=== cordic_sincos ===
### M2 wires, cordic_sincos

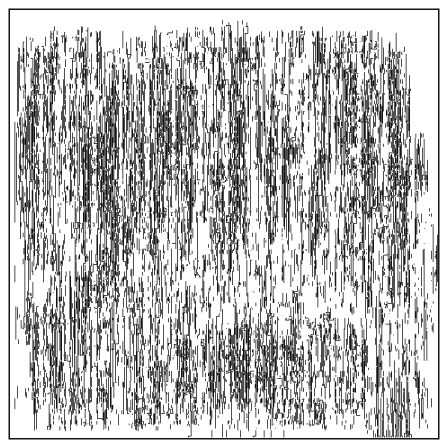

==> config.mk <==
export PLATFORM = sky130hd
export DESIGN_NAME = cordic_sincos
export DESIGN_NICKNAME = d
export VERILOG_FILES = /design/src/rtl/cordic_pkg.sv /design/src/rtl/cordic_sincos_fixed_to_float.sv /design/src/rtl/cordic_sincos.sv
export SDC_FILE = /design/constraint.sdc
export NUM_CORES = 1
export LEC_CHECK = 0
export ABC_AREA = 1
export CAP_MARGIN = 20
export CORE_MARGIN = 2
export CORE_UTILIZATION = 52
export CTS_CLUSTER_DIAMETER = 40
export DETAILED_ROUTE_END_ITERATION = 7
export GPL_ROUTABILITY_DRIVEN = 0
export PLACE_DENSITY_LB_ADDON = 0.05
export SLEW_MARGIN = 20
export SYNTH_ARGS = -nofsm -noshare
export SYNTH_HDL_FRONTEND = slang
export SYNTH_HIERARCHICAL = 1
export SYNTH_SLANG_ARGS = --single-unit
export TNS_END_PERCENT = 10
==> constraint.sdc <==
create_clock -name clk -period 11.85 [get_ports clk]
set_clock_uncertainty 0.15 [all_clocks]
set_input_delay 1.7775 -clock clk [delete_from_list [all_inputs] [get_ports clk]]
set_output_delay 1.7775 -clock clk [all_outputs]
set_load 0.005 [all_outputs]
==> src/rtl/cordic_pkg.sv <==
// cordic_pkg: shared FSM type and constants for the CORDIC sine/cosine unit.
// Angle and gain constants are Q2.30; users keep the top WIDTH bits.
package cordic_pkg;

    typedef enum logic [2:0] {
        S_IDLE,
        S_LOAD,
        S_ROTATE,
        S_PACK,
        S_DONE
    } state_t;

    // atan(2^-i) in Q2.30, truncated
    localparam logic [31:0] ATAN_TAB [24] = '{
        32'h3243F6A8, 32'h1DAC6705, 32'h0FADBAFC, 32'h07F56EA6,
        32'h03FEAB76, 32'h01FFD55B, 32'h00FFFAAA, 32'h007FFF55,
        32'h003FFFEA, 32'h001FFFFD, 32'h000FFFFF, 32'h0007FFFF,
        32'h0003FFFF, 32'h0001FFFF, 32'h0000FFFF, 32'h00007FFF,
        32'h00003FFF, 32'h00001FFF, 32'h00000FFF, 32'h000007FF,
        32'h000003FF, 32'h000001FF, 32'h000000FF, 32'h0000007F
    };

    // CORDIC gain compensation 1/prod(sqrt(1+2^-2i)), Q2.30
    localparam logic [31:0] K     = 32'h26DD3B6A;
    // pi/2, Q2.30
    localparam logic [31:0] PI_2  = 32'h6487ED51;

    localparam logic [31:0] NAN_Q = 32'h7FC00000;
    localparam logic [31:0] ONE   = 32'h3F800000;

endpackage

==> src/rtl/cordic_sincos_fixed_to_float.sv <==
// fixed_to_float: signed Q2.(WIDTH-2) fixed point to IEEE-754 single.
// Ports: fixed (WIDTH-bit signed in) -> flt (32-bit float out), RNE rounding.
module fixed_to_float
    import cordic_pkg::*;
#(
    parameter int WIDTH = 28
) (
    input  logic signed [WIDTH-1:0] fixed,
    output logic        [31:0]      flt
);

    logic             sgn;
    logic [WIDTH-1:0] mag;
    int               lead;
    logic [63:0]      ext;
    logic             guard;
    logic             sticky;
    logic             rnd;
    logic [23:0]      mant_r;
    logic [7:0]       expo;

    always_comb begin
        sgn  = fixed[WIDTH-1];
        mag  = sgn ? -fixed : fixed;
        lead = 0;
        for (int i = 0; i < WIDTH; i++) begin
            if (mag[i]) lead = i;
        end
        // leading one lands on bit 63; ext[63] doubles as non-zero flag
        ext    = {mag, {(64 - WIDTH){1'b0}}} << (WIDTH - 1 - lead);
        guard  = ext[39];
        sticky = |ext[38:0];
        rnd    = guard & (sticky | ext[40]);
        mant_r = {1'b0, ext[62:40]} + {23'd0, rnd};
        expo   = 8'(lead + 129 - WIDTH) + {7'd0, mant_r[23]};
        if (ext[63])
            flt = {sgn, expo, mant_r[22:0]};
        else
            flt = 32'd0;
    end

endmodule

==> src/rtl/cordic_sincos.sv <==
// cordic_sincos: iterative CORDIC sine/cosine on IEEE-754 single angles.
// Ports: clk, rst, clk_en, start, dataa, n (0=cos,1=sin) -> result, done, err.
module cordic_sincos
    import cordic_pkg::*;
#(
    parameter int ITER  = 16,
    parameter int WIDTH = 28
) (
    input  logic        clk,
    input  logic        rst,
    input  logic        clk_en,
    input  logic        start,
    input  logic [31:0] dataa,
    input  logic        n,
    output logic [31:0] result,
    output logic        done,
    output logic        err
);

    localparam logic signed [WIDTH-1:0] K_W    = WIDTH'(K >> (32 - WIDTH));
    localparam logic signed [WIDTH-1:0] PI_2_W = WIDTH'(PI_2 >> (32 - WIDTH));
    localparam logic [4:0]              LAST   = 5'(ITER - 1);

    state_t state;
    state_t state_nx;

    logic                    cap_en;
    logic                    load_en;
    logic                    rot_en;
    logic                    pack_en;
    logic                    done_en;

    logic [4:0]              cnt;
    logic [31:0]             din;
    logic                    fn;
    logic                    neg;
    logic                    zero;
    logic                    bad;
    logic signed [WIDTH-1:0] x;
    logic signed [WIDTH-1:0] y;
    logic signed [WIDTH-1:0] z;
    logic [31:0]             pack_q;

    // float -> fixed conversion of the captured angle magnitude
    logic [7:0]              ld_exp;
    int                      ld_ei;
    int                      ld_rsh;
    logic                    ld_bad;
    logic                    ld_tiny;
    logic                    ld_fold;
    logic signed [WIDTH-1:0] ld_mag;

    always_comb begin
        ld_exp  = din[30:23];
        ld_ei   = {24'd0, ld_exp};
        ld_bad  = ld_exp[7];
        ld_tiny = ld_ei < 129 - WIDTH;
        // value = mant24 * 2^(exp + WIDTH - 152)
        ld_rsh  = 184 - WIDTH - ld_ei;
        ld_mag  = '0;
        if (!ld_bad && !ld_tiny)
            ld_mag = WIDTH'({1'b1, din[22:0], 32'd0} >> ld_rsh);
        ld_fold = ld_mag > PI_2_W;
    end

    // shared shifter / adder operands
    logic signed [WIDTH-1:0] xs;
    logic signed [WIDTH-1:0] ys;
    logic signed [WIDTH-1:0] at;

    assign xs = x >>> cnt;
    assign ys = y >>> cnt;
    assign at = WIDTH'(ATAN_TAB[cnt] >> (32 - WIDTH));

    // the core works on |angle|; sin picks up the input sign here
    logic signed [WIDTH-1:0] pk_fix;
    logic [31:0]             pk_flt;

    always_comb begin
        pk_fix = fn ? y : x;
        if (fn && neg)
            pk_fix = -pk_fix;
    end

    fixed_to_float #(
        .WIDTH(WIDTH)
    ) u_f2f (
        .fixed(pk_fix),
        .flt  (pk_flt)
    );

    always_ff @(posedge clk) begin
        if (rst)
            state <= S_IDLE;
        else if (clk_en)
            state <= state_nx;
    end

    always_comb begin
        state_nx = state;
        unique case (state)
            S_IDLE:   if (start) state_nx = S_LOAD;
            S_LOAD:   state_nx = S_ROTATE;
            S_ROTATE: if (cnt == LAST) state_nx = S_PACK;
            S_PACK:   state_nx = S_DONE;
            S_DONE:   state_nx = S_IDLE;
            default:  state_nx = S_IDLE;
        endcase
    end

    always_comb begin
        cap_en  = (state == S_IDLE) && start;
        load_en = (state == S_LOAD);
        rot_en  = (state == S_ROTATE);
        pack_en = (state == S_PACK);
        done_en = (state == S_DONE);
    end

    always_ff @(posedge clk) begin
        if (rst) begin
            cnt    <= '0;
            din    <= '0;
            fn     <= 1'b0;
            neg    <= 1'b0;
            zero   <= 1'b0;
            bad    <= 1'b0;
            x      <= '0;
            y      <= '0;
            z      <= '0;
            pack_q <= '0;
            result <= '0;
            done   <= 1'b0;
            err    <= 1'b0;
        end else if (clk_en) begin
            done <= 1'b0;
            err  <= 1'b0;
            if (cap_en) begin
                din <= dataa;
                fn  <= n;
            end
            if (load_en) begin
                cnt  <= '0;
                neg  <= din[31];
                bad  <= ld_bad;
                zero <= ld_tiny;
                // beyond pi/2: pre-rotate by +pi/2 (x'=-y0=0, y'=x0=K)
                x    <= ld_fold ? '0 : K_W;
                y    <= ld_fold ? K_W : '0;
                z    <= ld_fold ? ld_mag - PI_2_W : ld_mag;
            end
            if (rot_en) begin
                cnt <= cnt + 5'd1;
                if (z[WIDTH-1]) begin
                    x <= x + ys;
                    y <= y - xs;
                    z <= z + at;
                end else begin
                    x <= x - ys;
                    y <= y + xs;
                    z <= z - at;
                end
            end
            if (pack_en) begin
                if (bad)
                    pack_q <= NAN_Q;
                else if (zero)
                    pack_q <= fn ? 32'd0 : ONE;
                else
                    pack_q <= pk_flt;
            end
            if (done_en) begin
                result <= pack_q;
                done   <= 1'b1;
                err    <= bad;
            end
        end
    end

endmodule

=== serial_subtractor ===
`config.mk`:
```
export PLATFORM = sky130hd
export DESIGN_NAME = serial_subtractor
export DESIGN_NICKNAME = d
export VERILOG_FILES = /design/src/rtl/serial_subtractor.sv
export SDC_FILE = /design/constraint.sdc
export NUM_CORES = 1
export LEC_CHECK = 0
export ABC_AREA = 1
export CELL_PAD_IN_SITES_DETAIL_PLACEMENT = 1
export CELL_PAD_IN_SITES_GLOBAL_PLACEMENT = 1
export CORE_MARGIN = 2
export CORE_UTILIZATION = 44
export DETAILED_ROUTE_END_ITERATION = 12
export DONT_BUFFER_PORTS = 1
export PLACE_DENSITY = 0.74
export REMOVE_ABC_BUFFERS = 1
export SYNTH_ARGS = -nofsm -noshare
export SYNTH_HDL_FRONTEND = slang
export SYNTH_SLANG_ARGS = --single-unit
```
`constraint.sdc`:
```
create_clock -name clk -period 1.6 [get_ports clk]
set_input_delay 0.16 -clock clk [delete_from_list [all_inputs] [get_ports clk]]
set_output_delay 0.16 -clock clk [all_outputs]
set_load 0.03 [all_outputs]
```
`src/rtl/serial_subtractor.sv`:
```
// Bit-serial subtractor: diff = a - b, processed LSB first, one bit per clock.
// Uses the full-adder cell in its borrow form with a single borrow flip-flop,
// behind a start/done handshake with registered results.
module serial_subtractor #(
    parameter int WIDTH = 8
) (
    input  logic             clk,
    input  logic             rst_n,
    input  logic             start,
    input  logic [WIDTH-1:0] a,
    input  logic [WIDTH-1:0] b,
    output logic             busy,
    output logic             done,
    output logic [WIDTH-1:0] diff,
    output logic             borrow,
    output logic             ovf
);

    localparam int CW = (WIDTH > 1) ? $clog2(WIDTH) : 1;
    localparam logic [CW-1:0] LAST_CNT = CW'(WIDTH - 1);

    typedef enum logic [1:0] {
        IDLE  = 2'd0,
        SHIFT = 2'd1,
        DONE  = 2'd2
    } state_t;

    state_t           state_q, state_d;
    logic [WIDTH-1:0] sa_q, sa_d;
    logic [WIDTH-1:0] sb_q, sb_d;
    logic [WIDTH-1:0] res_q, res_d;
    logic [CW-1:0]    cnt_q, cnt_d;
    logic             bw_q, bw_d;
    logic             amsb_q, amsb_d;
    logic             bmsb_q, bmsb_d;
    logic             busy_q, busy_d;
    logic             done_q, done_d;
    logic [WIDTH-1:0] diff_q, diff_d;
    logic             borrow_q, borrow_d;
    logic             ovf_q, ovf_d;

    // One-bit subtractor cell and the shifted result it produces
    logic             bit_d;
    logic             bw_nxt;
    logic [WIDTH-1:0] res_nxt;

    assign bit_d   = sa_q[0] ^ sb_q[0] ^ bw_q;
    assign bw_nxt  = (~sa_q[0] & sb_q[0]) | (~(sa_q[0] ^ sb_q[0]) & bw_q);
    assign res_nxt = {bit_d, res_q[WIDTH-1:1]};

    // Next-state and output logic for the IDLE/SHIFT/DONE sequencer
    always_comb begin
        state_d  = state_q;
        sa_d     = sa_q;
        sb_d     = sb_q;
        res_d    = res_q;
        cnt_d    = cnt_q;
        bw_d     = bw_q;
        amsb_d   = amsb_q;
        bmsb_d   = bmsb_q;
        busy_d   = busy_q;
        done_d   = 1'b0;
        diff_d   = diff_q;
        borrow_d = borrow_q;
        ovf_d    = ovf_q;

        case (state_q)
            IDLE: begin
                busy_d = 1'b0;
                if (start) begin
                    sa_d    = a;
                    sb_d    = b;
                    amsb_d  = a[WIDTH-1];
                    bmsb_d  = b[WIDTH-1];
                    bw_d    = 1'b0;
                    cnt_d   = '0;
                    busy_d  = 1'b1;
                    state_d = SHIFT;
                end
            end
            SHIFT: begin
                res_d = res_nxt;
                sa_d  = sa_q >> 1;
                sb_d  = sb_q >> 1;
                bw_d  = bw_nxt;
                if (cnt_q == LAST_CNT) begin
                    // Last bit: publish the result; the counter is left at
                    // its final value rather than wrapping.
                    state_d  = DONE;
                    busy_d   = 1'b0;
                    done_d   = 1'b1;
                    diff_d   = res_nxt;
                    borrow_d = bw_nxt;
                    ovf_d    = (amsb_q != bmsb_q) && (res_nxt[WIDTH-1] != amsb_q);
                end else begin
                    cnt_d = cnt_q + 1'b1;
                end
            end
            DONE: begin
                busy_d  = 1'b0;
                state_d = IDLE;
            end
            default: begin
                busy_d  = 1'b0;
                state_d = IDLE;
            end
        endcase
    end

    // State and datapath registers with synchronous active-low reset
    always_ff @(posedge clk) begin
        if (!rst_n) begin
            state_q  <= IDLE;
            sa_q     <= '0;
            sb_q     <= '0;
            res_q    <= '0;
            cnt_q    <= '0;
            bw_q     <= 1'b0;
            amsb_q   <= 1'b0;
            bmsb_q   <= 1'b0;
            busy_q   <= 1'b0;
            done_q   <= 1'b0;
            diff_q   <= '0;
            borrow_q <= 1'b0;
            ovf_q    <= 1'b0;
        end else begin
            state_q  <= state_d;
            sa_q     <= sa_d;
            sb_q     <= sb_d;
            res_q    <= res_d;
            cnt_q    <= cnt_d;
            bw_q     <= bw_d;
            amsb_q   <= amsb_d;
            bmsb_q   <= bmsb_d;
            busy_q   <= busy_d;
            done_q   <= done_d;
            diff_q   <= diff_d;
            borrow_q <= borrow_d;
            ovf_q    <= ovf_d;
        end
    end

    assign busy   = busy_q;
    assign done   = done_q;
    assign diff   = diff_q;
    assign borrow = borrow_q;
    assign ovf    = ovf_q;

endmodule
```
=== reg_file_mp ===
--- config.mk ---
export PLATFORM = sky130hd
export DESIGN_NAME = reg_file_mp
export DESIGN_NICKNAME = d
export VERILOG_FILES = /design/src/rtl/reg_file_mp.sv
export SDC_FILE = /design/constraint.sdc
export NUM_CORES = 2
export LEC_CHECK = 0
export CORE_MARGIN = 4
export CORE_UTILIZATION = 40
export DETAILED_ROUTE_END_ITERATION = 8
export HOLD_SLACK_MARGIN = 0.12
export SLEW_MARGIN = 15
export SYNTH_ARGS = -nofsm -noshare
export SYNTH_HDL_FRONTEND = slang
export SYNTH_SLANG_ARGS = --single-unit
--- constraint.sdc ---
create_clock -name clock -period 169.6 [get_ports clock]
set_clock_uncertainty 0.1 [all_clocks]
set_input_delay 50.88 -clock clock [delete_from_list [all_inputs] [get_ports clock]]
set_output_delay 50.88 -clock clock [all_outputs]
set_load 0.01 [all_outputs]
--- src/rtl/reg_file_mp.sv ---
// Multi-port integer register file with optional write-to-read bypass,
// per-register pending scoreboard and a held exception-capture pair.
module reg_file_mp #(
  parameter int unsigned DATA_W   = 32,
  parameter int unsigned NUM_REGS = 32,
  parameter int unsigned AW       = $clog2(NUM_REGS),
  parameter int unsigned NUM_RD   = 2,
  parameter int unsigned NUM_WR   = 2,
  parameter int unsigned BYPASS   = 1,
  parameter int unsigned ZERO_REG = 0,
  parameter int unsigned PC_W     = 32
) (
  input  logic                     clock,
  input  logic                     reset,
  input  logic [NUM_RD*AW-1:0]     rd_addr,
  output logic [NUM_RD*DATA_W-1:0] rd_data,
  output logic [NUM_RD-1:0]        rd_pending,
  input  logic [NUM_WR-1:0]        wr_en,
  input  logic [NUM_WR*AW-1:0]     wr_addr,
  input  logic [NUM_WR*DATA_W-1:0] wr_data,
  input  logic                     alloc_en,
  input  logic [AW-1:0]            alloc_addr,
  input  logic                     flush,
  input  logic                     xcpt_valid,
  input  logic [PC_W-1:0]          xcpt_pc,
  input  logic [AW-1:0]            xcpt_addr,
  input  logic                     rm_release,
  output logic [PC_W-1:0]          rm0,
  output logic [AW-1:0]            rm1,
  output logic                     rm_valid
);

  typedef enum logic {
    IDLE,
    HELD
  } state_t;

  logic [DATA_W-1:0]   regs [NUM_REGS];
  logic [NUM_REGS-1:0] pending;
  logic [NUM_REGS-1:0] pending_nxt;
  logic [NUM_REGS-1:0] wr_hit;
  logic [NUM_REGS-1:0] alloc_hit;
  logic [DATA_W-1:0]   wr_val [NUM_REGS];

  state_t state;
  state_t state_nxt;
  logic   capture;

  // Per-register write resolution; ascending scan lets the highest port win.
  always_comb begin
    for (int unsigned r = 0; r < NUM_REGS; r++) begin
      wr_hit[r]    = 1'b0;
      wr_val[r]    = '0;
      alloc_hit[r] = alloc_en && (alloc_addr == AW'(r));
      for (int unsigned j = 0; j < NUM_WR; j++) begin
        if (wr_en[j] && (wr_addr[j*AW +: AW] == AW'(r))) begin
          wr_hit[r] = 1'b1;
          wr_val[r] = wr_data[j*DATA_W +: DATA_W];
        end
      end
      if ((ZERO_REG != 0) && (r == 0)) begin
        wr_hit[r]    = 1'b0;
        alloc_hit[r] = 1'b0;
      end
    end
  end

  always_comb begin
    for (int unsigned r = 0; r < NUM_REGS; r++) begin
      if (flush) begin
        pending_nxt[r] = 1'b0;
      end else if (alloc_hit[r]) begin
        pending_nxt[r] = 1'b1;
      end else if (wr_hit[r]) begin
        pending_nxt[r] = 1'b0;
      end else begin
        pending_nxt[r] = pending[r];
      end
    end
  end

  always_ff @(posedge clock or posedge reset) begin
    if (reset) begin
      for (int unsigned r = 0; r < NUM_REGS; r++) begin
        regs[r] <= '0;
      end
    end else begin
      for (int unsigned r = 0; r < NUM_REGS; r++) begin
        if (wr_hit[r]) begin
          regs[r] <= wr_val[r];
        end
      end
    end
  end

  always_ff @(posedge clock or posedge reset) begin
    if (reset) begin
      pending <= '0;
    end else begin
      pending <= pending_nxt;
    end
  end

  for (genvar k = 0; k < NUM_RD; k++) begin : g_rd
    logic [AW-1:0]     addr;
    logic              byp_hit;
    logic [DATA_W-1:0] byp_val;
    logic              zero_sel;
    logic              alloc_same;

    assign addr = rd_addr[k*AW +: AW];

    always_comb begin
      byp_hit    = 1'b0;
      byp_val    = '0;
      zero_sel   = (ZERO_REG != 0) && (addr == '0);
      alloc_same = alloc_en && (alloc_addr == addr);
      for (int unsigned j = 0; j < NUM_WR; j++) begin
        if (wr_en[j] && (wr_addr[j*AW +: AW] == addr)) begin
          byp_hit = 1'b1;
          byp_val = wr_data[j*DATA_W +: DATA_W];
        end
      end
      if ((BYPASS == 0) || zero_sel) begin
        byp_hit = 1'b0;
      end
    end

    // A same-cycle alloc keeps the bit visible even though a write lands too.
    always_comb begin
      rd_data[k*DATA_W +: DATA_W] = regs[addr];
      rd_pending[k]               = pending[addr];
      if (byp_hit) begin
        rd_data[k*DATA_W +: DATA_W] = byp_val;
        if (!alloc_same) begin
          rd_pending[k] = 1'b0;
        end
      end
      if (zero_sel || reset) begin
        rd_data[k*DATA_W +: DATA_W] = '0;
        rd_pending[k]               = 1'b0;
      end
    end
  end

  always_comb begin
    state_nxt = state;
    capture   = 1'b0;
    case (state)
      IDLE: begin
        if (xcpt_valid) begin
          capture   = 1'b1;
          state_nxt = HELD;
        end
      end
      HELD: begin
        if (rm_release) begin
          if (xcpt_valid) begin
            capture = 1'b1;
          end else begin
            state_nxt = IDLE;
          end
        end
      end
      default: state_nxt = IDLE;
    endcase
  end

  always_ff @(posedge clock or posedge reset) begin
    if (reset) begin
      state <= IDLE;
      rm0   <= '0;
      rm1   <= '0;
    end else begin
      state <= state_nxt;
      if (capture) begin
        rm0 <= xcpt_pc;
        rm1 <= xcpt_addr;
      end
    end
  end

  assign rm_valid = (state == HELD);

endmodule
### Cells by drive strength, cordic_sincos

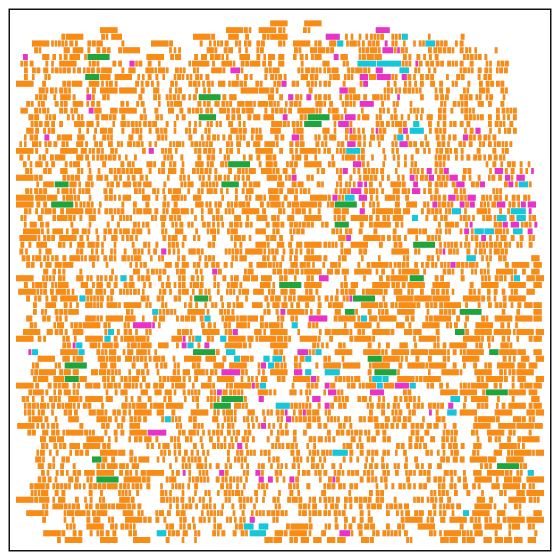
_6 and larger: drawn in green, cells 32. _0 and _1 cells: drawn in orange, cells 3947. _2 cells: drawn in magenta, cells 123. _3 and _4 cells: drawn in cyan, cells 61.

### Clock nets, cordic_sincos

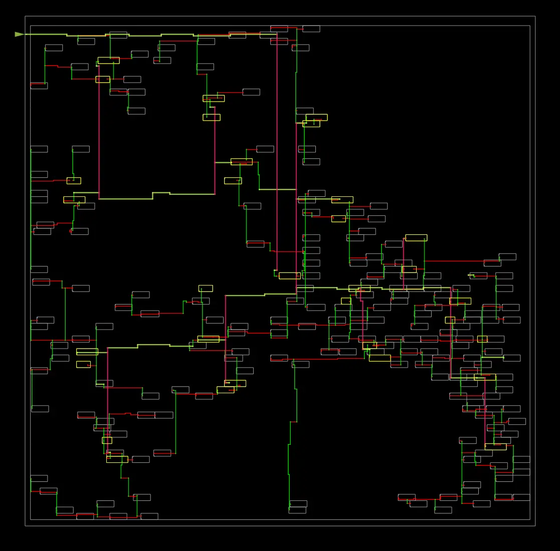
clock latency (worst-skew pair): 0.52 ns
clock buf count: 17

## Picture notes: 'M2 wires' of cordic_sincos
The longest straight run is 59.5 µm. 3267 nets have wire on it.

==> results.toml, cordic_sincos <==
# physical design summary
[floorplanning]
die_h_um = 219
die_width_um = 219
rows = 78
initCoreUtil_pct = 52.8

[global_routing]
grt_use_total_pct = 32.6
use_met2_pct = 51.6
antenna_found_initial = 0
top_usage_layer = "met2"

[run_status]
status = "finished clean"

[synthesis]
netlist.area_leader.share_pct = 17.7
async_reset_ff_share_pct = 0
syn_inst = 4251
ys_types = 71
adder_share_pct = 5.61
mux_share_pct = 0.635
ys_seq_share_pct = 16.2
synth_chip_area_mm2 = 0.0240
synthTopLogicFamily = "simple AND/OR/NAND/NOR gates"

[critical_path]
cpPeakStageDelay_ns = 0.89
crit_required_ns = 12.09
critPathKind = "reg2reg"
r2r-start = "fn"
cp_common_cell = "nand2_1"
worst-path-buf-inv = 8
worst-path-max-fanout = 57

[cells_and_area]
stdcell_area_mm2 = 0.0254
antenna-diode-count = 0
drive_gt1_share_pct = 5.19
largestRegisters = "din x32, pack_q x32, result x32"
flops = 194

[power_and_ir_drop]
leakagePower_nw = 11.9
combPwrFrac_pct = 75.4
p_seq_mw = 0.747
cellPowerDensity_mw_per_mm2 = 226

[sta]
final_hold_viol_count = 0
final.min_clock_period_ns = 9.74
setup_viol = 0

[placed_design]
place_area_mm2 = 0.0248
dp.cells = 4731

[clocking]
htreeDepth = 4
clkTransAtPathRegs_ns = 0.09
cts_made_buffers = 17

[detailed_routing]
wl_met2_mm = 34.7
[cordic_sincos: cell usage in the layout (no fill, tap or decap), drive strengths merged, types with 4 or more instances in the layout]
cell | netlist | final
nor3 | 43 | 43
clkinv | 14 | 19
a21boi | 7 | 7
nand2 | 1159 | 1159
dfxtp | 194 | 194
o211ai | 28 | 28
or2 | 23 | 23
xor2 | 107 | 107
clkbuf | 136 | 17
clkdlybuf4s50 | 0 | 69
a211oi | 6 | 6
o22ai | 4 | 4
o221ai | 12 | 12
inv | 380 | 390
a21oi | 335 | 335
o21bai | 6 | 6
nand3 | 525 | 525
a31oi | 19 | 19
nand3b | 12 | 12
xnor2 | 48 | 48
o21a | 11 | 11
nand4 | 70 | 70
ha | 103 | 103
a221o | 4 | 4
a21o | 5 | 5
mux2i | 13 | 13
nor4 | 16 | 16
buf | 86 | 33
nor2 | 446 | 446
o21ai | 412 | 412
[cordic_sincos: worst paths after layout]
check	depth (start not counted)	slack, ns	end
setup / recovery	46	2.11	pack_q[27]
hold / removal	2	0.32	pack_q[15]
setup reg to reg	46	2.11	pack_q[27]
hold reg to reg	2	0.32	pack_q[15]
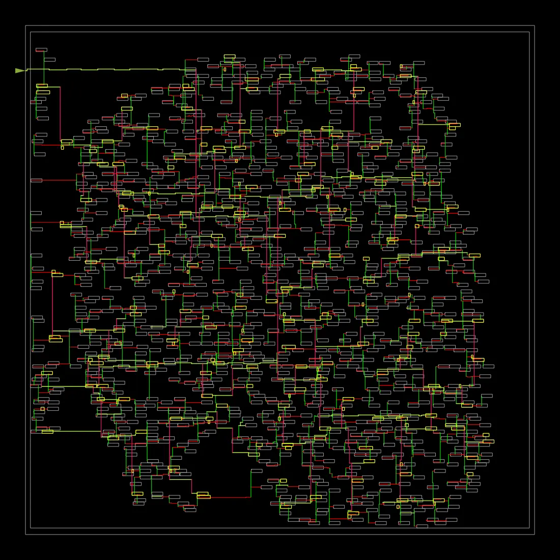
*Clock nets, reg_file_mp*
flop count: 1094
Power Clock: 0.299 mW
total CTS buffers: 134

==> results.toml, reg_file_mp <==
# physical design summary
[detailed_routing]
ant_nets = 0
wl_met2_mm = 132
met1_length_mm = 114
wl_per_cell_um = 31.0
drc = 0

[cells_and_area]
comb_share_pct = 49.9
final_core_util_pct = 45.0
lay_top_count = "mux2i_1"
clkCellAreaFrac_pct = 5.77
syn2layout_area_growth_pct = 11.7

[placed_design]
dp_hpwl_mm = 167
globalplace.congestion = 0.880
port_buffers = 237

[power_and_ir_drop]
largestPowerGroup = "registers"
swShare_pct = 32.4
combinationalPower_mw = 0.217

[global_routing]
gr-total-overflow = 0
top_usage_layer = "met2"

[synthesis]
synth_flops = 1094
ys_seq_share_pct = 39.5
netlist_area_mm2 = 0.0693

[run_status]
status = "finished clean"

[worst_hold_path]
min_from = "rm0[8]"
hold_end = "rm0[8]"

[clocking]
cts_repair_resize_count = 0
clock_latency_ns = 0.76

[sta]
finalCritPeriodShare_pct = 63.0
drv_slew = 0
rsz0062_at_grt = "no"
hold_ws_ns = 0.400

[flow_run]
maxCapViolations = 0

[floorplanning]
die_width_um = 424

[critical_path]
crit_required_ns = 118.62
reg_file_mp: cell usage after synthesis, drive strengths merged, types with 2 or more instances:
| library cell | n |
|---|---|
| o22ai | 2 |
| xor2 | 24 |
| a2111oi | 3 |
| o221ai | 32 |
| a31oi | 2 |
| mux2i | 1331 |
| a21oi | 1146 |
| nand4b | 3 |
| o22a | 8 |
| clkbuf | 507 |
| a32oi | 14 |
| dfrtp | 1094 |
| nor3 | 16 |
| clkinv | 23 |
| nand3 | 219 |
| a221oi | 8 |
| nor2 | 1084 |
| o21ai | 449 |
| nor3b | 2 |
| nor2b | 13 |
| a22o | 8 |
| nor4 | 32 |
| a22oi | 295 |
| nand3b | 14 |
| and2 | 6 |
| buf | 366 |
| xnor2 | 6 |
| a41oi | 29 |
| a221o | 29 |
| mux2 | 45 |
| mux4 | 184 |
| nand4 | 2 |
| nand2 | 650 |
| inv | 5 |
| nand2b | 19 |
| or2 | 4 |
reg_file_mp: flip-flops by register name (all words and copies together), names as in the netlist:
name      flops
regs       1024
rm_valid      1
rm0          32
rm1           5
pending      32
### Clock nets, serial_subtractor

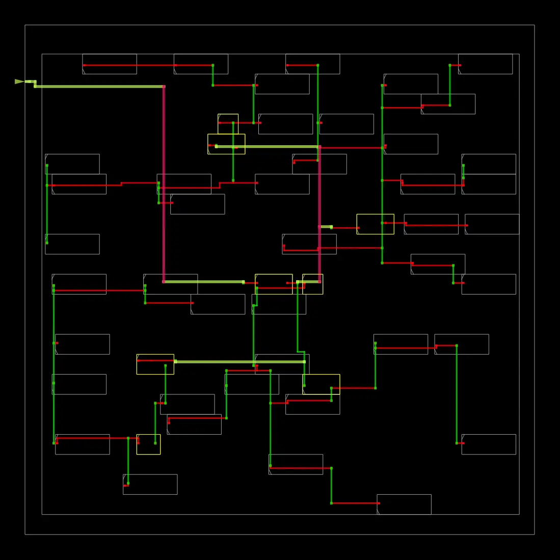
clock buf count: 5
clock latency (worst-skew pair): 0.30 ns
clock skew: 0.00889 ns
total CTS buffers: 5

### Logic cells by family, serial_subtractor

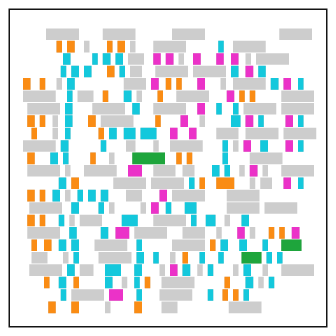
inverting AOI/OAI gates: drawn in magenta, cells 28, most used a21oi_1. NOR gates: drawn in orange, cells 45, most used nor2_1, where widely spread. NAND gates: drawn in cyan, cells 84, most used nand2_1, where widely spread. adder and majority cells: drawn in green, cells 3, most used ha_1.

==> results.toml, serial_subtractor <==
# physical design summary
[synthesis]
syn_avg_cell_area_um2 = 7.46
synth.most_common_cell = "dfxtp_1"
synth_xor_xnor_area_share_pct = 0
ys_seq_share_pct = 46.0
ff_type = "dfxtp_1"
ys_types = 23

[sta]
fmax_ghz = 0.715
final_hold_viol_count = 0
worst_pin_slew_ns = 0.869

[cells_and_area]
lay_top_cells = "dfxtp_1 (43), nand2_1 (39), nand3_1 (38)"

[critical_path]
crit_required_ns = 1.84
crit_arrival_ns = 1.63

[clocking]
clkTransAtPathRegs_ns = 0.09
clock_path_buffers = 2

[detailed_routing]
met3_length_um = 169

[global_routing]
gr-total-overflow = 0

[run_status]
status = "finished clean"

[worst_hold_path]
holdPathStages = 2

[power_and_ir_drop]
largestPowerGroup = "registers"
serial_subtractor: what timing repair did:
action	4_1_cts	5_1_grt
resized	0	0
hold endpoints to repair	23	0
setup endpoints to repair	0	0
hold buffers	5	0
serial_subtractor: metrics by stage:
step	util [%]	area [µm²]	std cells
3_5_place_dp	47.0	1910	291
3_3_place_gp	47.0	1910	291
6_report	50.5	2050	304
2_1_floorplan	-	1780	237
5_1_grt	50.5	2050	304
4_1_cts	50.5	2050	304
serial_subtractor: sequential cells by signal (all words and copies together) (netlist names), 2 cells and up:
name	count
sa_q	8
state_q	2
cnt_q	3
diff	8
res_q	7
sb_q	8
serial_subtractor: worst max-delay path, delay by kind of cell:
| kind | cells | cell delay (ns) |
|---|---|---|
| buf+inv | 1 | 1.10 |
| compound gates | 2 | 0.36 |
serial_subtractor: final cells by class:
cell class	count	area (µm²)	share of cell area (%)
repair buffers	9	118	5.74
flip-flops and latches	43	861	42.0
well taps	50	62.6	3.05
clock inverters	3	23.8	1.16
inverters	33	124	6.05
clock buffers	5	68.8	3.36
multi-input cells	161	791	38.6

=== dda_sequencer ===
### Clock nets, dda_sequencer

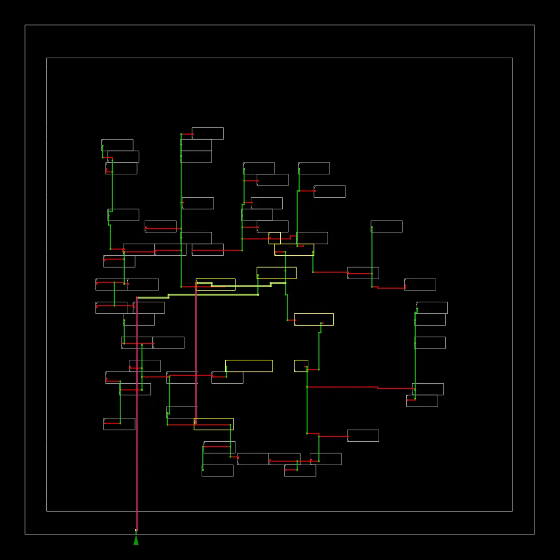

## src/rtl/dda_sequencer.sv

```systemverilog
// Run controller for the posit damped-oscillator DDA core: loads initial
// conditions, steps the core, and streams decimated (x, y) samples.
module dda_sequencer #(
  parameter int N       = 16,
  parameter int STEPS_W = 16,
  parameter int DECIM_W = 8
) (
  input  logic               clk,
  input  logic               rst,
  input  logic               start,
  input  logic               abort,
  input  logic [STEPS_W-1:0] num_steps,
  input  logic [DECIM_W-1:0] decim,
  output logic               dda_rst,
  output logic               dda_en,
  input  logic [N-1:0]       x_in,
  input  logic [N-1:0]       y_in,
  output logic [N-1:0]       sample_x,
  output logic [N-1:0]       sample_y,
  output logic               sample_valid,
  input  logic               sample_ready,
  output logic [STEPS_W-1:0] step_count,
  output logic               busy,
  output logic               done
);

  typedef enum logic [2:0] {
    ST_IDLE = 3'd0,
    ST_LOAD = 3'd1,
    ST_RUN  = 3'd2,
    ST_EMIT = 3'd3,
    ST_DONE = 3'd4
  } state_t;

  state_t             state_r;
  state_t             state_next_s;
  logic [STEPS_W-1:0] num_steps_r;
  logic [DECIM_W-1:0] decim_r;
  logic [STEPS_W-1:0] step_count_r;
  logic [DECIM_W-1:0] decim_cnt_r;
  logic [STEPS_W-1:0] step_count_inc_s;
  logic               decim_wrap_s;
  logic               sample_due_s;
  logic               run_complete_s;

  // Step/decimation bookkeeping for the step taken in the current RUN cycle.
  always_comb begin
    step_count_inc_s = step_count_r + {{(STEPS_W-1){1'b0}}, 1'b1};
    decim_wrap_s     = (decim_cnt_r == decim_r);
    sample_due_s     = decim_wrap_s || (step_count_inc_s == num_steps_r);
    run_complete_s   = (step_count_r == num_steps_r);
  end

  // State register.
  always_ff @(posedge clk) begin
    if (rst) begin
      state_r <= ST_IDLE;
    end else begin
      state_r <= state_next_s;
    end
  end

  // Next-state logic; abort only matters while a run is in progress.
  always_comb begin
    state_next_s = state_r;
    case (state_r)
      ST_IDLE: begin
        if (start) begin
          state_next_s = ST_LOAD;
        end else begin
          state_next_s = ST_IDLE;
        end
      end
      ST_LOAD: begin
        if (abort) begin
          state_next_s = ST_IDLE;
        end else if (num_steps_r == {STEPS_W{1'b0}}) begin
          state_next_s = ST_DONE;
        end else begin
          state_next_s = ST_RUN;
        end
      end
      ST_RUN: begin
        if (abort) begin
          state_next_s = ST_IDLE;
        end else if (sample_due_s) begin
          state_next_s = ST_EMIT;
        end else begin
          state_next_s = ST_RUN;
        end
      end
      ST_EMIT: begin
        if (abort) begin
          state_next_s = ST_IDLE;
        end else if (sample_ready) begin
          state_next_s = run_complete_s ? ST_DONE : ST_RUN;
        end else begin
          state_next_s = ST_EMIT;
        end
      end
      ST_DONE: begin
        state_next_s = ST_IDLE;
      end
      default: begin
        state_next_s = ST_IDLE;
      end
    endcase
  end

  // Run parameters are captured once per start and held for the whole run.
  always_ff @(posedge clk) begin
    if (rst) begin
      num_steps_r <= {STEPS_W{1'b0}};
      decim_r     <= {DECIM_W{1'b0}};
    end else if (state_r == ST_IDLE && start) begin
      num_steps_r <= num_steps;
      decim_r     <= decim;
    end else begin
      num_steps_r <= num_steps_r;
      decim_r     <= decim_r;
    end
  end

  // The core steps on every RUN edge (even when aborting), so count it.
  always_ff @(posedge clk) begin
    if (rst) begin
      step_count_r <= {STEPS_W{1'b0}};
      decim_cnt_r  <= {DECIM_W{1'b0}};
    end else if (state_r == ST_IDLE && start) begin
      step_count_r <= {STEPS_W{1'b0}};
      decim_cnt_r  <= {DECIM_W{1'b0}};
    end else if (state_r == ST_RUN) begin
      step_count_r <= step_count_inc_s;
      decim_cnt_r  <= decim_wrap_s ? {DECIM_W{1'b0}}
                                   : decim_cnt_r + {{(DECIM_W-1){1'b0}}, 1'b1};
    end else begin
      step_count_r <= step_count_r;
      decim_cnt_r  <= decim_cnt_r;
    end
  end

  // Outputs decoded from state; dda honours reset only while enabled.
  always_comb begin
    dda_en       = 1'b0;
    dda_rst      = 1'b0;
    sample_valid = 1'b0;
    busy         = 1'b0;
    done         = 1'b0;
    case (state_r)
      ST_IDLE: begin
        busy = 1'b0;
      end
      ST_LOAD: begin
        dda_en  = 1'b1;
        dda_rst = 1'b1;
        busy    = 1'b1;
      end
      ST_RUN: begin
        dda_en = 1'b1;
        busy   = 1'b1;
      end
      ST_EMIT: begin
        sample_valid = 1'b1;
        busy         = 1'b1;
      end
      ST_DONE: begin
        done = 1'b1;
      end
      default: begin
        busy = 1'b0;
      end
    endcase
  end

  assign sample_x   = x_in;
  assign sample_y   = y_in;
  assign step_count = step_count_r;

endmodule
```

## config.mk

```make
export PLATFORM = sky130hd
export DESIGN_NAME = dda_sequencer
export DESIGN_NICKNAME = d
export VERILOG_FILES = /design/src/rtl/dda_sequencer.sv
export SDC_FILE = /design/constraint.sdc
export NUM_CORES = 1
export LEC_CHECK = 0
export CORE_MARGIN = 5
export CORE_UTILIZATION = 25
export DETAILED_ROUTE_END_ITERATION = 8
export PLACE_DENSITY = 0.59
export SLEW_MARGIN = 20
export SYNTH_ARGS = -nofsm -noshare
export SYNTH_HDL_FRONTEND = slang
export SYNTH_SLANG_ARGS = --single-unit
```

## constraint.sdc

```tcl
create_clock -name clk -period 2.6 [get_ports clk]
set_input_delay 0.65 -clock clk [delete_from_list [all_inputs] [get_ports clk]]
set_output_delay 0.65 -clock clk [all_outputs]
set_load 0.03 [all_outputs]
```

=== tpu_layer_sequencer ===
$ cat src/rtl/tpu_layer_sequencer.sv
// Layer sequencer for the TPU top controller: queues layer commands and runs each one
// through a clear / start / done handshake, with an optional RUN-phase timeout.
//
// state    | meaning
// ---------+-----------------------------------------------------------
// IDLE     | waiting for a queued command; pops the FIFO head on exit
// LOAD     | active command latched, stage enables asserted
// CLR      | one-cycle tpu_reset to clear the controller's sticky done
// RUN      | start_tpu held, waiting for done_tpu or the timeout
// COMPLETE | layer_done (and seq_done for the last layer) pulse
// ERROR    | timeout hit; FIFO flushed, held here until reset
module tpu_layer_sequencer #(
    parameter int DEPTH = 4,
    parameter int ID_W  = 4,
    parameter int TMO_W = 16
) (
    input  logic             clk,
    input  logic             reset,
    input  logic             cmd_valid,
    output logic             cmd_ready,
    input  logic [2:0]       cmd_en,
    input  logic [ID_W-1:0]  cmd_id,
    input  logic             cmd_last,
    input  logic [TMO_W-1:0] timeout_limit,
    output logic             tpu_reset,
    output logic             start_tpu,
    output logic             enable_matmul,
    output logic             enable_norm,
    output logic             enable_pool,
    output logic             enable_activation,
    input  logic             done_tpu,
    output logic             busy,
    output logic             layer_done,
    output logic [ID_W-1:0]  layer_done_id,
    output logic             seq_done,
    output logic             timeout_err
);

    localparam int AW = (DEPTH > 1) ? $clog2(DEPTH) : 1;
    localparam int CW = $clog2(DEPTH + 1);
    localparam int EW = 3 + ID_W + 1;

    typedef enum logic [2:0] {
        S_IDLE,
        S_LOAD,
        S_CLR,
        S_RUN,
        S_COMPLETE,
        S_ERROR
    } state_t;

    state_t            state;
    logic [EW-1:0]     mem [DEPTH];
    logic [AW-1:0]     wr_ptr;
    logic [AW-1:0]     rd_ptr;
    logic [CW-1:0]     count;
    logic [TMO_W-1:0]  tmo_cnt;
    logic [2:0]        act_en;
    logic [ID_W-1:0]   act_id;
    logic              act_last;

    logic full;
    logic push;
    logic pop;
    logic tmo_hit;
    logic flush;
    logic active;
    logic [EW-1:0] head;

    assign full    = (count == CW'(DEPTH));
    assign push    = cmd_valid && cmd_ready;
    assign pop     = (state == S_IDLE) && (count != '0);
    assign tmo_hit = (timeout_limit != '0) && (tmo_cnt == timeout_limit - TMO_W'(1));
    // done_tpu has priority over a timeout landing in the same RUN cycle
    assign flush   = (state == S_RUN) && !done_tpu && tmo_hit;
    assign head    = mem[rd_ptr];

    function automatic logic [AW-1:0] ptr_next(input logic [AW-1:0] p);
        return (p == AW'(DEPTH - 1)) ? '0 : p + AW'(1);
    endfunction

    always_ff @(posedge clk) begin
        if (push) begin
            mem[wr_ptr] <= {cmd_en, cmd_id, cmd_last};
        end
    end

    always_ff @(posedge clk) begin
        if (reset) begin
            state    <= S_IDLE;
            wr_ptr   <= '0;
            rd_ptr   <= '0;
            count    <= '0;
            tmo_cnt  <= '0;
            act_en   <= '0;
            act_id   <= '0;
            act_last <= 1'b0;
        end else begin
            if (flush) begin
                wr_ptr <= '0;
                rd_ptr <= '0;
                count  <= '0;
            end else begin
                if (push) wr_ptr <= ptr_next(wr_ptr);
                if (pop)  rd_ptr <= ptr_next(rd_ptr);
                if (push && !pop)      count <= count + CW'(1);
                else if (pop && !push) count <= count - CW'(1);
            end

            case (state)
                S_IDLE: begin
                    if (pop) begin
                        {act_en, act_id, act_last} <= head;
                        state <= S_LOAD;
                    end
                end
                S_LOAD: state <= S_CLR;
                S_CLR: begin
                    tmo_cnt <= '0;
                    state   <= S_RUN;
                end
                S_RUN: begin
                    tmo_cnt <= tmo_cnt + TMO_W'(1);
                    if (done_tpu)     state <= S_COMPLETE;
                    else if (tmo_hit) state <= S_ERROR;
                end
                S_COMPLETE: state <= S_IDLE;
                S_ERROR:    state <= S_ERROR;
                default:    state <= S_IDLE;
            endcase
        end
    end

    assign active            = (state == S_LOAD) || (state == S_CLR) ||
                               (state == S_RUN)  || (state == S_COMPLETE);
    assign timeout_err       = (state == S_ERROR);
    assign cmd_ready         = !reset && !full && !timeout_err;
    assign tpu_reset         = (state == S_CLR) || (state == S_COMPLETE) || (state == S_ERROR);
    assign start_tpu         = (state == S_RUN);
    assign enable_matmul     = active;
    assign enable_norm       = active && act_en[2];
    assign enable_pool       = active && act_en[1];
    assign enable_activation = active && act_en[0];
    assign busy              = active;
    assign layer_done        = (state == S_COMPLETE);
    assign layer_done_id     = layer_done ? act_id : '0;
    assign seq_done          = layer_done && act_last;

endmodule
$ cat config.mk
export PLATFORM = sky130hd
export DESIGN_NAME = tpu_layer_sequencer
export DESIGN_NICKNAME = d
export VERILOG_FILES = /design/src/rtl/tpu_layer_sequencer.sv
export SDC_FILE = /design/constraint.sdc
export NUM_CORES = 1
export LEC_CHECK = 0
export ABC_CLOCK_PERIOD_IN_PS = 6700
export CAP_MARGIN = 20
export CORE_MARGIN = 4
export CORE_UTILIZATION = 51
export DETAILED_ROUTE_END_ITERATION = 8
export PLACE_DENSITY = 0.74
export SYNTH_ARGS = -nofsm -noshare
export SYNTH_HDL_FRONTEND = slang
export SYNTH_SLANG_ARGS = --single-unit
$ cat constraint.sdc
create_clock -name clk -period 6.7 [get_ports clk]
set_clock_uncertainty 0.15 [all_clocks]
set_input_delay 1.005 -clock clk [delete_from_list [all_inputs] [get_ports clk]]
set_output_delay 1.005 -clock clk [all_outputs]
set_load 0.1 [all_outputs]
### Cell classes on the final placement, tpu_layer_sequencer

Scale bar: 20 µm. Fill, decap, tap and diode cells in gray.
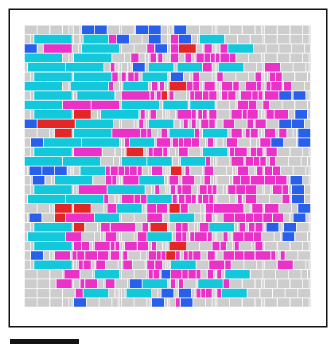
combinational and other logic: drawn in magenta, cells 270. other buffers and delay cells: drawn in blue, cells 43. flops: drawn in cyan, cells 66. clock drivers and dummy loads: drawn in red, cells 16.

==> results.toml, tpu_layer_sequencer <==
# physical design summary
[flow_run]
warnings = 30
maxCapViolations = 0

[global_routing]
use_met3_pct = 5.14
antenna_found_initial = 0
grt_max_degree = 36

[clocking]
cts_root_buffer = "clkbuf_8"
cts_repair_resize_count = 0
clock_latency_ns = 0.34
htreeDepth = 3

[critical_path]
path_depth = 4
critical-path-slowest-cell = "clkdlybuf4s50_1"
crit_end = "cmd_ready"
r2r_slack_ns = 3.52
crit_family = "buffers and inverters"
path_cells = "clkdlybuf4s50_1 -> buf_4 -> a211oi_1 -> clkdlybuf4s50_1"
startpoint = "reset"
worst-path-max-fanout = 35

[cells_and_area]
nets = 428
syn2layout_area_growth_pct = 18.6
lay_top_cells = "clkdlybuf4s50_1 (42), nand2_1 (38), dfxtp_1 (34)"
drive_gt1_share_pct = 10.1
fill_cells = 553

[synthesis]
adder_share_pct = 3.74
ys_seq_share_pct = 46.3
async_reset_ff_share_pct = 0

[placed_design]
dp_hpwl_mm = 5.45
globalplace.congestion = 0.874

[sta]
fmax_ghz = 0.219
tns_ns = 0

[detailed_routing]
via_count = 2771
drtPass1Iterations = 4
finalWirelength_mm = 7.54

[power_and_ir_drop]
swShare_pct = 38.1
net-switching-power_mw = 0.488
combinationalPower_mw = 0.423
cellPowerDensity_mw_per_mm2 = 305

[run_status]
status = "finished clean"

[worst_hold_path]
hp-class = "reg2reg"
tpu_layer_sequencer: layout make-up:
| cell class | count | share of cell area (%) |
|---|---|---|
| inverter | 13 | 1.16 |
| clock buffer | 9 | 2.95 |
| clock inverter | 7 | 1.85 |
| multi-input combinational | 257 | 42.4 |
| sequential | 66 | 39.1 |
| tap | 80 | 2.38 |
| timing repair buffer | 43 | 10.2 |
tpu_layer_sequencer: flip-flops by register name, summed over array words and instances, names as in the netlist:
name	cells
mem	32
tmo_cnt	16
act_id	4
act_en	3
count	3
state	3
rd_ptr	2
wr_ptr	2
act_last	1
tpu_layer_sequencer: Yosys cell counts, types with 6 or more instances:
cell type  count  area, µm²
and2_1        11       68.8
mux4_2         8        180
edfxtp_1      32        961
xnor2_1       13        114
o21ai_0        7       35.0
nor4_1         8       50.1
inv_1         13       48.8
dfxtp_1       34        681
ha_1           9        113
nor2_1        25       93.8
a21oi_1       28        140
nand4_1        7       43.8
xor2_1        11       96.3
mux2i_1        6       60.1
nand2_1       38        143
and3_1         9       56.3
a211oi_1      11       82.6
clkbuf_1      14       52.6
nand3_1       11       55.1
nor3_1         9       45.0
### Cells by drive strength, dda_sequencer

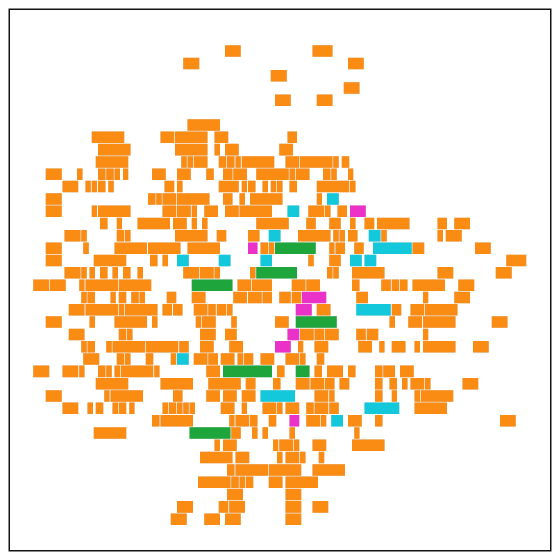
_0 and _1 cells: drawn in orange, cells 361. _3 and _4 cells: drawn in cyan, cells 15. _6 and larger: drawn in green, cells 7. _2 cells: drawn in magenta, cells 7.

## Picture notes: 'Clock nets' of dda_sequencer
flop count: 51
clock skew: 0.00327 ns
total CTS buffers: 5
Power Clock: 0.755 mW
clock buf count: 5

==> results.toml, dda_sequencer <==
# physical design summary
[synthesis]
netlist_area_mm2 = 0.00298
synthTopLogicFamily = "simple AND/OR/NAND/NOR gates"
synth-edff-count = 0
synth_xor_xnor_area_share_pct = 15.3
ys_sh_aoi_pct = 10.2
ys_seq_share_pct = 34.2
netlist.area_leader.share_pct = 34.2
top_cells_by_area = "dfxtp_1 (34%), xnor2_1 (8.8%), buf_4 (8.3%)"
syn_inst = 371
yosys-top-cells-count = "nand2_1 (66), dfxtp_1 (51), buf_4 (33), nor2_1 (32), a21oi_1 (31)"

[sta]
tns_ns = 0
final_hold_viol_count = 0
finalCritPeriodShare_pct = 91.5

[cells_and_area]
buf_share_pct = 15.9
fill_cells = 1229
stdcell_area_mm2 = 0.00360
regArea_mm2 = 0.00102
final_core_util_pct = 31.1

[run_status]
status = "finished clean"

[detailed_routing]
drtIter0Drc = 110
via_count = 2481
finalWirelength_mm = 7.85
drc = 0

[power_and_ir_drop]
swShare_pct = 25.7

[global_routing]
grt_pass1_wl_mm = 12.6
antenna_found_initial = 0
gr-total-overflow = 0

[worst_hold_path]
min_from = "decim_r[2]"
holdPathStages = 2

[clocking]
clock_path_buffers = 2
clock_latency_ns = 0.29

[floorplanning]
io_pins = 114

[critical_path]
crit_end = "done"
crit_path_end_kind = "output pin"

[placed_design]
place_ws_ns = 0.273
[dda_sequencer: flip-flops by register name (all words and copies together) (netlist names)]
register / cells
decim_cnt_r: 8
decim_r: 8
num_steps_r: 16
state_r: 3
step_count: 16
[dda_sequencer: logic make-up after synthesis]
group,after synthesis
and+or+nand+nor,160
xor gates and xnor gates,52
AOI/OAI and AO/OA,51
muxes,1
buffers and inverters,54
DFF,51
adders and majority gates,2
[dda_sequencer: tightest hold or removal path: cells and delay by family (launching register included)]
family	cells	cell delay, ns
compound gates	1	0.05
simple gates	1	0.05
flops	1	0.32
[dda_sequencer: per-layer routing]
metal | up-vias | track usage (%) | routed length (µm)
met3 | 20 | 2.04 | 429
met5 | - | 0 | 0
met1 | 1142 | 15.6 | 4000
met2 | 61 | 16.0 | 3260
met4 | 0 | 4.34 | 162
li1 | 1258 | - | -
[dda_sequencer: power groups by stage]
stage / clock network (mW) / logic [mW] / registers [mW]
floorplan: 0 / 0.268 / 0.855
global placement: 0 / 0.286 / 0.865
detailed placement: 0 / 0.288 / 0.867
CTS: 0.777 / 0.289 / 0.848
global route: 0.802 / 0.316 / 0.853
finish: 0.755 / 0.286 / 0.848

==> layout pictures side by side <==
M2 wires.
panel A
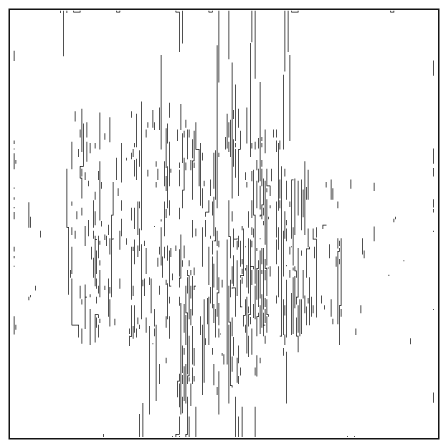
panel B
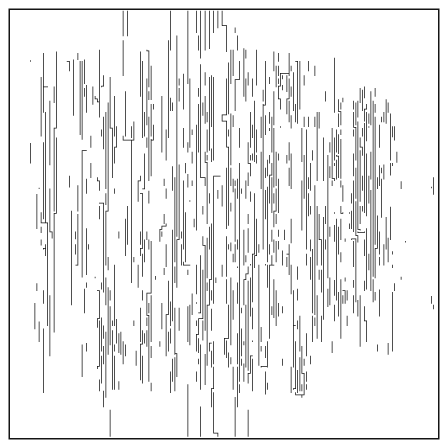
- tpu_layer_sequencer = panel B
- dda_sequencer = panel A

Key to panel B:
The longest straight run is 46.6 µm. 364 nets have wire on it.


=== shake_squeeze ===
### Cell classes on the final placement, shake_squeeze

Scale bar: 200 µm. Fill, decap, tap and diode cells in gray.
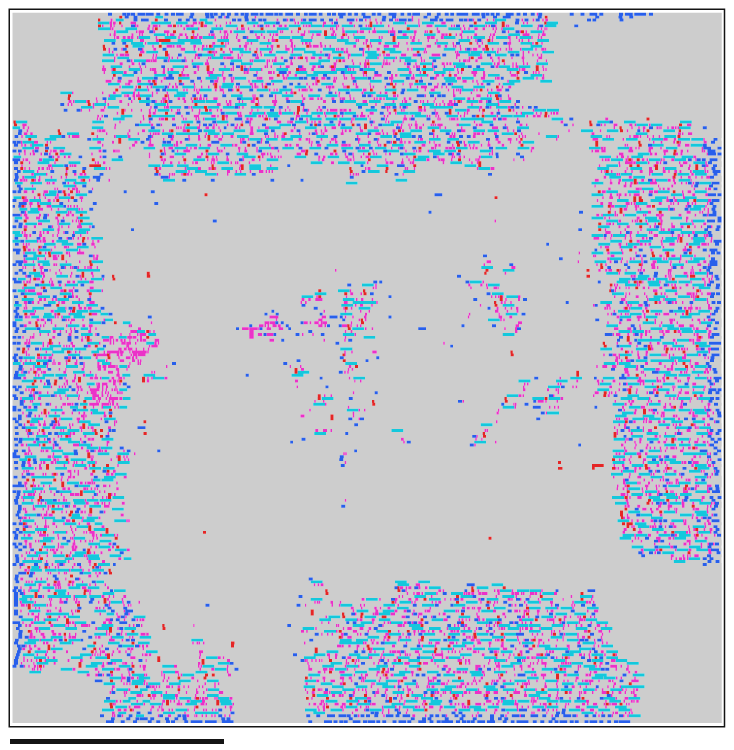

--- src/rtl/shake_squeeze.sv ---
// shake_squeeze
//   Squeeze-phase controller for SHAKE128/SHAKE256. It captures a completed
//   Keccak permutation state and streams its rate lanes as LANE_W-bit words.
//   When a block's rate lanes are used up, it requests another permutation.
//
// Ports
//   clk         clock, rising edge
//   rst         synchronous active-high reset
//   start       one-cycle request to begin a squeeze (ignored while busy)
//   mode        0: SHAKE128 (21 rate lanes), 1: SHAKE256 (17 rate lanes)
//   out_words   number of words to emit (0 = request ignored)
//   perm_state  1600-bit permutation state, lane j = perm_state[j*64 +: 64]
//   perm_valid  perm_state holds a completed permutation
//   perm_req    one-cycle pulse asking for another permutation
//   out_data    current output word
//   out_valid   out_data valid
//   out_ready   downstream accept
//   out_last    final word of the squeeze
//   busy        controller not idle
//   done        one-cycle pulse after the final transfer
module shake_squeeze #(
   parameter int unsigned LANE_W = 64,
   parameter int unsigned CNT_W  = 11
) (
   input  logic              clk,
   input  logic              rst,
   input  logic              start,
   input  logic              mode,
   input  logic [CNT_W-1:0]  out_words,
   input  logic [1599:0]     perm_state,
   input  logic              perm_valid,
   output logic              perm_req,
   output logic [LANE_W-1:0] out_data,
   output logic              out_valid,
   input  logic              out_ready,
   output logic              out_last,
   output logic              busy,
   output logic              done
);

   // The largest rate is 21 lanes; capacity lanes are never emitted, so
   // only the rate portion of the state is kept.
   localparam int unsigned MAX_RATE = 21;
   localparam int unsigned BUF_W    = MAX_RATE * 64;

   typedef enum logic [1:0] {
      IDLE,
      WAIT_PERM,
      STREAM
   } state_t;

   state_t            state, state_nxt;
   logic              armed, armed_nxt;
   logic [4:0]        lane_idx, lane_nxt;
   logic [CNT_W-1:0]  remaining, rem_nxt;
   logic              mode_r, mode_nxt;
   logic [BUF_W-1:0]  buffer, src;
   logic              capture;
   logic              xfer, last_xfer, bound_xfer;
   logic [4:0]        rate_m1;
   logic [LANE_W-1:0] data_nxt;
   logic              unused_capacity;

   assign unused_capacity = ^perm_state[1599:BUF_W];

   always_comb begin
      state_nxt  = state;
      armed_nxt  = armed;
      lane_nxt   = lane_idx;
      rem_nxt    = remaining;
      mode_nxt   = mode_r;
      capture    = 1'b0;
      last_xfer  = 1'b0;
      bound_xfer = 1'b0;
      rate_m1    = mode_r ? 5'd16 : 5'd20;
      xfer       = out_valid & out_ready;

      case (state)
         IDLE: begin
            if (start && out_words != '0) begin
               mode_nxt  = mode;
               rem_nxt   = out_words;
               armed_nxt = 1'b1;
               lane_nxt  = '0;
               state_nxt = WAIT_PERM;
            end
         end
         WAIT_PERM: begin
            // armed stays clear after a perm_req until perm_valid has been
            // seen low, so a stale perm_valid is never mistaken for the new
            // permutation.
            if (!perm_valid) begin
               armed_nxt = 1'b1;
            end else if (armed) begin
               capture   = 1'b1;
               lane_nxt  = '0;
               state_nxt = STREAM;
            end
         end
         STREAM: begin
            if (xfer) begin
               rem_nxt  = remaining - CNT_W'(1);
               lane_nxt = lane_idx + 5'd1;
               // The final word takes priority over the rate boundary.
               if (remaining == CNT_W'(1)) begin
                  last_xfer = 1'b1;
                  state_nxt = IDLE;
               end else if (lane_idx == rate_m1) begin
                  bound_xfer = 1'b1;
                  armed_nxt  = 1'b0;
                  state_nxt  = WAIT_PERM;
               end
            end
         end
         default: state_nxt = IDLE;
      endcase

      // Output word is registered, so it is selected from the lane the
      // controller will point at next, using the freshly captured state on
      // a capture cycle.
      src      = capture ? perm_state[BUF_W-1:0] : buffer;
      data_nxt = '0;
      for (int unsigned j = 0; j < MAX_RATE; j++) begin
         if (lane_nxt == 5'(j)) begin
            data_nxt = src[j*64 +: LANE_W];
         end
      end
   end

   always_ff @(posedge clk) begin
      if (rst) begin
         state     <= IDLE;
         armed     <= 1'b0;
         lane_idx  <= '0;
         remaining <= '0;
         mode_r    <= 1'b0;
         out_data  <= '0;
         out_valid <= 1'b0;
         out_last  <= 1'b0;
         perm_req  <= 1'b0;
         busy      <= 1'b0;
         done      <= 1'b0;
      end else begin
         state     <= state_nxt;
         armed     <= armed_nxt;
         lane_idx  <= lane_nxt;
         remaining <= rem_nxt;
         mode_r    <= mode_nxt;
         if (capture) begin
            buffer <= perm_state[BUF_W-1:0];
         end
         out_data  <= data_nxt;
         out_valid <= (state_nxt == STREAM);
         out_last  <= (state_nxt == STREAM) && (rem_nxt == CNT_W'(1));
         perm_req  <= bound_xfer;
         busy      <= (state_nxt != IDLE);
         done      <= last_xfer;
      end
   end

endmodule

--- config.mk ---
export PLATFORM = sky130hd
export DESIGN_NAME = shake_squeeze
export DESIGN_NICKNAME = d
export VERILOG_FILES = /design/src/rtl/shake_squeeze.sv
export SDC_FILE = /design/constraint.sdc
export NUM_CORES = 2
export LEC_CHECK = 0
export ABC_AREA = 1
export CAP_MARGIN = 5
export CORE_AREA = 2 2 665 667
export CTS_BUF_LIST = sky130_fd_sc_hd__clkbuf_4
export CTS_CLUSTER_SIZE = 40
export DETAILED_ROUTE_END_ITERATION = 6
export DIE_AREA = 0 0 667 669
export MAX_ROUTING_LAYER = met4
export PLACE_DENSITY_LB_ADDON = 0.3
export SYNTH_ARGS = -nofsm -noshare
export SYNTH_HDL_FRONTEND = slang
export SYNTH_SLANG_ARGS = --single-unit
--- constraint.sdc ---
create_clock -name clk -period 67.7 [get_ports clk]
set_clock_uncertainty 0.2 [all_clocks]
set_input_delay 6.77 -clock clk [delete_from_list [all_inputs] [get_ports clk]]
set_output_delay 6.77 -clock clk [all_outputs]
set_load 0.1 [all_outputs]
=== uart_rx ===
`config.mk`:
```
export PLATFORM = sky130hd
export DESIGN_NAME = uart_rx
export DESIGN_NICKNAME = d
export VERILOG_FILES = /design/src/rtl/uart_rx.sv
export SDC_FILE = /design/constraint.sdc
export NUM_CORES = 1
export LEC_CHECK = 0
export CORE_MARGIN = 4
export CORE_UTILIZATION = 45
export CTS_BUF_LIST = sky130_fd_sc_hd__clkbuf_8
export CTS_CLUSTER_SIZE = 16
export DETAILED_ROUTE_END_ITERATION = 12
export GPL_TIMING_DRIVEN = 0
export SLEW_MARGIN = 20
export SYNTH_ARGS = -nofsm -noshare
export SYNTH_HDL_FRONTEND = slang
export SYNTH_SLANG_ARGS = --single-unit
```
`constraint.sdc`:
```
create_clock -name clk -period 2.8 [get_ports clk]
set_input_delay 0.28 -clock clk [delete_from_list [all_inputs] [get_ports clk]]
set_output_delay 0.28 -clock clk [all_outputs]
set_load 0.01 [all_outputs]
```
`src/rtl/uart_rx.sv`:
```
// UART 8N1 receiver: 2-flop synchroniser, mid-bit sampling FSM and a one-entry
// valid/ready holding register. Define UART_RX_PARITY_EN to add an even-parity bit.
//
// state  | meaning
// IDLE   | line idle, waiting for rx_s low
// START  | half-bit wait, then confirm start bit
// DATA   | sampling data bits 0..7 at mid-bit
// PARITY | sampling the even-parity bit (UART_RX_PARITY_EN only)
// STOP   | sampling stop bit, completing or rejecting the byte
// BREAK  | line held low after a framing error; wait for it to return high

module uart_rx #(
  parameter int CLKS_PER_BIT = 434
) (
  input  logic       clk,
  input  logic       reset,
  input  logic       io_rx,
  output logic [7:0] rx_data,
  output logic       rx_valid,
  input  logic       rx_ready,
  output logic       frame_err,
  output logic       overrun
);

  localparam logic [15:0] BIT_LOAD  = 16'(CLKS_PER_BIT - 1);
  localparam logic [15:0] HALF_LOAD = 16'(CLKS_PER_BIT / 2 - 1);

`ifdef UART_RX_PARITY_EN
  typedef enum logic [2:0] {IDLE, START, DATA, PARITY, STOP, BREAK} state_t;
`else
  typedef enum logic [2:0] {IDLE, START, DATA, STOP, BREAK} state_t;
`endif

  state_t      state_q, state_d;
  logic        sync1_q, sync1_d;
  logic        rx_s_q, rx_s_d;
  logic [15:0] timer_q, timer_d;
  logic [2:0]  idx_q, idx_d;
  logic [7:0]  shift_q, shift_d;
  logic [7:0]  data_q, data_d;
  logic        valid_q, valid_d;
  logic        frame_err_q, frame_err_d;
  logic        overrun_q, overrun_d;
  logic        byte_done;
  logic        expired;
`ifdef UART_RX_PARITY_EN
  logic        parity_bad_q, parity_bad_d;
`endif

  assign expired = (timer_q == 16'd0);

  always_comb begin
    sync1_d     = io_rx;
    rx_s_d      = sync1_q;
    state_d     = state_q;
    timer_d     = expired ? timer_q : timer_q - 16'd1;
    idx_d       = idx_q;
    shift_d     = shift_q;
    byte_done   = 1'b0;
    frame_err_d = 1'b0;
`ifdef UART_RX_PARITY_EN
    parity_bad_d = parity_bad_q;
`endif

    case (state_q)
      IDLE: begin
        if (!rx_s_q) begin
          timer_d = HALF_LOAD;
          state_d = START;
        end
      end
      START: begin
        if (expired) begin
          if (!rx_s_q) begin
            timer_d = BIT_LOAD;
            idx_d   = 3'd0;
            state_d = DATA;
          end else begin
            state_d = IDLE;
          end
        end
      end
      DATA: begin
        if (expired) begin
          shift_d[idx_q] = rx_s_q;
          timer_d        = BIT_LOAD;
          if (idx_q == 3'd7) begin
`ifdef UART_RX_PARITY_EN
            state_d = PARITY;
`else
            state_d = STOP;
`endif
          end else begin
            idx_d = idx_q + 3'd1;
          end
        end
      end
`ifdef UART_RX_PARITY_EN
      PARITY: begin
        if (expired) begin
          parity_bad_d = (^shift_q) ^ rx_s_q;
          timer_d      = BIT_LOAD;
          state_d      = STOP;
        end
      end
`endif
      STOP: begin
        if (expired) begin
          if (rx_s_q) begin
            state_d = IDLE;
`ifdef UART_RX_PARITY_EN
            if (parity_bad_q) frame_err_d = 1'b1;
            else              byte_done   = 1'b1;
`else
            byte_done = 1'b1;
`endif
          end else begin
            frame_err_d = 1'b1;
            state_d     = BREAK;
          end
        end
      end
      BREAK: begin
        if (rx_s_q) state_d = IDLE;
      end
      default: state_d = IDLE;
    endcase
  end

  // Holding register: a simultaneous transfer frees the slot for the new byte.
  always_comb begin
    data_d    = data_q;
    valid_d   = valid_q;
    overrun_d = 1'b0;
    if (byte_done) begin
      if (!valid_q || rx_ready) begin
        data_d  = shift_q;
        valid_d = 1'b1;
      end else begin
        overrun_d = 1'b1;
      end
    end else if (valid_q && rx_ready) begin
      valid_d = 1'b0;
    end
  end

  always_ff @(posedge clk) begin
    if (reset) begin
      sync1_q     <= 1'b1;
      rx_s_q      <= 1'b1;
      state_q     <= IDLE;
      timer_q     <= 16'd0;
      idx_q       <= 3'd0;
      shift_q     <= 8'h00;
      data_q      <= 8'h00;
      valid_q     <= 1'b0;
      frame_err_q <= 1'b0;
      overrun_q   <= 1'b0;
`ifdef UART_RX_PARITY_EN
      parity_bad_q <= 1'b0;
`endif
    end else begin
      sync1_q     <= sync1_d;
      rx_s_q      <= rx_s_d;
      state_q     <= state_d;
      timer_q     <= timer_d;
      idx_q       <= idx_d;
      shift_q     <= shift_d;
      data_q      <= data_d;
      valid_q     <= valid_d;
      frame_err_q <= frame_err_d;
      overrun_q   <= overrun_d;
`ifdef UART_RX_PARITY_EN
      parity_bad_q <= parity_bad_d;
`endif
    end
  end

  assign rx_data   = data_q;
  assign rx_valid  = valid_q;
  assign frame_err = frame_err_q;
  assign overrun   = overrun_q;

endmodule

```
=== phase_burst_driver ===
==> src/rtl/phase_burst_driver.sv <==
// phase_burst_driver
// Turns the prescaler's non-overlapping phi1/phi2 strobes into a counted
// burst of phase-aligned drive pulses for the switched-capacitor switches.
// A burst is requested with start/burst_len, reported through busy/done,
// and can be cancelled with abort. Every output is a flop, so each drive
// pulse trails its strobe by one clock and keeps the prescaler's non-overlap.
//
// Optional feature: define PHASE_GUARD_EN to add the phase-fault guard.
// Simultaneous strobes, or no expected strobe within TIMEOUT clocks while
// waiting, raise a sticky guard_err and drop the burst without done.
// Without the macro there is no timeout counter and guard_err is tied 0.
module phase_burst_driver #(
  parameter int CNT_W   = 8,
  parameter int TIMEOUT = 16
) (
  input  logic             clk,
  input  logic             rst_n,
  input  logic             phi1_i,
  input  logic             phi2_i,
  input  logic             start,
  input  logic             abort,
  input  logic [CNT_W-1:0] burst_len,
  output logic             drv1,
  output logic             drv2,
  output logic             busy,
  output logic             done,
  output logic             guard_err
);

  typedef enum logic [2:0] {
    IDLE,
    ARM,
    WAIT_P2,
    WAIT_P1,
    DONE
  } state_e;

  state_e           state_q, state_d;
  logic [CNT_W-1:0] rem_q, rem_d;
  logic             drv1_q, drv1_d;
  logic             drv2_q, drv2_d;
  logic             busy_q, busy_d;
  logic             done_q, done_d;
  logic             fault;

  // Next-state, remaining-pair and output decode for the burst sequencer.
  always_comb begin
    // NOTE: every signal written here gets a default first, so no path
    // leaves one unassigned and no latch is inferred.
    state_d = state_q;
    rem_d   = rem_q;
    drv1_d  = 1'b0;
    drv2_d  = 1'b0;
    done_d  = 1'b0;

    case (state_q)
      IDLE: begin
        if (start) begin
          if (burst_len != '0) begin
            rem_d   = burst_len;
            state_d = ARM;
          end else begin
            // A zero-length request passes through DONE like any other
            // burst, so done still appears, but busy never rises.
            state_d = DONE;
          end
        end
      end
      // A burst always opens on phi1; a stray phi2 here is ignored.
      ARM, WAIT_P1: begin
        if (phi1_i) begin
          drv1_d  = 1'b1;
          state_d = WAIT_P2;
        end
      end
      WAIT_P2: begin
        if (phi2_i) begin
          drv2_d  = 1'b1;
          rem_d   = rem_q - CNT_W'(1);
          // Leaving at 1 means the counter never wraps below zero.
          state_d = (rem_q == CNT_W'(1)) ? DONE : WAIT_P1;
        end
      end
      DONE: begin
        done_d  = 1'b1;
        state_d = IDLE;
      end
      default: state_d = IDLE;
    endcase

    // Abort (outside IDLE) and a guard fault beat strobes and start, kill
    // any pending pulse and suppress done.
    if ((abort && (state_q != IDLE)) || fault) begin
      state_d = IDLE;
      drv1_d  = 1'b0;
      drv2_d  = 1'b0;
      done_d  = 1'b0;
    end

    // busy covers the whole accepted burst including its DONE cycle, but
    // not the DONE cycle of a zero-length request.
    busy_d = (state_d == ARM) || (state_d == WAIT_P1) || (state_d == WAIT_P2) ||
             ((state_d == DONE) && (state_q != IDLE));
  end

  // State, remaining-pair counter and registered outputs.
  always_ff @(posedge clk or negedge rst_n) begin
    if (!rst_n) begin
      state_q <= IDLE;
      rem_q   <= '0;
      drv1_q  <= 1'b0;
      drv2_q  <= 1'b0;
      busy_q  <= 1'b0;
      done_q  <= 1'b0;
    end else begin
      // NOTE: sequential state uses non-blocking assignments only, so every
      // flop samples the pre-edge values regardless of statement order.
      state_q <= state_d;
      rem_q   <= rem_d;
      drv1_q  <= drv1_d;
      drv2_q  <= drv2_d;
      busy_q  <= busy_d;
      done_q  <= done_d;
    end
  end

  assign drv1 = drv1_q;
  assign drv2 = drv2_q;
  assign busy = busy_q;
  assign done = done_q;

`ifdef PHASE_GUARD_EN
  localparam int TO_W = $clog2(TIMEOUT + 1);

  logic [TO_W-1:0] to_cnt_q, to_cnt_d;
  logic            guard_q, guard_d;
  logic            waiting;
  logic            got_strobe;

  // Fault detection, strobe timeout counting and sticky flag update.
  always_comb begin
    waiting    = (state_q == ARM) || (state_q == WAIT_P1) || (state_q == WAIT_P2);
    got_strobe = (((state_q == ARM) || (state_q == WAIT_P1)) && phi1_i) ||
                 ((state_q == WAIT_P2) && phi2_i);

    // The TIMEOUT-th consecutive waiting clock without the expected strobe
    // is the error cycle.
    fault = (phi1_i && phi2_i) ||
            (waiting && !got_strobe && (to_cnt_q == TO_W'(TIMEOUT - 1)));

    to_cnt_d = '0;
    if (waiting && !got_strobe && !fault && !abort) begin
      to_cnt_d = to_cnt_q + TO_W'(1);
    end

    // An accepted start clears the flag; a fault in the same cycle blocks
    // the start and wins.
    guard_d = guard_q;
    if ((state_q == IDLE) && start) begin
      guard_d = 1'b0;
    end
    if (fault) begin
      guard_d = 1'b1;
    end
  end

  // Guard flag and timeout counter registers.
  always_ff @(posedge clk or negedge rst_n) begin
    if (!rst_n) begin
      to_cnt_q <= '0;
      guard_q  <= 1'b0;
    end else begin
      to_cnt_q <= to_cnt_d;
      guard_q  <= guard_d;
    end
  end

  assign guard_err = guard_q;
`else
  // TIMEOUT only matters to the guard; keep it referenced in this build.
  logic unused_timeout;
  assign unused_timeout = (TIMEOUT != 0);
  assign fault          = 1'b0;
  assign guard_err      = 1'b0;
`endif

endmodule
==> config.mk <==
export PLATFORM = sky130hd
export DESIGN_NAME = phase_burst_driver
export DESIGN_NICKNAME = d
export VERILOG_FILES = /design/src/rtl/phase_burst_driver.sv
export SDC_FILE = /design/constraint.sdc
export NUM_CORES = 1
export LEC_CHECK = 0
export CORE_MARGIN = 2
export CORE_UTILIZATION = 53
export DETAILED_ROUTE_END_ITERATION = 16
export PLACE_DENSITY = 0.79
export SETUP_SLACK_MARGIN = 0.2
export SYNTH_ARGS = -nofsm -noshare
export SYNTH_HDL_FRONTEND = slang
export SYNTH_SLANG_ARGS = --single-unit
==> constraint.sdc <==
create_clock -name clk -period 4 [get_ports clk]
set_clock_uncertainty 0.2 [all_clocks]
set_input_delay 0.8 -clock clk [delete_from_list [all_inputs] [get_ports clk]]
set_output_delay 0.8 -clock clk [all_outputs]
set_load 0.005 [all_outputs]
### Cell classes on the final placement, uart_rx

Scale bar: 20 µm. Fill, decap, tap and diode cells in gray.
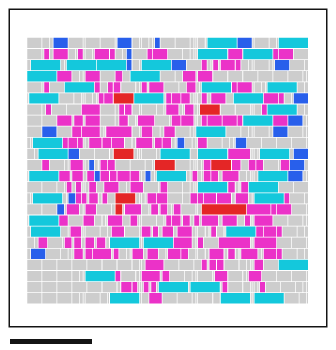
other buffers and delay cells: drawn in blue, cells 24. clock drivers and dummy loads: drawn in red, cells 8. flops: drawn in cyan, cells 43. combinational and other logic: drawn in magenta, cells 182.
row cnt: 24
design area: 0.00248 mm²

==> results.toml, uart_rx <==
# physical design summary
[run_status]
status = "finished clean"

[cells_and_area]
buf_share_pct = 7.36
nets = 264
largestClassByArea = "logic gates"
signal_buffers = 24
regArea_um2 = 861

[global_routing]
met1_usage_pct = 23.2
use_met2_pct = 22.1
grt_pass1_vias = 1541
use_met3_pct = 3.36

[clocking]
post-cts-setup-buffers = 0
cts_made_buffers = 5
cts.hold.buffers_added = 0
clock_path_buffers = 2

[power_and_ir_drop]
cellPowerDensity_mw_per_mm2 = 1000
total_power_mw = 2.48

[synthesis]
synth_xor_xnor_area_share_pct = 2.42
syn_nets = 244
syn_avg_cell_area_um2 = 9.19
syn_inst = 236
ys_seq_share_pct = 39.7
top_cells_by_area = "dfxtp_1 (40%), mux2i_1 (9.2%), nor2_1 (6.6%)"
ff_type = "dfxtp_1"
ys_sh_aoi_pct = 10.5

[critical_path]
crit_arrival_ns = 2.63
r2r_slack_ns = 0.33

[detailed_routing]
drtIter0Drc = 70
via_count = 1721

[sta]
hold_ws_ns = 0.416
drv_slew = 0
setup_ws_ns = 0.332
final_hold_viol_count = 0

[placed_design]
globalplace.congestion = 0.796
place_ws_ns = 0.357

[floorplanning]
nWellTaps = 52
==> uart_rx: power by group <==
group / leakage (nW) / total, mW / switching (mW) / internal (mW)
Combinational: 0.550 / 1.12 / 0.667 / 0.454
Sequential: 0.349 / 0.860 / 0.148 / 0.712
Clock: 0.0612 / 0.501 / 0.213 / 0.289
Total: 0.961 / 2.48 / 1.03 / 1.45
==> uart_rx: worst paths after layout <==
check,startpoint,endpoint,depth (start not counted)
worst max register to register,timer_q[0],timer_q[0],10
worst min-delay path,rx_s_d,rx_s_q,1
worst min register to register,rx_s_d,rx_s_q,1
worst max-delay path,timer_q[0],timer_q[0],10
==> uart_rx: critical path, stage by stage (launching register included) <==
cell and delay [ns]:
dfxtp_1 0.37, inv_1 0.08, ha_1 0.19, nor3b_2 0.24, nand2_1 0.16, nor2_1 0.34
inv_1 0.22, ha_1 0.34, nand2b_1 0.14, o21ai_0 0.15, o22ai_1 0.09
==> uart_rx: sequential cells by signal, summed over array words and instances (netlist names) <==
name       cells
rx_data        8
rx_valid       1
timer_q       16
state_q        3
idx_q          3
frame_err      1
overrun        1
rx_s_q         1
rx_s_d         1
shift_q        8
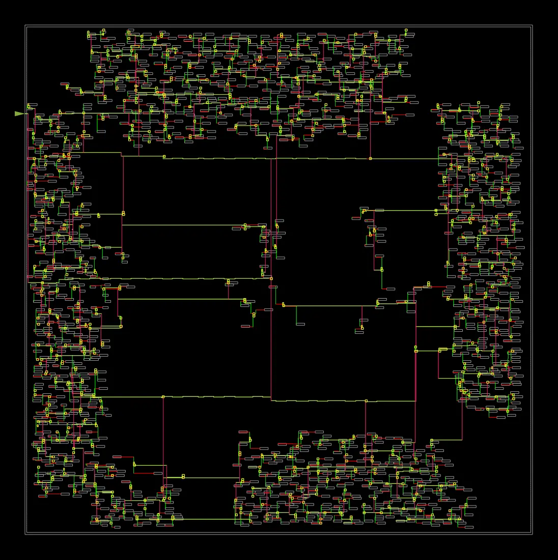
*Clock nets, shake_squeeze*
total clock sinks: 1433
clock buf count: 648
total CTS buffers: 439
flop count: 1433
clock latency (worst-skew pair): 1.48 ns

About 'Cell classes on the final placement' of shake_squeeze:
flops: drawn in cyan, cells 1433. other buffers and delay cells: drawn in blue, cells 1542. combinational and other logic: drawn in magenta, cells 6385. clock drivers and dummy loads: drawn in red, cells 737.
CORE AREA: 0.440 mm²
row cnt: 244
utilization after layout: 22.1%
Seq/total area: 43.3%

==> results.toml, shake_squeeze <==
# physical design summary
[cells_and_area]
lay_top_cells = "nand2_1 (4103), clkdlybuf4s50_1 (1426), edfxtp_1 (1344)"
fill_cells = 49000

[synthesis]
synth_xor_xnor_area_share_pct = 0.0370
netlist.area_leader.share_pct = 56.8
ys_seq_share_pct = 59.3
top_cells_by_area = "edfxtp_1 (57%), nand2_1 (22%), nand4_1 (2.9%)"
ys_sh_simple_pct = 31.4
ys_sh_aoi_pct = 3.41
syn_inst = 8283
yosys_cells = 8283

[global_routing]
antenna_found_initial = 208
grt_use_total_pct = 16.9

[power_and_ir_drop]
p_int_mw = 1.64
combPwrFrac_pct = 15.4
leakagePower_nw = 39.7

[clocking]
htreeDepth = 5
clkTransAtPathRegs_ns = 0.07

[placed_design]
place_ws_ns = 53.94
place_area_mm2 = 0.0916

[detailed_routing]
finalWirelength_mm = 385

[critical_path]
crit_end = "out_data[53]"
crit_required_ns = 68.75
crit_arrival_ns = 13.09

[run_status]
status = "finished clean"

[sta]
tns_ns = 0
shake_squeeze: registers in the layout, summed over array words and instances (netlist names):
signal,flops
out_valid,1
state,2
lane_idx,5
done,1
out_last,1
perm_req,1
armed,1
mode_r,1
buffer,1344
out_data,64
remaining,11
busy,1
shake_squeeze: area by class of cell:
| type | instances | area [µm²] | area share (%) |
|---|---|---|---|
| antenna | 150 | 375 | 0.386 |
| clock buffer | 648 | 4860 | 5.00 |
| clock inverter | 89 | 513 | 0.527 |
| inverter | 429 | 1630 | 1.67 |
| multi-input combinational | 5956 | 25300 | 26.0 |
| sequential | 1433 | 42100 | 43.3 |
| tap | 5781 | 7230 | 7.43 |
| timing repair buffer | 1542 | 15300 | 15.7 |
shake_squeeze: Yosys cell counts, drive strengths merged:
cell	n
a22oi	2
inv	429
and3b	1
buf	274
dfxtp	89
nor4b	1
a211oi	1
mux2i	38
xor2	3
a21oi	102
a22o	1
and2	1
nand4	328
nand3	119
a31oi	4
ha	4
o21ai	353
o22ai	2
o211ai	3
nor3	12
o311ai	1
o21bai	1
nor2	562
edfxtp	1344
a221oi	3
clkbuf	191
nand2	4117
or2	295
or4	1
o211a	1
### Clock nets, phase_burst_driver

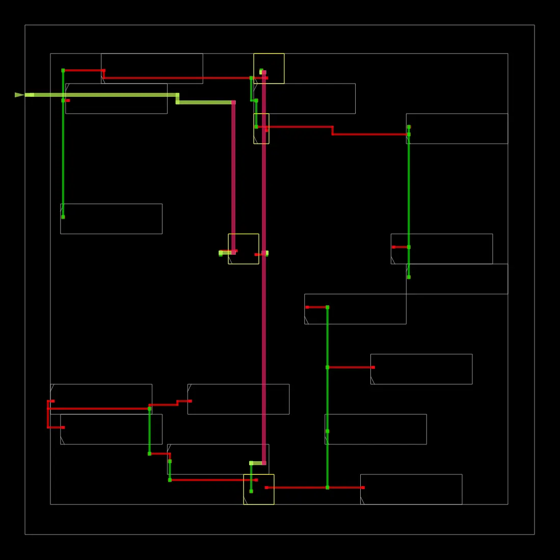
total CTS buffers: 3
clock buf count: 4
flop count: 15
total clock sinks: 15
Power Clock: 0.0881 mW

### Logic cells by family, phase_burst_driver

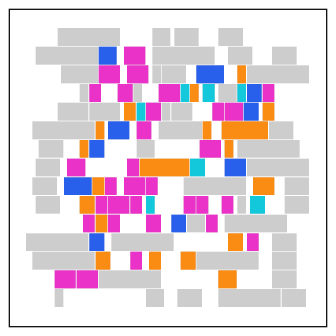
NOR gates: drawn in orange, cells 19, most used nor2_1. inverting AOI/OAI gates: drawn in magenta, cells 31, most used o21ai_0. NAND gates: drawn in cyan, cells 7, most used nand2_1. AND and OR gates: drawn in blue, cells 10.
Comb/total area: 46.2%
Post-Layout Cell Count: 132

==> results.toml, phase_burst_driver <==
# physical design summary
[sta]
slew_headroom_pct = 53.3
final_hold_viol_count = 0
finalCritPeriodShare_pct = 65.3

[detailed_routing]
top_layer_used = "met4"
ant_nets = 0

[cells_and_area]
largestClassByArea = "logic gates"
regMostFlops = "rem_q"
n_all_inverters = 4
seq_share_pct = 33.2

[global_routing]
antenna_found_initial = 0
grt_pass1_vias = 747
use_met3_pct = 4.71

[floorplanning]
io_pins = 19

[clocking]
cts.hold.buffers_added = 0
clkTransAtPathRegs_ns = 0.09
cts_tree = "yes"
cts_repair_resize_count = 0

[synthesis]
async_reset_ff_share_pct = 100
adder_share_pct = 2.66

[flow_run]
warnings = 27

[power_and_ir_drop]
clock_power_share_pct = 12.9
largestPowerGroup = "combinational logic"
p_seq_mw = 0.274

[critical_path]
critical-path-slowest-cell = "or4_4"
crit_arrival_ns = 2.59

[run_status]
status = "finished clean"
## phase_burst_driver: final timing paths
kind	end	slack, ns	cells after the start
max in group asynchronous	rem_q[3]	2.43	1
worst max-delay path	rem_q[1]	1.39	5
worst max register to register	rem_q[1]	1.92	4
worst min register to register	rem_q[7]	0.30	1
min in group asynchronous	drv2	0.73	1
worst min-delay path	rem_q[7]	0.30	1
## phase_burst_driver: Yosys cell counts, types with 2 or more instances
| master | n | share of area, % |
|---|---|---|
| o22ai_1 | 3 | 2.0 |
| nor2_1 | 6 | 2.4 |
| a21o_1 | 2 | 1.6 |
| nor4_1 | 2 | 1.3 |
| nand2b_1 | 2 | 1.3 |
| or4_4 | 2 | 2.4 |
| nand2_1 | 4 | 1.6 |
| nor2b_1 | 2 | 1.3 |
| dfrtp_1 | 15 | 40 |
| or3_1 | 2 | 1.3 |
| buf_2 | 2 | 1.1 |
| o21ai_0 | 9 | 4.8 |
| a21oi_1 | 7 | 3.7 |
| inv_1 | 4 | 1.6 |
| a2bb2oi_1 | 2 | 1.9 |
| o2bb2ai_1 | 5 | 4.7 |
| nor3_1 | 5 | 2.7 |
| ha_1 | 2 | 2.7 |

==> layout pictures side by side <==
M2 wires.
image #1
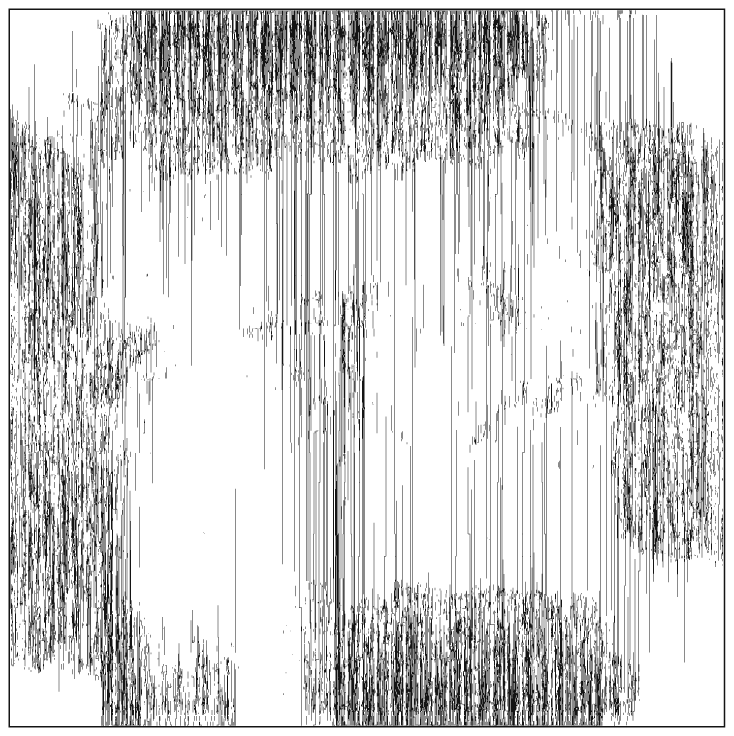
image #2
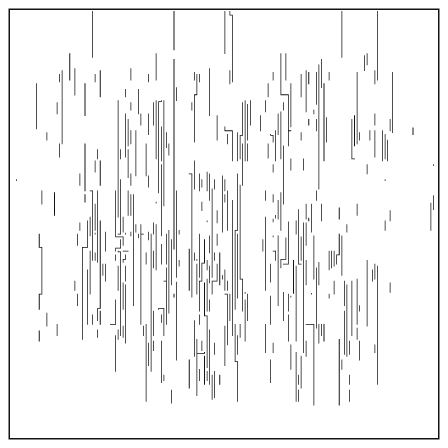
image #3
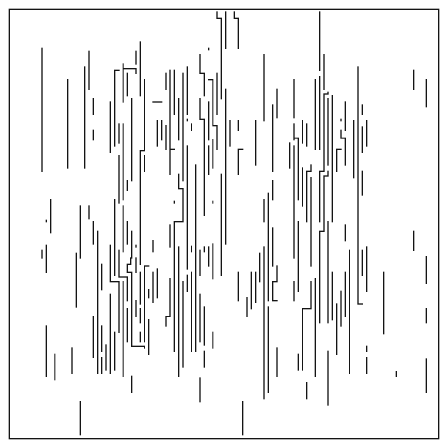
image #3 -> phase_burst_driver
image #2 -> uart_rx
image #1 -> shake_squeeze


=== blake2b_msg_packer_flat ===
### Cell classes on the final placement, blake2b_msg_packer_flat

Scale bar: 100 µm. Fill, decap, tap and diode cells in gray.
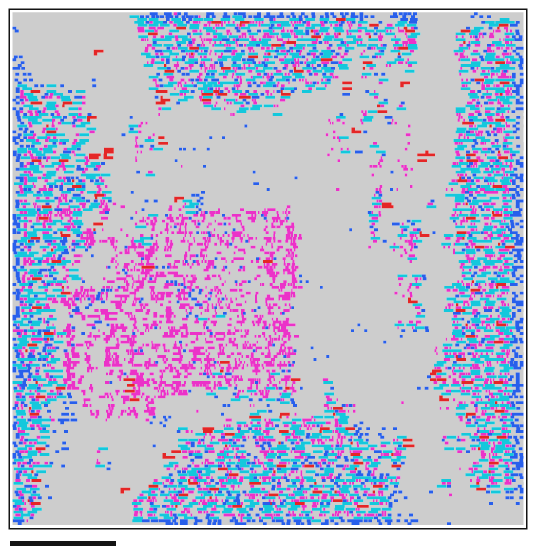

<file path="config.mk">
export PLATFORM = sky130hd
export DESIGN_NAME = blake2b_msg_packer_flat
export DESIGN_NICKNAME = d
export VERILOG_FILES = /design/src/rtl/blake2b_msg_packer_if.sv /design/src/rtl/blake2b_msg_packer.sv /design/src/flat_wrapper.sv
export SDC_FILE = /design/constraint.sdc
export NUM_CORES = 2
export LEC_CHECK = 0
export CORE_AREA = 2 2 485 487
export CTS_BUF_LIST = sky130_fd_sc_hd__clkbuf_16
export DETAILED_ROUTE_END_ITERATION = 7
export DIE_AREA = 0 0 487 489
export HOLD_SLACK_MARGIN = 0.02
export SYNTH_ARGS = -nofsm -noshare
export SYNTH_HDL_FRONTEND = slang
export SYNTH_SLANG_ARGS = --single-unit
</file>
<file path="constraint.sdc">
create_clock -name i_clk -period 37.5 [get_ports i_clk]
set_clock_uncertainty 0.1 [all_clocks]
set_input_delay 7.5 -clock i_clk [delete_from_list [all_inputs] [get_ports i_clk]]
set_output_delay 7.5 -clock i_clk [all_outputs]
set_load 0.01 [all_outputs]
</file>
<file path="src/rtl/blake2b_msg_packer_if.sv">
// Packer stream bundle: beat input (i_*) plus packed-block output (o_*), named from the packer's side.
// slave = packer, master = source/sink driving the beats and consuming the block.
interface blake2b_msg_packer_if #(
    parameter int IN_BYTS = 8,
    parameter int MAX_LEN = 144
);
    localparam int MW = (IN_BYTS > 1) ? $clog2(IN_BYTS) : 1;

    logic [IN_BYTS*8-1:0] i_dat;
    logic                 i_val;
    logic                 i_sop;
    logic                 i_eop;
    logic [MW-1:0]        i_mod;
    logic                 o_rdy;

    logic [MAX_LEN*8-1:0] o_dat;
    logic [7:0]           o_byte_len;
    logic                 o_val;
    logic                 o_sop;
    logic                 o_eop;
    logic                 o_err;
    logic                 i_rdy;

    modport slave (
        input  i_dat, i_val, i_sop, i_eop, i_mod, i_rdy,
        output o_rdy, o_dat, o_byte_len, o_val, o_sop, o_eop, o_err
    );

    modport master (
        output i_dat, i_val, i_sop, i_eop, i_mod, i_rdy,
        input  o_rdy, o_dat, o_byte_len, o_val, o_sop, o_eop, o_err
    );
endinterface

</file>
<file path="src/rtl/blake2b_msg_packer.sv">
// Packs a beat stream into one zero-padded MAX_LEN-byte block for the BLAKE2b core; block valid one cycle after eop.
// o_rdy drops while a block is held, until the downstream i_rdy handshake; bytes beyond MAX_LEN are dropped and flagged.
module blake2b_msg_packer #(
    parameter int IN_BYTS = 8,
    parameter int MAX_LEN = 144
) (
    input  logic                 i_clk,
    input  logic                 i_rst,
    blake2b_msg_packer_if.slave  io_bus
);
    typedef enum logic [1:0] {IDLE, FILL, HOLD} state_t;

    state_t               r_state;
    state_t               w_state_nxt;
    logic                 r_rst_q;
    logic [MAX_LEN*8-1:0] r_buf;
    logic [7:0]           r_cnt;
    logic                 r_err;

    logic                 w_rdy;
    logic                 w_xfer;
    logic                 w_start;
    logic                 w_append;
    logic [8:0]           w_nv;
    logic [8:0]           w_base;
    logic [8:0]           w_end;
    logic                 w_ovf;
    logic [MAX_LEN*8-1:0] w_buf_nxt;

    // Single flop so o_rdy rises on the first edge after reset release.
    always_ff @(posedge i_clk or posedge i_rst) begin
        if (i_rst) r_rst_q <= 1'b1;
        else       r_rst_q <= 1'b0;
    end

    assign w_rdy  = !r_rst_q && (r_state != HOLD);
    assign w_xfer = io_bus.i_val && w_rdy;

    always_comb begin
        w_nv = 9'(IN_BYTS);
        if (io_bus.i_eop && (io_bus.i_mod != '0))
            w_nv = 9'(io_bus.i_mod);
    end

    always_ff @(posedge i_clk or posedge i_rst) begin
        if (i_rst) r_state <= IDLE;
        else       r_state <= w_state_nxt;
    end

    always_comb begin
        w_state_nxt = r_state;
        w_start     = 1'b0;
        w_append    = 1'b0;
        case (r_state)
            IDLE: begin
                if (w_xfer && io_bus.i_sop) begin
                    w_start     = 1'b1;
                    w_state_nxt = io_bus.i_eop ? HOLD : FILL;
                end
            end
            FILL: begin
                if (w_xfer) begin
                    if (io_bus.i_sop) w_start  = 1'b1;
                    else              w_append = 1'b1;
                    w_state_nxt = io_bus.i_eop ? HOLD : FILL;
                end
            end
            HOLD: begin
                if (io_bus.i_rdy) w_state_nxt = IDLE;
            end
            default: w_state_nxt = IDLE;
        endcase
    end

    assign w_base = w_start ? 9'd0 : {1'b0, r_cnt};
    assign w_end  = w_base + w_nv;
    assign w_ovf  = (w_end > 9'(MAX_LEN));

    // Only valid bytes landing below MAX_LEN are written; everything else keeps the cleared zero.
    always_comb begin
        w_buf_nxt = w_start ? '0 : r_buf;
        for (int j = 0; j < MAX_LEN; j++) begin
            int k;
            k = j - int'(w_base);
            if ((k >= 0) && (k < int'(w_nv)))
                w_buf_nxt[8*j +: 8] = io_bus.i_dat[8*k +: 8];
        end
    end

    always_ff @(posedge i_clk or posedge i_rst) begin
        if (i_rst) begin
            r_buf <= '0;
            r_cnt <= '0;
            r_err <= 1'b0;
        end else if (w_start || w_append) begin
            r_buf <= w_buf_nxt;
            r_cnt <= w_ovf ? 8'(MAX_LEN) : w_end[7:0];
            r_err <= (w_start ? 1'b0 : r_err) | w_ovf;
        end
    end

    assign io_bus.o_rdy      = w_rdy;
    assign io_bus.o_dat      = r_buf;
    assign io_bus.o_byte_len = r_cnt;
    assign io_bus.o_val      = (r_state == HOLD);
    assign io_bus.o_sop      = (r_state == HOLD);
    assign io_bus.o_eop      = (r_state == HOLD);
    assign io_bus.o_err      = r_err;
endmodule

</file>
<file path="src/flat_wrapper.sv">
// flat-port wrapper written by rule: the top's interface ports become plain ports
module blake2b_msg_packer_flat 
#(
    parameter int IN_BYTS = 8,
    parameter int MAX_LEN = 144
)
  (i_clk, i_rst, io_bus_i_dat, io_bus_i_val, io_bus_i_sop, io_bus_i_eop, io_bus_i_mod, io_bus_i_rdy, io_bus_o_rdy, io_bus_o_dat, io_bus_o_byte_len, io_bus_o_val, io_bus_o_sop, io_bus_o_eop, io_bus_o_err);
  blake2b_msg_packer_if #(.IN_BYTS(IN_BYTS), .MAX_LEN(MAX_LEN)) io_bus_i ();
  input  logic i_clk;
  input  logic i_rst;
  input wire logic [$bits(io_bus_i.i_dat)-1:0] io_bus_i_dat;
  input wire logic [$bits(io_bus_i.i_val)-1:0] io_bus_i_val;
  input wire logic [$bits(io_bus_i.i_sop)-1:0] io_bus_i_sop;
  input wire logic [$bits(io_bus_i.i_eop)-1:0] io_bus_i_eop;
  input wire logic [$bits(io_bus_i.i_mod)-1:0] io_bus_i_mod;
  input wire logic [$bits(io_bus_i.i_rdy)-1:0] io_bus_i_rdy;
  output wire logic [$bits(io_bus_i.o_rdy)-1:0] io_bus_o_rdy;
  output wire logic [$bits(io_bus_i.o_dat)-1:0] io_bus_o_dat;
  output wire logic [$bits(io_bus_i.o_byte_len)-1:0] io_bus_o_byte_len;
  output wire logic [$bits(io_bus_i.o_val)-1:0] io_bus_o_val;
  output wire logic [$bits(io_bus_i.o_sop)-1:0] io_bus_o_sop;
  output wire logic [$bits(io_bus_i.o_eop)-1:0] io_bus_o_eop;
  output wire logic [$bits(io_bus_i.o_err)-1:0] io_bus_o_err;
  assign io_bus_i.i_dat = io_bus_i_dat;
  assign io_bus_i.i_val = io_bus_i_val;
  assign io_bus_i.i_sop = io_bus_i_sop;
  assign io_bus_i.i_eop = io_bus_i_eop;
  assign io_bus_i.i_mod = io_bus_i_mod;
  assign io_bus_i.i_rdy = io_bus_i_rdy;
  assign io_bus_o_rdy = io_bus_i.o_rdy;
  assign io_bus_o_dat = io_bus_i.o_dat;
  assign io_bus_o_byte_len = io_bus_i.o_byte_len;
  assign io_bus_o_val = io_bus_i.o_val;
  assign io_bus_o_sop = io_bus_i.o_sop;
  assign io_bus_o_eop = io_bus_i.o_eop;
  assign io_bus_o_err = io_bus_i.o_err;
  blake2b_msg_packer #(.IN_BYTS(IN_BYTS), .MAX_LEN(MAX_LEN)) u_core (.i_clk(i_clk), .i_rst(i_rst), .io_bus(io_bus_i));
endmodule
</file>
=== pin_period_meter ===
==> src/rtl/pin_period_meter_pkg.sv <==
// Shared types and constants for the pin period meter and its input synchronizer.
// Pure definitions; no logic, no latency, no flow control.
package pin_period_meter_pkg;

  localparam int DEF_WIDTH = 24;
  localparam logic [DEF_WIDTH-1:0] CNT_MAX = {DEF_WIDTH{1'b1}};

  typedef enum logic {
    IDLE    = 1'b0,
    MEASURE = 1'b1
  } state_t;

endpackage

==> src/rtl/pin_period_meter_sync_edge.sv <==
// Brings an asynchronous pin into CLK and emits a registered one-cycle pulse per rising edge.
// Latency: SYNC_STAGES+1 cycles from pin sample to RISE; no backpressure (free-running).
module pin_sync_edge #(
  parameter int SYNC_STAGES = 2
) (
  input  logic CLK,
  input  logic RESETN,
  input  logic I,
  output logic O,
  output logic RISE
);

  logic [SYNC_STAGES-1:0] sync_q;
  logic                   prev_q;
  logic                   rise_q;

  always_ff @(posedge CLK) begin
    if (!RESETN) begin
      sync_q <= '0;
      prev_q <= 1'b0;
      rise_q <= 1'b0;
    end else begin
      sync_q <= {sync_q[SYNC_STAGES-2:0], I};
      prev_q <= sync_q[SYNC_STAGES-1];
      // Falling edges are ignored; only a 0->1 on the synced level pulses.
      rise_q <= sync_q[SYNC_STAGES-1] & ~prev_q;
    end
  end

  assign O    = sync_q[SYNC_STAGES-1];
  assign RISE = rise_q;

endmodule

==> src/rtl/pin_period_meter.sv <==
// Measures CLK cycles between rising edges of PIN; latency SYNC_STAGES+2 from pin edge to VALID.
// Result is held until READY; a capture arriving while held is discarded and flagged in DROPPED.
module pin_period_meter
  import pin_period_meter_pkg::*;
#(
  parameter int WIDTH       = DEF_WIDTH,
  parameter int SYNC_STAGES = 2
) (
  input  logic             CLK,
  input  logic             RESETN,
  input  logic             PIN,
  output logic [WIDTH-1:0] O,
  output logic             VALID,
  input  logic             READY,
  output logic             OVF,
  output logic             DROPPED
);

  localparam logic [WIDTH-1:0] MAX_CNT = {WIDTH{1'b1}};
  localparam logic [WIDTH-1:0] ONE     = {{(WIDTH-1){1'b0}}, 1'b1};

  state_t           state_q;
  state_t           state_d;
  logic [WIDTH-1:0] cnt_q;
  logic [WIDTH-1:0] cnt_d;
  logic [WIDTH:0]   cnt_inc;
  logic             capture;
  logic             sat;
  logic             rise;
  logic             pin_lvl_unused;

  pin_sync_edge #(
    .SYNC_STAGES(SYNC_STAGES)
  ) u_sync (
    .CLK   (CLK),
    .RESETN(RESETN),
    .I     (PIN),
    .O     (pin_lvl_unused),
    .RISE  (rise)
  );

  // Carry-out of the widened increment pins the count at all-ones.
  assign cnt_inc = {1'b0, cnt_q} + {{WIDTH{1'b0}}, 1'b1};
  assign sat     = (cnt_q == MAX_CNT);

  always_comb begin
    state_d = state_q;
    cnt_d   = cnt_q;
    capture = 1'b0;
    case (state_q)
      IDLE: begin
        if (rise) begin
          cnt_d   = ONE;
          state_d = MEASURE;
        end
      end
      MEASURE: begin
        if (rise) begin
          capture = 1'b1;
          cnt_d   = ONE;
        end else begin
          cnt_d = cnt_inc[WIDTH] ? MAX_CNT : cnt_inc[WIDTH-1:0];
        end
      end
      default: state_d = IDLE;
    endcase
  end

  always_ff @(posedge CLK) begin
    if (!RESETN) begin
      state_q <= IDLE;
      cnt_q   <= '0;
      O       <= '0;
      VALID   <= 1'b0;
      OVF     <= 1'b0;
      DROPPED <= 1'b0;
    end else begin
      state_q <= state_d;
      cnt_q   <= cnt_d;
      if (capture) begin
        // An accept in the same cycle frees the register for the new result.
        if (!VALID || READY) begin
          O     <= cnt_q;
          OVF   <= sat;
          VALID <= 1'b1;
        end else begin
          DROPPED <= 1'b1;
        end
      end else if (VALID && READY) begin
        VALID <= 1'b0;
      end
    end
  end

endmodule

==> config.mk <==
export PLATFORM = sky130hd
export DESIGN_NAME = pin_period_meter
export DESIGN_NICKNAME = d
export VERILOG_FILES = /design/src/rtl/pin_period_meter_pkg.sv /design/src/rtl/pin_period_meter_sync_edge.sv /design/src/rtl/pin_period_meter.sv
export SDC_FILE = /design/constraint.sdc
export NUM_CORES = 1
export LEC_CHECK = 0
export CELL_PAD_IN_SITES_DETAIL_PLACEMENT = 0
export CELL_PAD_IN_SITES_GLOBAL_PLACEMENT = 1
export CORE_MARGIN = 2
export CORE_UTILIZATION = 37
export DETAILED_ROUTE_END_ITERATION = 8
export MAX_ROUTING_LAYER = met4
export PLACE_DENSITY = 0.85
export SKIP_CTS_REPAIR_TIMING = 1
export SYNTH_ARGS = -nofsm -noshare
export SYNTH_HDL_FRONTEND = slang
export SYNTH_SLANG_ARGS = --single-unit
==> constraint.sdc <==
create_clock -name CLK -period 1.5 [get_ports CLK]
set_input_delay 0.3 -clock CLK [delete_from_list [all_inputs] [get_ports CLK]]
set_output_delay 0.3 -clock CLK [all_outputs]
set_load 0.05 [all_outputs]
=== zynet_cfg_loader_flat ===
<file path="src/rtl/zynet_cfg_loader_if.sv">
// AXI4-Lite write-only channel bundle between the config loader (master) and
// the zyNet configuration slave.
interface zynet_cfg_loader_if;
    logic [31:0] awaddr;
    logic [2:0]  awprot;
    logic        awvalid;
    logic        awready;
    logic [31:0] wdata;
    logic [3:0]  wstrb;
    logic        wvalid;
    logic        wready;
    logic [1:0]  bresp;
    logic        bvalid;
    logic        bready;

    modport master (
        output awaddr, awprot, awvalid, wdata, wstrb, wvalid, bready,
        input  awready, wready, bresp, bvalid
    );

    modport slave (
        input  awaddr, awprot, awvalid, wdata, wstrb, wvalid, bready,
        output awready, wready, bresp, bvalid
    );
endinterface

</file>
<file path="src/rtl/zynet_cfg_loader.sv">
// Processor-less zyNet configurator: replays soft-reset clear, then weight and
// bias loading from a parameter ROM as AXI4-Lite writes.
module zynet_cfg_loader #(
    parameter int          DATA_WIDTH    = 16,
    parameter int          NUM_LAYERS    = 1,
    parameter logic [31:0] LAYER_NEURONS = 32'd30,
    parameter logic [63:0] LAYER_WEIGHTS = 64'd784,
    parameter int          ROM_AW        = 16
) (
    input  logic                  s_axi_aclk,
    input  logic                  s_axi_areset,
    input  logic                  start,
    output logic                  busy,
    output logic                  done,
    output logic                  err,
    output logic [ROM_AW-1:0]     rom_addr,
    input  logic [DATA_WIDTH-1:0] rom_data,
    zynet_cfg_loader_if.master    m_axi
);

    typedef enum logic [2:0] {IDLE, ROM_RD, ROM_CAP, ISSUE, RESP, NEXT, FIN} state_t;
    typedef enum logic [2:0] {K_SRST, K_LAYER, K_NEURON, K_WEIGHT, K_BIAS} kind_t;

    localparam logic [31:0] REG_WEIGHT = 32'd0;
    localparam logic [31:0] REG_BIAS   = 32'd4;
    localparam logic [31:0] REG_LAYER  = 32'd12;
    localparam logic [31:0] REG_NEURON = 32'd16;
    localparam logic [31:0] REG_SRST   = 32'd28;
    localparam logic [2:0]  LAST_LAYER = 3'(NUM_LAYERS - 1);

    state_t      state, state_n;
    kind_t       kind, kind_n;
    logic [2:0]  layer, layer_n;
    logic [7:0]  neuron, neuron_n;
    logic [15:0] wcnt, wcnt_n;
    logic        pass, pass_n;
    logic        rom_used;
    logic        seq_end;
    logic [7:0]  n_cur;
    logic [15:0] w_cur;
    logic [31:0] next_addr, next_data;

    assign m_axi.awprot = 3'b000;
    assign m_axi.wstrb  = 4'hF;
    assign m_axi.bready = (state == RESP);
    assign busy         = (state != IDLE) && (state != FIN);
    assign done         = (state == FIN);

    always_ff @(posedge s_axi_aclk or posedge s_axi_areset) begin
        if (s_axi_areset) state <= IDLE;
        else              state <= state_n;
    end

    // Counter walk order: layer register, then per neuron the neuron register
    // followed by its weights (pass 0) or its single bias (pass 1).
    always_comb begin
        case (layer)
            3'd0:    begin n_cur = LAYER_NEURONS[7:0];   w_cur = LAYER_WEIGHTS[15:0];  end
            3'd1:    begin n_cur = LAYER_NEURONS[15:8];  w_cur = LAYER_WEIGHTS[31:16]; end
            3'd2:    begin n_cur = LAYER_NEURONS[23:16]; w_cur = LAYER_WEIGHTS[47:32]; end
            default: begin n_cur = LAYER_NEURONS[31:24]; w_cur = LAYER_WEIGHTS[63:48]; end
        endcase

        kind_n   = kind;
        layer_n  = layer;
        neuron_n = neuron;
        wcnt_n   = wcnt;
        pass_n   = pass;
        seq_end  = 1'b0;
        case (kind)
            K_SRST: begin
                kind_n  = K_LAYER;
                layer_n = 3'd0;
                pass_n  = 1'b0;
            end
            K_LAYER: begin
                kind_n   = K_NEURON;
                neuron_n = 8'd0;
            end
            K_NEURON: begin
                kind_n = pass ? K_BIAS : K_WEIGHT;
                wcnt_n = 16'd0;
            end
            K_WEIGHT, K_BIAS: begin
                if (kind == K_WEIGHT && wcnt != w_cur - 16'd1) begin
                    wcnt_n = wcnt + 16'd1;
                end else if (neuron != n_cur - 8'd1) begin
                    neuron_n = neuron + 8'd1;
                    kind_n   = K_NEURON;
                end else if (layer != LAST_LAYER) begin
                    layer_n = layer + 3'd1;
                    kind_n  = K_LAYER;
                end else if (!pass) begin
                    pass_n  = 1'b1;
                    layer_n = 3'd0;
                    kind_n  = K_LAYER;
                end else begin
                    seq_end = 1'b1;
                end
            end
            default: kind_n = K_SRST;
        endcase

        case (kind_n)
            K_LAYER:  begin next_addr = REG_LAYER;  next_data = 32'(layer_n) + 32'd1; end
            K_NEURON: begin next_addr = REG_NEURON; next_data = 32'(neuron_n);        end
            K_WEIGHT: begin next_addr = REG_WEIGHT; next_data = 32'd0;                end
            K_BIAS:   begin next_addr = REG_BIAS;   next_data = 32'd0;                end
            default:  begin next_addr = REG_SRST;   next_data = 32'd0;                end
        endcase

        state_n = state;
        case (state)
            IDLE:    if (start) state_n = ISSUE;
            ROM_RD:  state_n = ROM_CAP;
            ROM_CAP: state_n = ISSUE;
            ISSUE: begin
                if ((!m_axi.awvalid || m_axi.awready) && (!m_axi.wvalid || m_axi.wready))
                    state_n = RESP;
            end
            RESP: begin
                if (m_axi.bvalid) state_n = (m_axi.bresp != 2'b00) ? FIN : NEXT;
            end
            NEXT: begin
                if (seq_end)                                    state_n = FIN;
                else if (kind_n == K_WEIGHT || kind_n == K_BIAS) state_n = ROM_RD;
                else                                            state_n = ISSUE;
            end
            default: state_n = IDLE;
        endcase
    end

    // The first ROM read uses address 0 as-is; later reads step it first so the
    // address always names the word currently in flight.
    always_ff @(posedge s_axi_aclk or posedge s_axi_areset) begin
        if (s_axi_areset) begin
            kind          <= K_SRST;
            layer         <= 3'd0;
            neuron        <= 8'd0;
            wcnt          <= 16'd0;
            pass          <= 1'b0;
            rom_used      <= 1'b0;
            rom_addr      <= '0;
            err           <= 1'b0;
            m_axi.awaddr  <= 32'd0;
            m_axi.wdata   <= 32'd0;
            m_axi.awvalid <= 1'b0;
            m_axi.wvalid  <= 1'b0;
        end else begin
            case (state)
                IDLE: begin
                    if (start) begin
                        kind          <= K_SRST;
                        layer         <= 3'd0;
                        neuron        <= 8'd0;
                        wcnt          <= 16'd0;
                        pass          <= 1'b0;
                        rom_used      <= 1'b0;
                        rom_addr      <= '0;
                        err           <= 1'b0;
                        m_axi.awaddr  <= REG_SRST;
                        m_axi.wdata   <= 32'd0;
                        m_axi.awvalid <= 1'b1;
                        m_axi.wvalid  <= 1'b1;
                    end
                end
                ROM_CAP: begin
                    m_axi.wdata   <= 32'(rom_data);
                    m_axi.awvalid <= 1'b1;
                    m_axi.wvalid  <= 1'b1;
                end
                ISSUE: begin
                    if (m_axi.awready) m_axi.awvalid <= 1'b0;
                    if (m_axi.wready)  m_axi.wvalid  <= 1'b0;
                end
                RESP: begin
                    if (m_axi.bvalid && m_axi.bresp != 2'b00) err <= 1'b1;
                end
                NEXT: begin
                    kind         <= kind_n;
                    layer        <= layer_n;
                    neuron       <= neuron_n;
                    wcnt         <= wcnt_n;
                    pass         <= pass_n;
                    m_axi.awaddr <= next_addr;
                    if (state_n == ISSUE) begin
                        m_axi.wdata   <= next_data;
                        m_axi.awvalid <= 1'b1;
                        m_axi.wvalid  <= 1'b1;
                    end
                    if (state_n == ROM_RD) begin
                        if (rom_used) rom_addr <= rom_addr + ROM_AW'(1);
                        rom_used <= 1'b1;
                    end
                end
                default: ;
            endcase
        end
    end

endmodule
</file>
<file path="src/flat_wrapper.sv">
// flat-port wrapper written by rule: the top's interface ports become plain ports
module zynet_cfg_loader_flat 
#(
    parameter int          DATA_WIDTH    = 16,
    parameter int          NUM_LAYERS    = 1,
    parameter logic [31:0] LAYER_NEURONS = 32'd30,
    parameter logic [63:0] LAYER_WEIGHTS = 64'd784,
    parameter int          ROM_AW        = 16
)
  (s_axi_aclk, s_axi_areset, start, busy, done, err, rom_addr, rom_data, m_axi_awaddr, m_axi_awprot, m_axi_awvalid, m_axi_wdata, m_axi_wstrb, m_axi_wvalid, m_axi_bready, m_axi_awready, m_axi_wready, m_axi_bresp, m_axi_bvalid);
  zynet_cfg_loader_if m_axi_i ();
  input  logic s_axi_aclk;
  input  logic s_axi_areset;
  input  logic start;
  output logic busy;
  output logic done;
  output logic err;
  output logic [ROM_AW-1:0] rom_addr;
  input  logic [DATA_WIDTH-1:0] rom_data;
  output wire logic [$bits(m_axi_i.awaddr)-1:0] m_axi_awaddr;
  output wire logic [$bits(m_axi_i.awprot)-1:0] m_axi_awprot;
  output wire logic [$bits(m_axi_i.awvalid)-1:0] m_axi_awvalid;
  output wire logic [$bits(m_axi_i.wdata)-1:0] m_axi_wdata;
  output wire logic [$bits(m_axi_i.wstrb)-1:0] m_axi_wstrb;
  output wire logic [$bits(m_axi_i.wvalid)-1:0] m_axi_wvalid;
  output wire logic [$bits(m_axi_i.bready)-1:0] m_axi_bready;
  input wire logic [$bits(m_axi_i.awready)-1:0] m_axi_awready;
  input wire logic [$bits(m_axi_i.wready)-1:0] m_axi_wready;
  input wire logic [$bits(m_axi_i.bresp)-1:0] m_axi_bresp;
  input wire logic [$bits(m_axi_i.bvalid)-1:0] m_axi_bvalid;
  assign m_axi_awaddr = m_axi_i.awaddr;
  assign m_axi_awprot = m_axi_i.awprot;
  assign m_axi_awvalid = m_axi_i.awvalid;
  assign m_axi_wdata = m_axi_i.wdata;
  assign m_axi_wstrb = m_axi_i.wstrb;
  assign m_axi_wvalid = m_axi_i.wvalid;
  assign m_axi_bready = m_axi_i.bready;
  assign m_axi_i.awready = m_axi_awready;
  assign m_axi_i.wready = m_axi_wready;
  assign m_axi_i.bresp = m_axi_bresp;
  assign m_axi_i.bvalid = m_axi_bvalid;
  zynet_cfg_loader #(.DATA_WIDTH(DATA_WIDTH), .NUM_LAYERS(NUM_LAYERS), .LAYER_NEURONS(LAYER_NEURONS), .LAYER_WEIGHTS(LAYER_WEIGHTS), .ROM_AW(ROM_AW)) u_core (.s_axi_aclk(s_axi_aclk), .s_axi_areset(s_axi_areset), .start(start), .busy(busy), .done(done), .err(err), .rom_addr(rom_addr), .rom_data(rom_data), .m_axi(m_axi_i));
endmodule
</file>
<file path="config.mk">
export PLATFORM = sky130hd
export DESIGN_NAME = zynet_cfg_loader_flat
export DESIGN_NICKNAME = d
export VERILOG_FILES = /design/src/rtl/zynet_cfg_loader_if.sv /design/src/rtl/zynet_cfg_loader.sv /design/src/flat_wrapper.sv
export SDC_FILE = /design/constraint.sdc
export NUM_CORES = 1
export LEC_CHECK = 0
export CORE_UTILIZATION = 54
export DETAILED_ROUTE_END_ITERATION = 10
export GPL_ROUTABILITY_DRIVEN = 0
export PLACE_DENSITY = 0.86
export SKIP_CTS_REPAIR_TIMING = 1
export SKIP_LAST_GASP = 1
export SLEW_MARGIN = 20
export SYNTH_ARGS = -nofsm -noshare
export SYNTH_HDL_FRONTEND = slang
export SYNTH_SLANG_ARGS = --single-unit
</file>
<file path="constraint.sdc">
create_clock -name s_axi_aclk -period 9 [get_ports s_axi_aclk]
set_input_delay 1.8 -clock s_axi_aclk [delete_from_list [all_inputs] [get_ports s_axi_aclk]]
set_output_delay 1.8 -clock s_axi_aclk [all_outputs]
set_load 0.02 [all_outputs]
</file>
### Clock nets, blake2b_msg_packer_flat

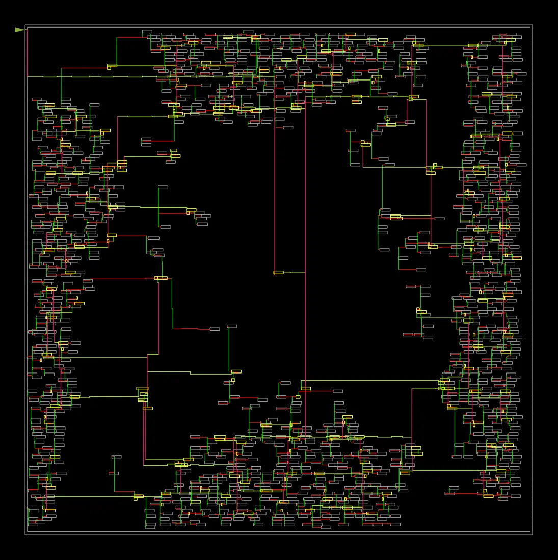
total clock sinks: 1164
flop count: 1164

About 'Cell classes on the final placement' of blake2b_msg_packer_flat:
other buffers and delay cells: drawn in blue, cells 1412. flops: drawn in cyan, cells 1164. clock drivers and dummy loads: drawn in red, cells 242. combinational and other logic: drawn in magenta, cells 4051.

==> results.toml, blake2b_msg_packer_flat <==
# physical design summary
[run_status]
status = "finished clean"

[critical_path]
path_cells = "clkdlybuf4s50_1 -> and4bb_4 -> nor2_8 -> buf_4 -> ha_2 -> buf_4 -> a21boi_1 -> nor2_4 -> buf_4 -> inv_2 -> ha_1 -> o21a_1 -> o21ai_0 -> and2_1 -> nand4_1 -> nor4_4 -> mux2i_1"
worst-path-buf-inv = 5
startpoint = "io_bus_i_sop"
crit_path_end_kind = "register"
cp_common_cell = "buf_4"
crit_end = "u_core.io_bus.o_dat[787]"

[synthesis]
syn_nets = 5732
netlist_area_mm2 = 0.0569
ys_types = 117
synth_xor_xnor_area_share_pct = 1.05
ys_sh_aoi_pct = 15.1

[detailed_routing]
wl_met2_mm = 153
met3_length_mm = 34.0
drtPass1Iterations = 6
via_count = 54200
top_layer_used = "met5"
wl_per_cell_um = 34.6
met1_length_mm = 137

[clocking]
cts.hold.buffers_added = 0
clock_path_buffers = 3
cts_repair_resize_count = 0
clock_latency_ns = 0.86
cts_made_buffers = 135

[global_routing]
grt_max_degree = 142
use_met3_pct = 8.80
antenna_found_initial = 52

[floorplanning]
initCoreUtil_pct = 24.4
die_h_um = 489
io_pins = 1238

[power_and_ir_drop]
combinationalPower_mw = 3.12
combPwrFrac_pct = 53.1
p_seq_mw = 1.46
p_seq_share_pct = 24.8
leakagePower_nw = 32.6

[placed_design]
dp.cells = 9687
place_ws_ns = 23.04
port_buffers = 1237

[sta]
hold_ws_ns = 0.388
final_hold_viol_count = 0
worst_pin_slew_ns = 1.36

[flow_run]
maxCapViolations = 0

[worst_hold_path]
min_from = "u_core.io_bus.o_dat[146]"

[cells_and_area]
stdcell_area_mm2 = 0.0771
==> blake2b_msg_packer_flat: worst min-delay path, cell delays in order, from the launching register on <==
cell	delay [ns]
dfrtp_1	0.34
nand2_1	0.05
o21ai_0	0.06
==> blake2b_msg_packer_flat: layout make-up <==
cell class                      instances  share of cell area, %
Sequential cell                      1164                   37.8
Multi-Input combinational cell       4005                   33.6
Timing Repair Buffer                 1412                   17.8
Tap cell                             3060                   4.96
Clock buffer                          137                   4.44
Clock inverter                        105                   1.07
Inverter                               46                  0.232
Antenna cell                           23                 0.0746
==> blake2b_msg_packer_flat: cells in the mapped netlist, types with 47 or more instances <==
cell / count / area share [%]
nand4_1: 69 / 0.76
o21ai_0: 444 / 3.9
o22ai_1: 47 / 0.52
mux2i_1: 558 / 9.8
buf_2: 130 / 1.1
nand2_1: 787 / 5.2
a22o_1: 246 / 3.8
nor3_1: 52 / 0.46
nand3_1: 520 / 4.6
nor2_1: 206 / 1.4
o21ai_1: 89 / 0.78
dfrtp_1: 1163 / 51
xnor2_1: 61 / 0.94
clkbuf_1: 196 / 1.3
nand2b_1: 94 / 1.0
a21oi_1: 150 / 1.3
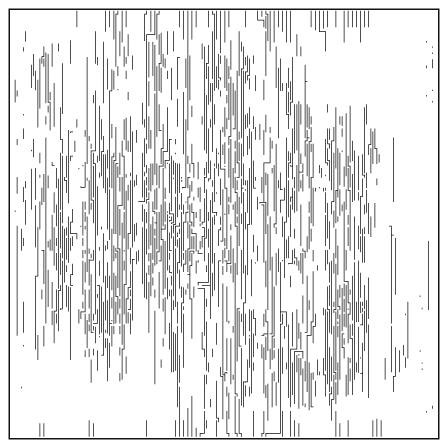
*M2 wires, zynet_cfg_loader_flat*
The layer holds 52% of the routed length. 532 nets have wire on it. The longest straight run is 41.5 µm.
met2 Use GR: 42.6%
vias: 4145
DRT Wirelength: 11.1 mm

==> results.toml, zynet_cfg_loader_flat <==
# physical design summary
[placed_design]
dp_hpwl_mm = 7.87
place_area_mm2 = 0.00524

[global_routing]
use_met3_pct = 5.85
grt_pass1_wl_mm = 18.1
antenna_found_initial = 0

[synthesis]
netlist_area_mm2 = 0.00475
synth_chip_area_mm2 = 0.00475
netlist.area_leader.share_pct = 38.5
ff_type = "dfrtp_1"
top_cells_by_area = "dfrtp_1 (38%), buf_4 (8.4%), nand2_1 (4.5%)"

[sta]
hold_ws_ns = 0.503
tns_ns = 0
drv_slew = 0
final.min_clock_period_ns = 4.55
slew_headroom_pct = 37.6
final_hold_viol_count = 0

[critical_path]
crit_end = "u_core.m_axi.wdata[1]"
worst-path-buf-inv = 1
critical-path-slowest-cell = "or4b_1"
rr_worst_depth = 11
path_cells = "clkdlybuf4s50_1 -> or4b_1 -> nand2_1 -> nor2_1 -> a21oi_1 -> nand3_1 -> a222oi_1 -> nand2b_1"
worst-path-max-fanout = 17

[clocking]
cts_tree = "yes"
htreeDepth = 3
clock-sinks = 73
clkTransAtPathRegs_ns = 0.08

[detailed_routing]
drtPass1Iterations = 8
wl_per_cell_um = 16.0
met3_length_um = 755
ant_nets = 0
drtIter0Drc = 442
wl_met2_mm = 5.75

[flow_run]
maxCapViolations = 0

[power_and_ir_drop]
p_seq_mw = 0.485
total_power_mw = 1.30
p_seq_share_pct = 37.3
ir_drop_v = 0.000140
cellPowerDensity_mw_per_mm2 = 238
swShare_pct = 40.2
combPwrFrac_pct = 41.5

[floorplanning]
coreArea_mm2 = 0.00838
die_width_um = 95.8

[run_status]
status = "finished clean"

[cells_and_area]
lay_top_count = "dfrtp_1"
==> zynet_cfg_loader_flat: flip-flops by register name (all words and copies together) (netlist names) <==
signal                cells
u_core.rom_addr          16
u_core.m_axi.wdata       16
u_core.pass               1
u_core.state              3
u_core.err                1
u_core.m_axi.awaddr       3
u_core.rom_used           1
u_core.neuron             8
u_core.m_axi.wvalid       1
u_core.wcnt              16
u_core.m_axi.awvalid      1
u_core.layer              3
u_core.kind               3
==> zynet_cfg_loader_flat: logic make-up after synthesis <==
family,Yosys count,share of synthesized area [%]
flops,73,38.5
fa+ha+maj,6,1.58
compound gates,130,20.2
buf+inv,96,12.0
xor+xnor,12,2.21
simple gates,208,23.2
mux,10,2.13
other cells,2,0.158
==> zynet_cfg_loader_flat: layout make-up <==
type	instances	area, µm²
Clock buffer	13	169
Clock inverter	3	46.3
Fill cell	673	2930
Inverter	18	67.6
Multi-Input combinational cell	418	2540
Sequential cell	73	1830
Tap cell	105	131
Timing Repair Buffer	68	671
### Clock nets, pin_period_meter

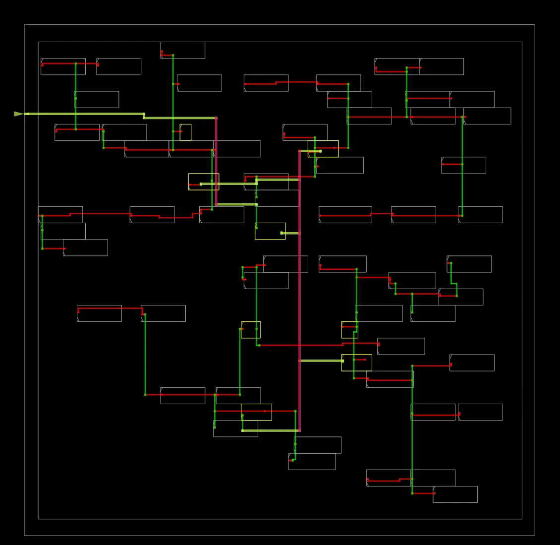
clock latency (worst-skew pair): 0.32 ns
flop count: 56
total CTS buffers: 5
total clock sinks: 56
clock skew: 0.00770 ns

### Logic cells by family, pin_period_meter

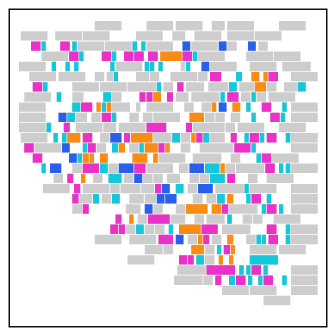
inverting AOI/OAI gates: drawn in magenta, cells 64, most used a21boi_0, where widely spread. AND and OR gates: drawn in blue, cells 19, most used and2_1. NOR gates: drawn in orange, cells 34, most used nor2_1. NAND gates: drawn in cyan, cells 80, most used nand2_1, where widely spread.
Comb/total area: 36.2%
most numerous logic cell after layout: nand2_1
Post-Layout Cell Count: 444

==> results.toml, pin_period_meter <==
# physical design summary
[sta]
setup_viol = 10
rsz0062_at_grt = "yes"
fmax_ghz = 0.643
finalCritPeriodShare_pct = 104
setup_ws_ns = -0.0564

[synthesis]
netlist.area_leader.share_pct = 46.8
async_reset_ff_share_pct = 0
mux_share_pct = 0.418
synthTopLogicFamily = "simple AND/OR/NAND/NOR gates"
yosys_cells = 284
synth-edff-count = 0

[global_routing]
grt_pass1_vias = 2211
grt_use_total_pct = 18.1
gr-total-overflow = 0
antenna_found_initial = 0
grt_max_degree = 31

[cells_and_area]
drive_gt1_share_pct = 37.9
largestClassByArea = "logic gates"
nets = 371

[floorplanning]
io_pins = 31
die_width_um = 84.5
dieArea_mm2 = 0.00713

[power_and_ir_drop]
clk-power_mw = 0.854
p_seq_share_pct = 61.2
combPwrFrac_pct = 3.9
largestPowerGroup = "registers"

[flow_run]
warnings = 28

[detailed_routing]
vias_per_cell = 5.12
wl_met2_mm = 2.99
finalWirelength_mm = 6.12

[clocking]
clkTransAtPathRegs_ns = 0.11

[run_status]
status = "finished, violations left"
violations = "setup timing"

[critical_path]
crit_required_ns = 1.72

[placed_design]
globalplace.congestion = 0.797
dp_hpwl_mm = 4.34

[worst_hold_path]
hp-class = "reg2reg"
-- pin_period_meter: cells in the final DEF (no fill, tap or decap), types with 2 or more instances in the layout --
cell              n
and4_1            3
nand3_1           5
inv_1             2
clkdlybuf4s50_1   3
buf_12           27
and2_1            7
or3_4             2
nor3_1            4
and3_1            6
nand4_1           8
a21oi_2           2
o21ai_0          12
nor3_2            3
buf_6             5
a21oi_1           9
nor2_4            2
clkbuf_8          5
a31oi_1           4
nand2_2           2
a211oi_2          2
a21boi_0         25
a41o_1            3
buf_8             2
o21a_1            4
nand2b_1          2
nand2_4           2
nor2b_1           2
dfxtp_2          10
dfxtp_1          45
xor2_1            2
nor2_2            2
nor2_1           15
buf_4            54
nor3_4            4
nand2_1          59
-- pin_period_meter: through the flow --
stage,setup TNS [ns],setup WS (ns),instances,instance area (µm²)
2_1_floorplan,-0.126,-0.0423,284,2420
3_3_place_gp,-1.45,-0.0772,427,3400
3_5_place_dp,-1.98,-0.111,427,3400
4_1_cts,-1.51,-0.135,435,3490
5_1_grt,-2.10,-0.183,444,3750
6_report,-0.317,-0.0564,444,3750


==> layout pictures side by side <==
M2 wires.
picture 1
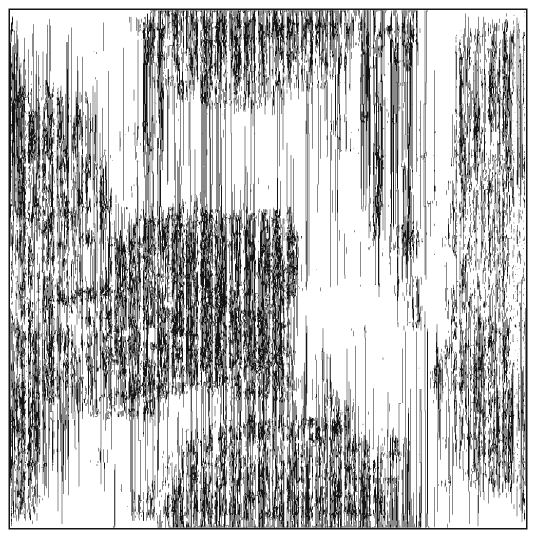
picture 2
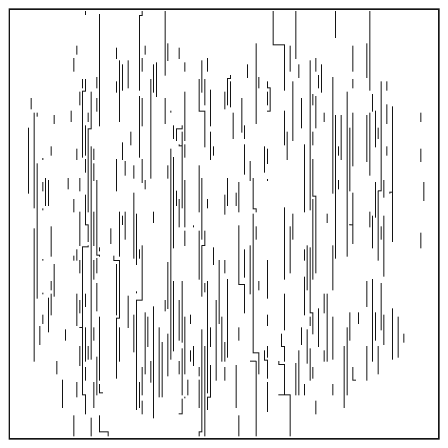
picture 3
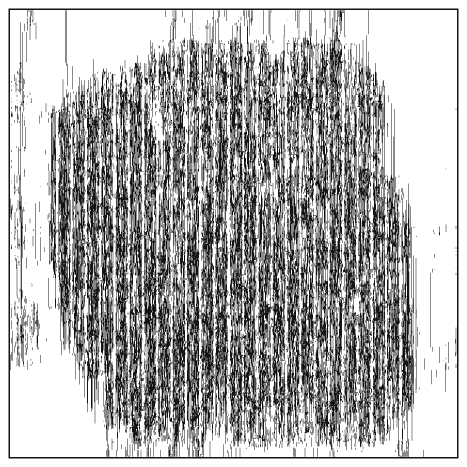
| from | picture |
|---|---|
| reg_file_mp | picture 3 |
| serial_subtractor | picture 2 |
| blake2b_msg_packer_flat | picture 1 |

Key to picture 1:
The layer carries 153 mm of wire. The longest straight run is 218 µm. The wires run mostly vertical.


==> gallery <==
Logic cells by family.
shot_01.png
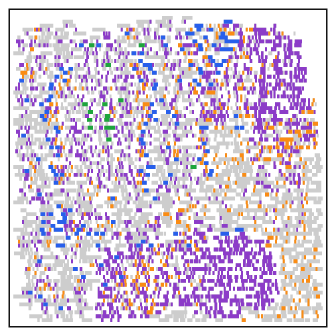
shot_02.png
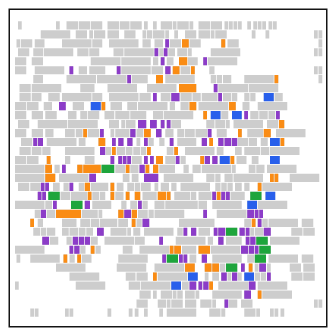
shot_03.png
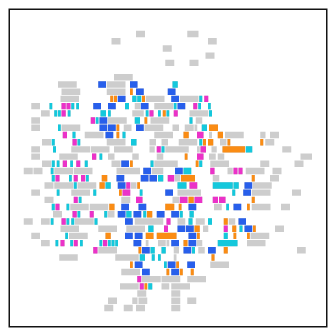
shot_04.png
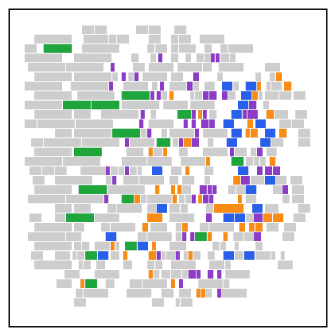
shot_05.png
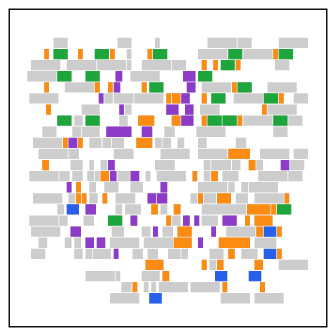
| picture | from |
|---|---|
| shot_04.png | tpu_layer_sequencer |
| shot_01.png | cordic_sincos |
| shot_05.png | uart_rx |
| shot_02.png | zynet_cfg_loader_flat |
| shot_03.png | dda_sequencer |
- fewest cells: shot_05.png

Key to shot_04.png:
XOR/XNOR gates: drawn in blue, cells 24, most used xnor2_1. multiplexers: drawn in green, cells 16, most used mux4_2. NOR gates: drawn in orange, cells 46, most used nor2_1. NAND gates: drawn in purple, cells 61, most used nand2_1.

Power figures rest on the tool's default switching activity, not on a simulated workload.
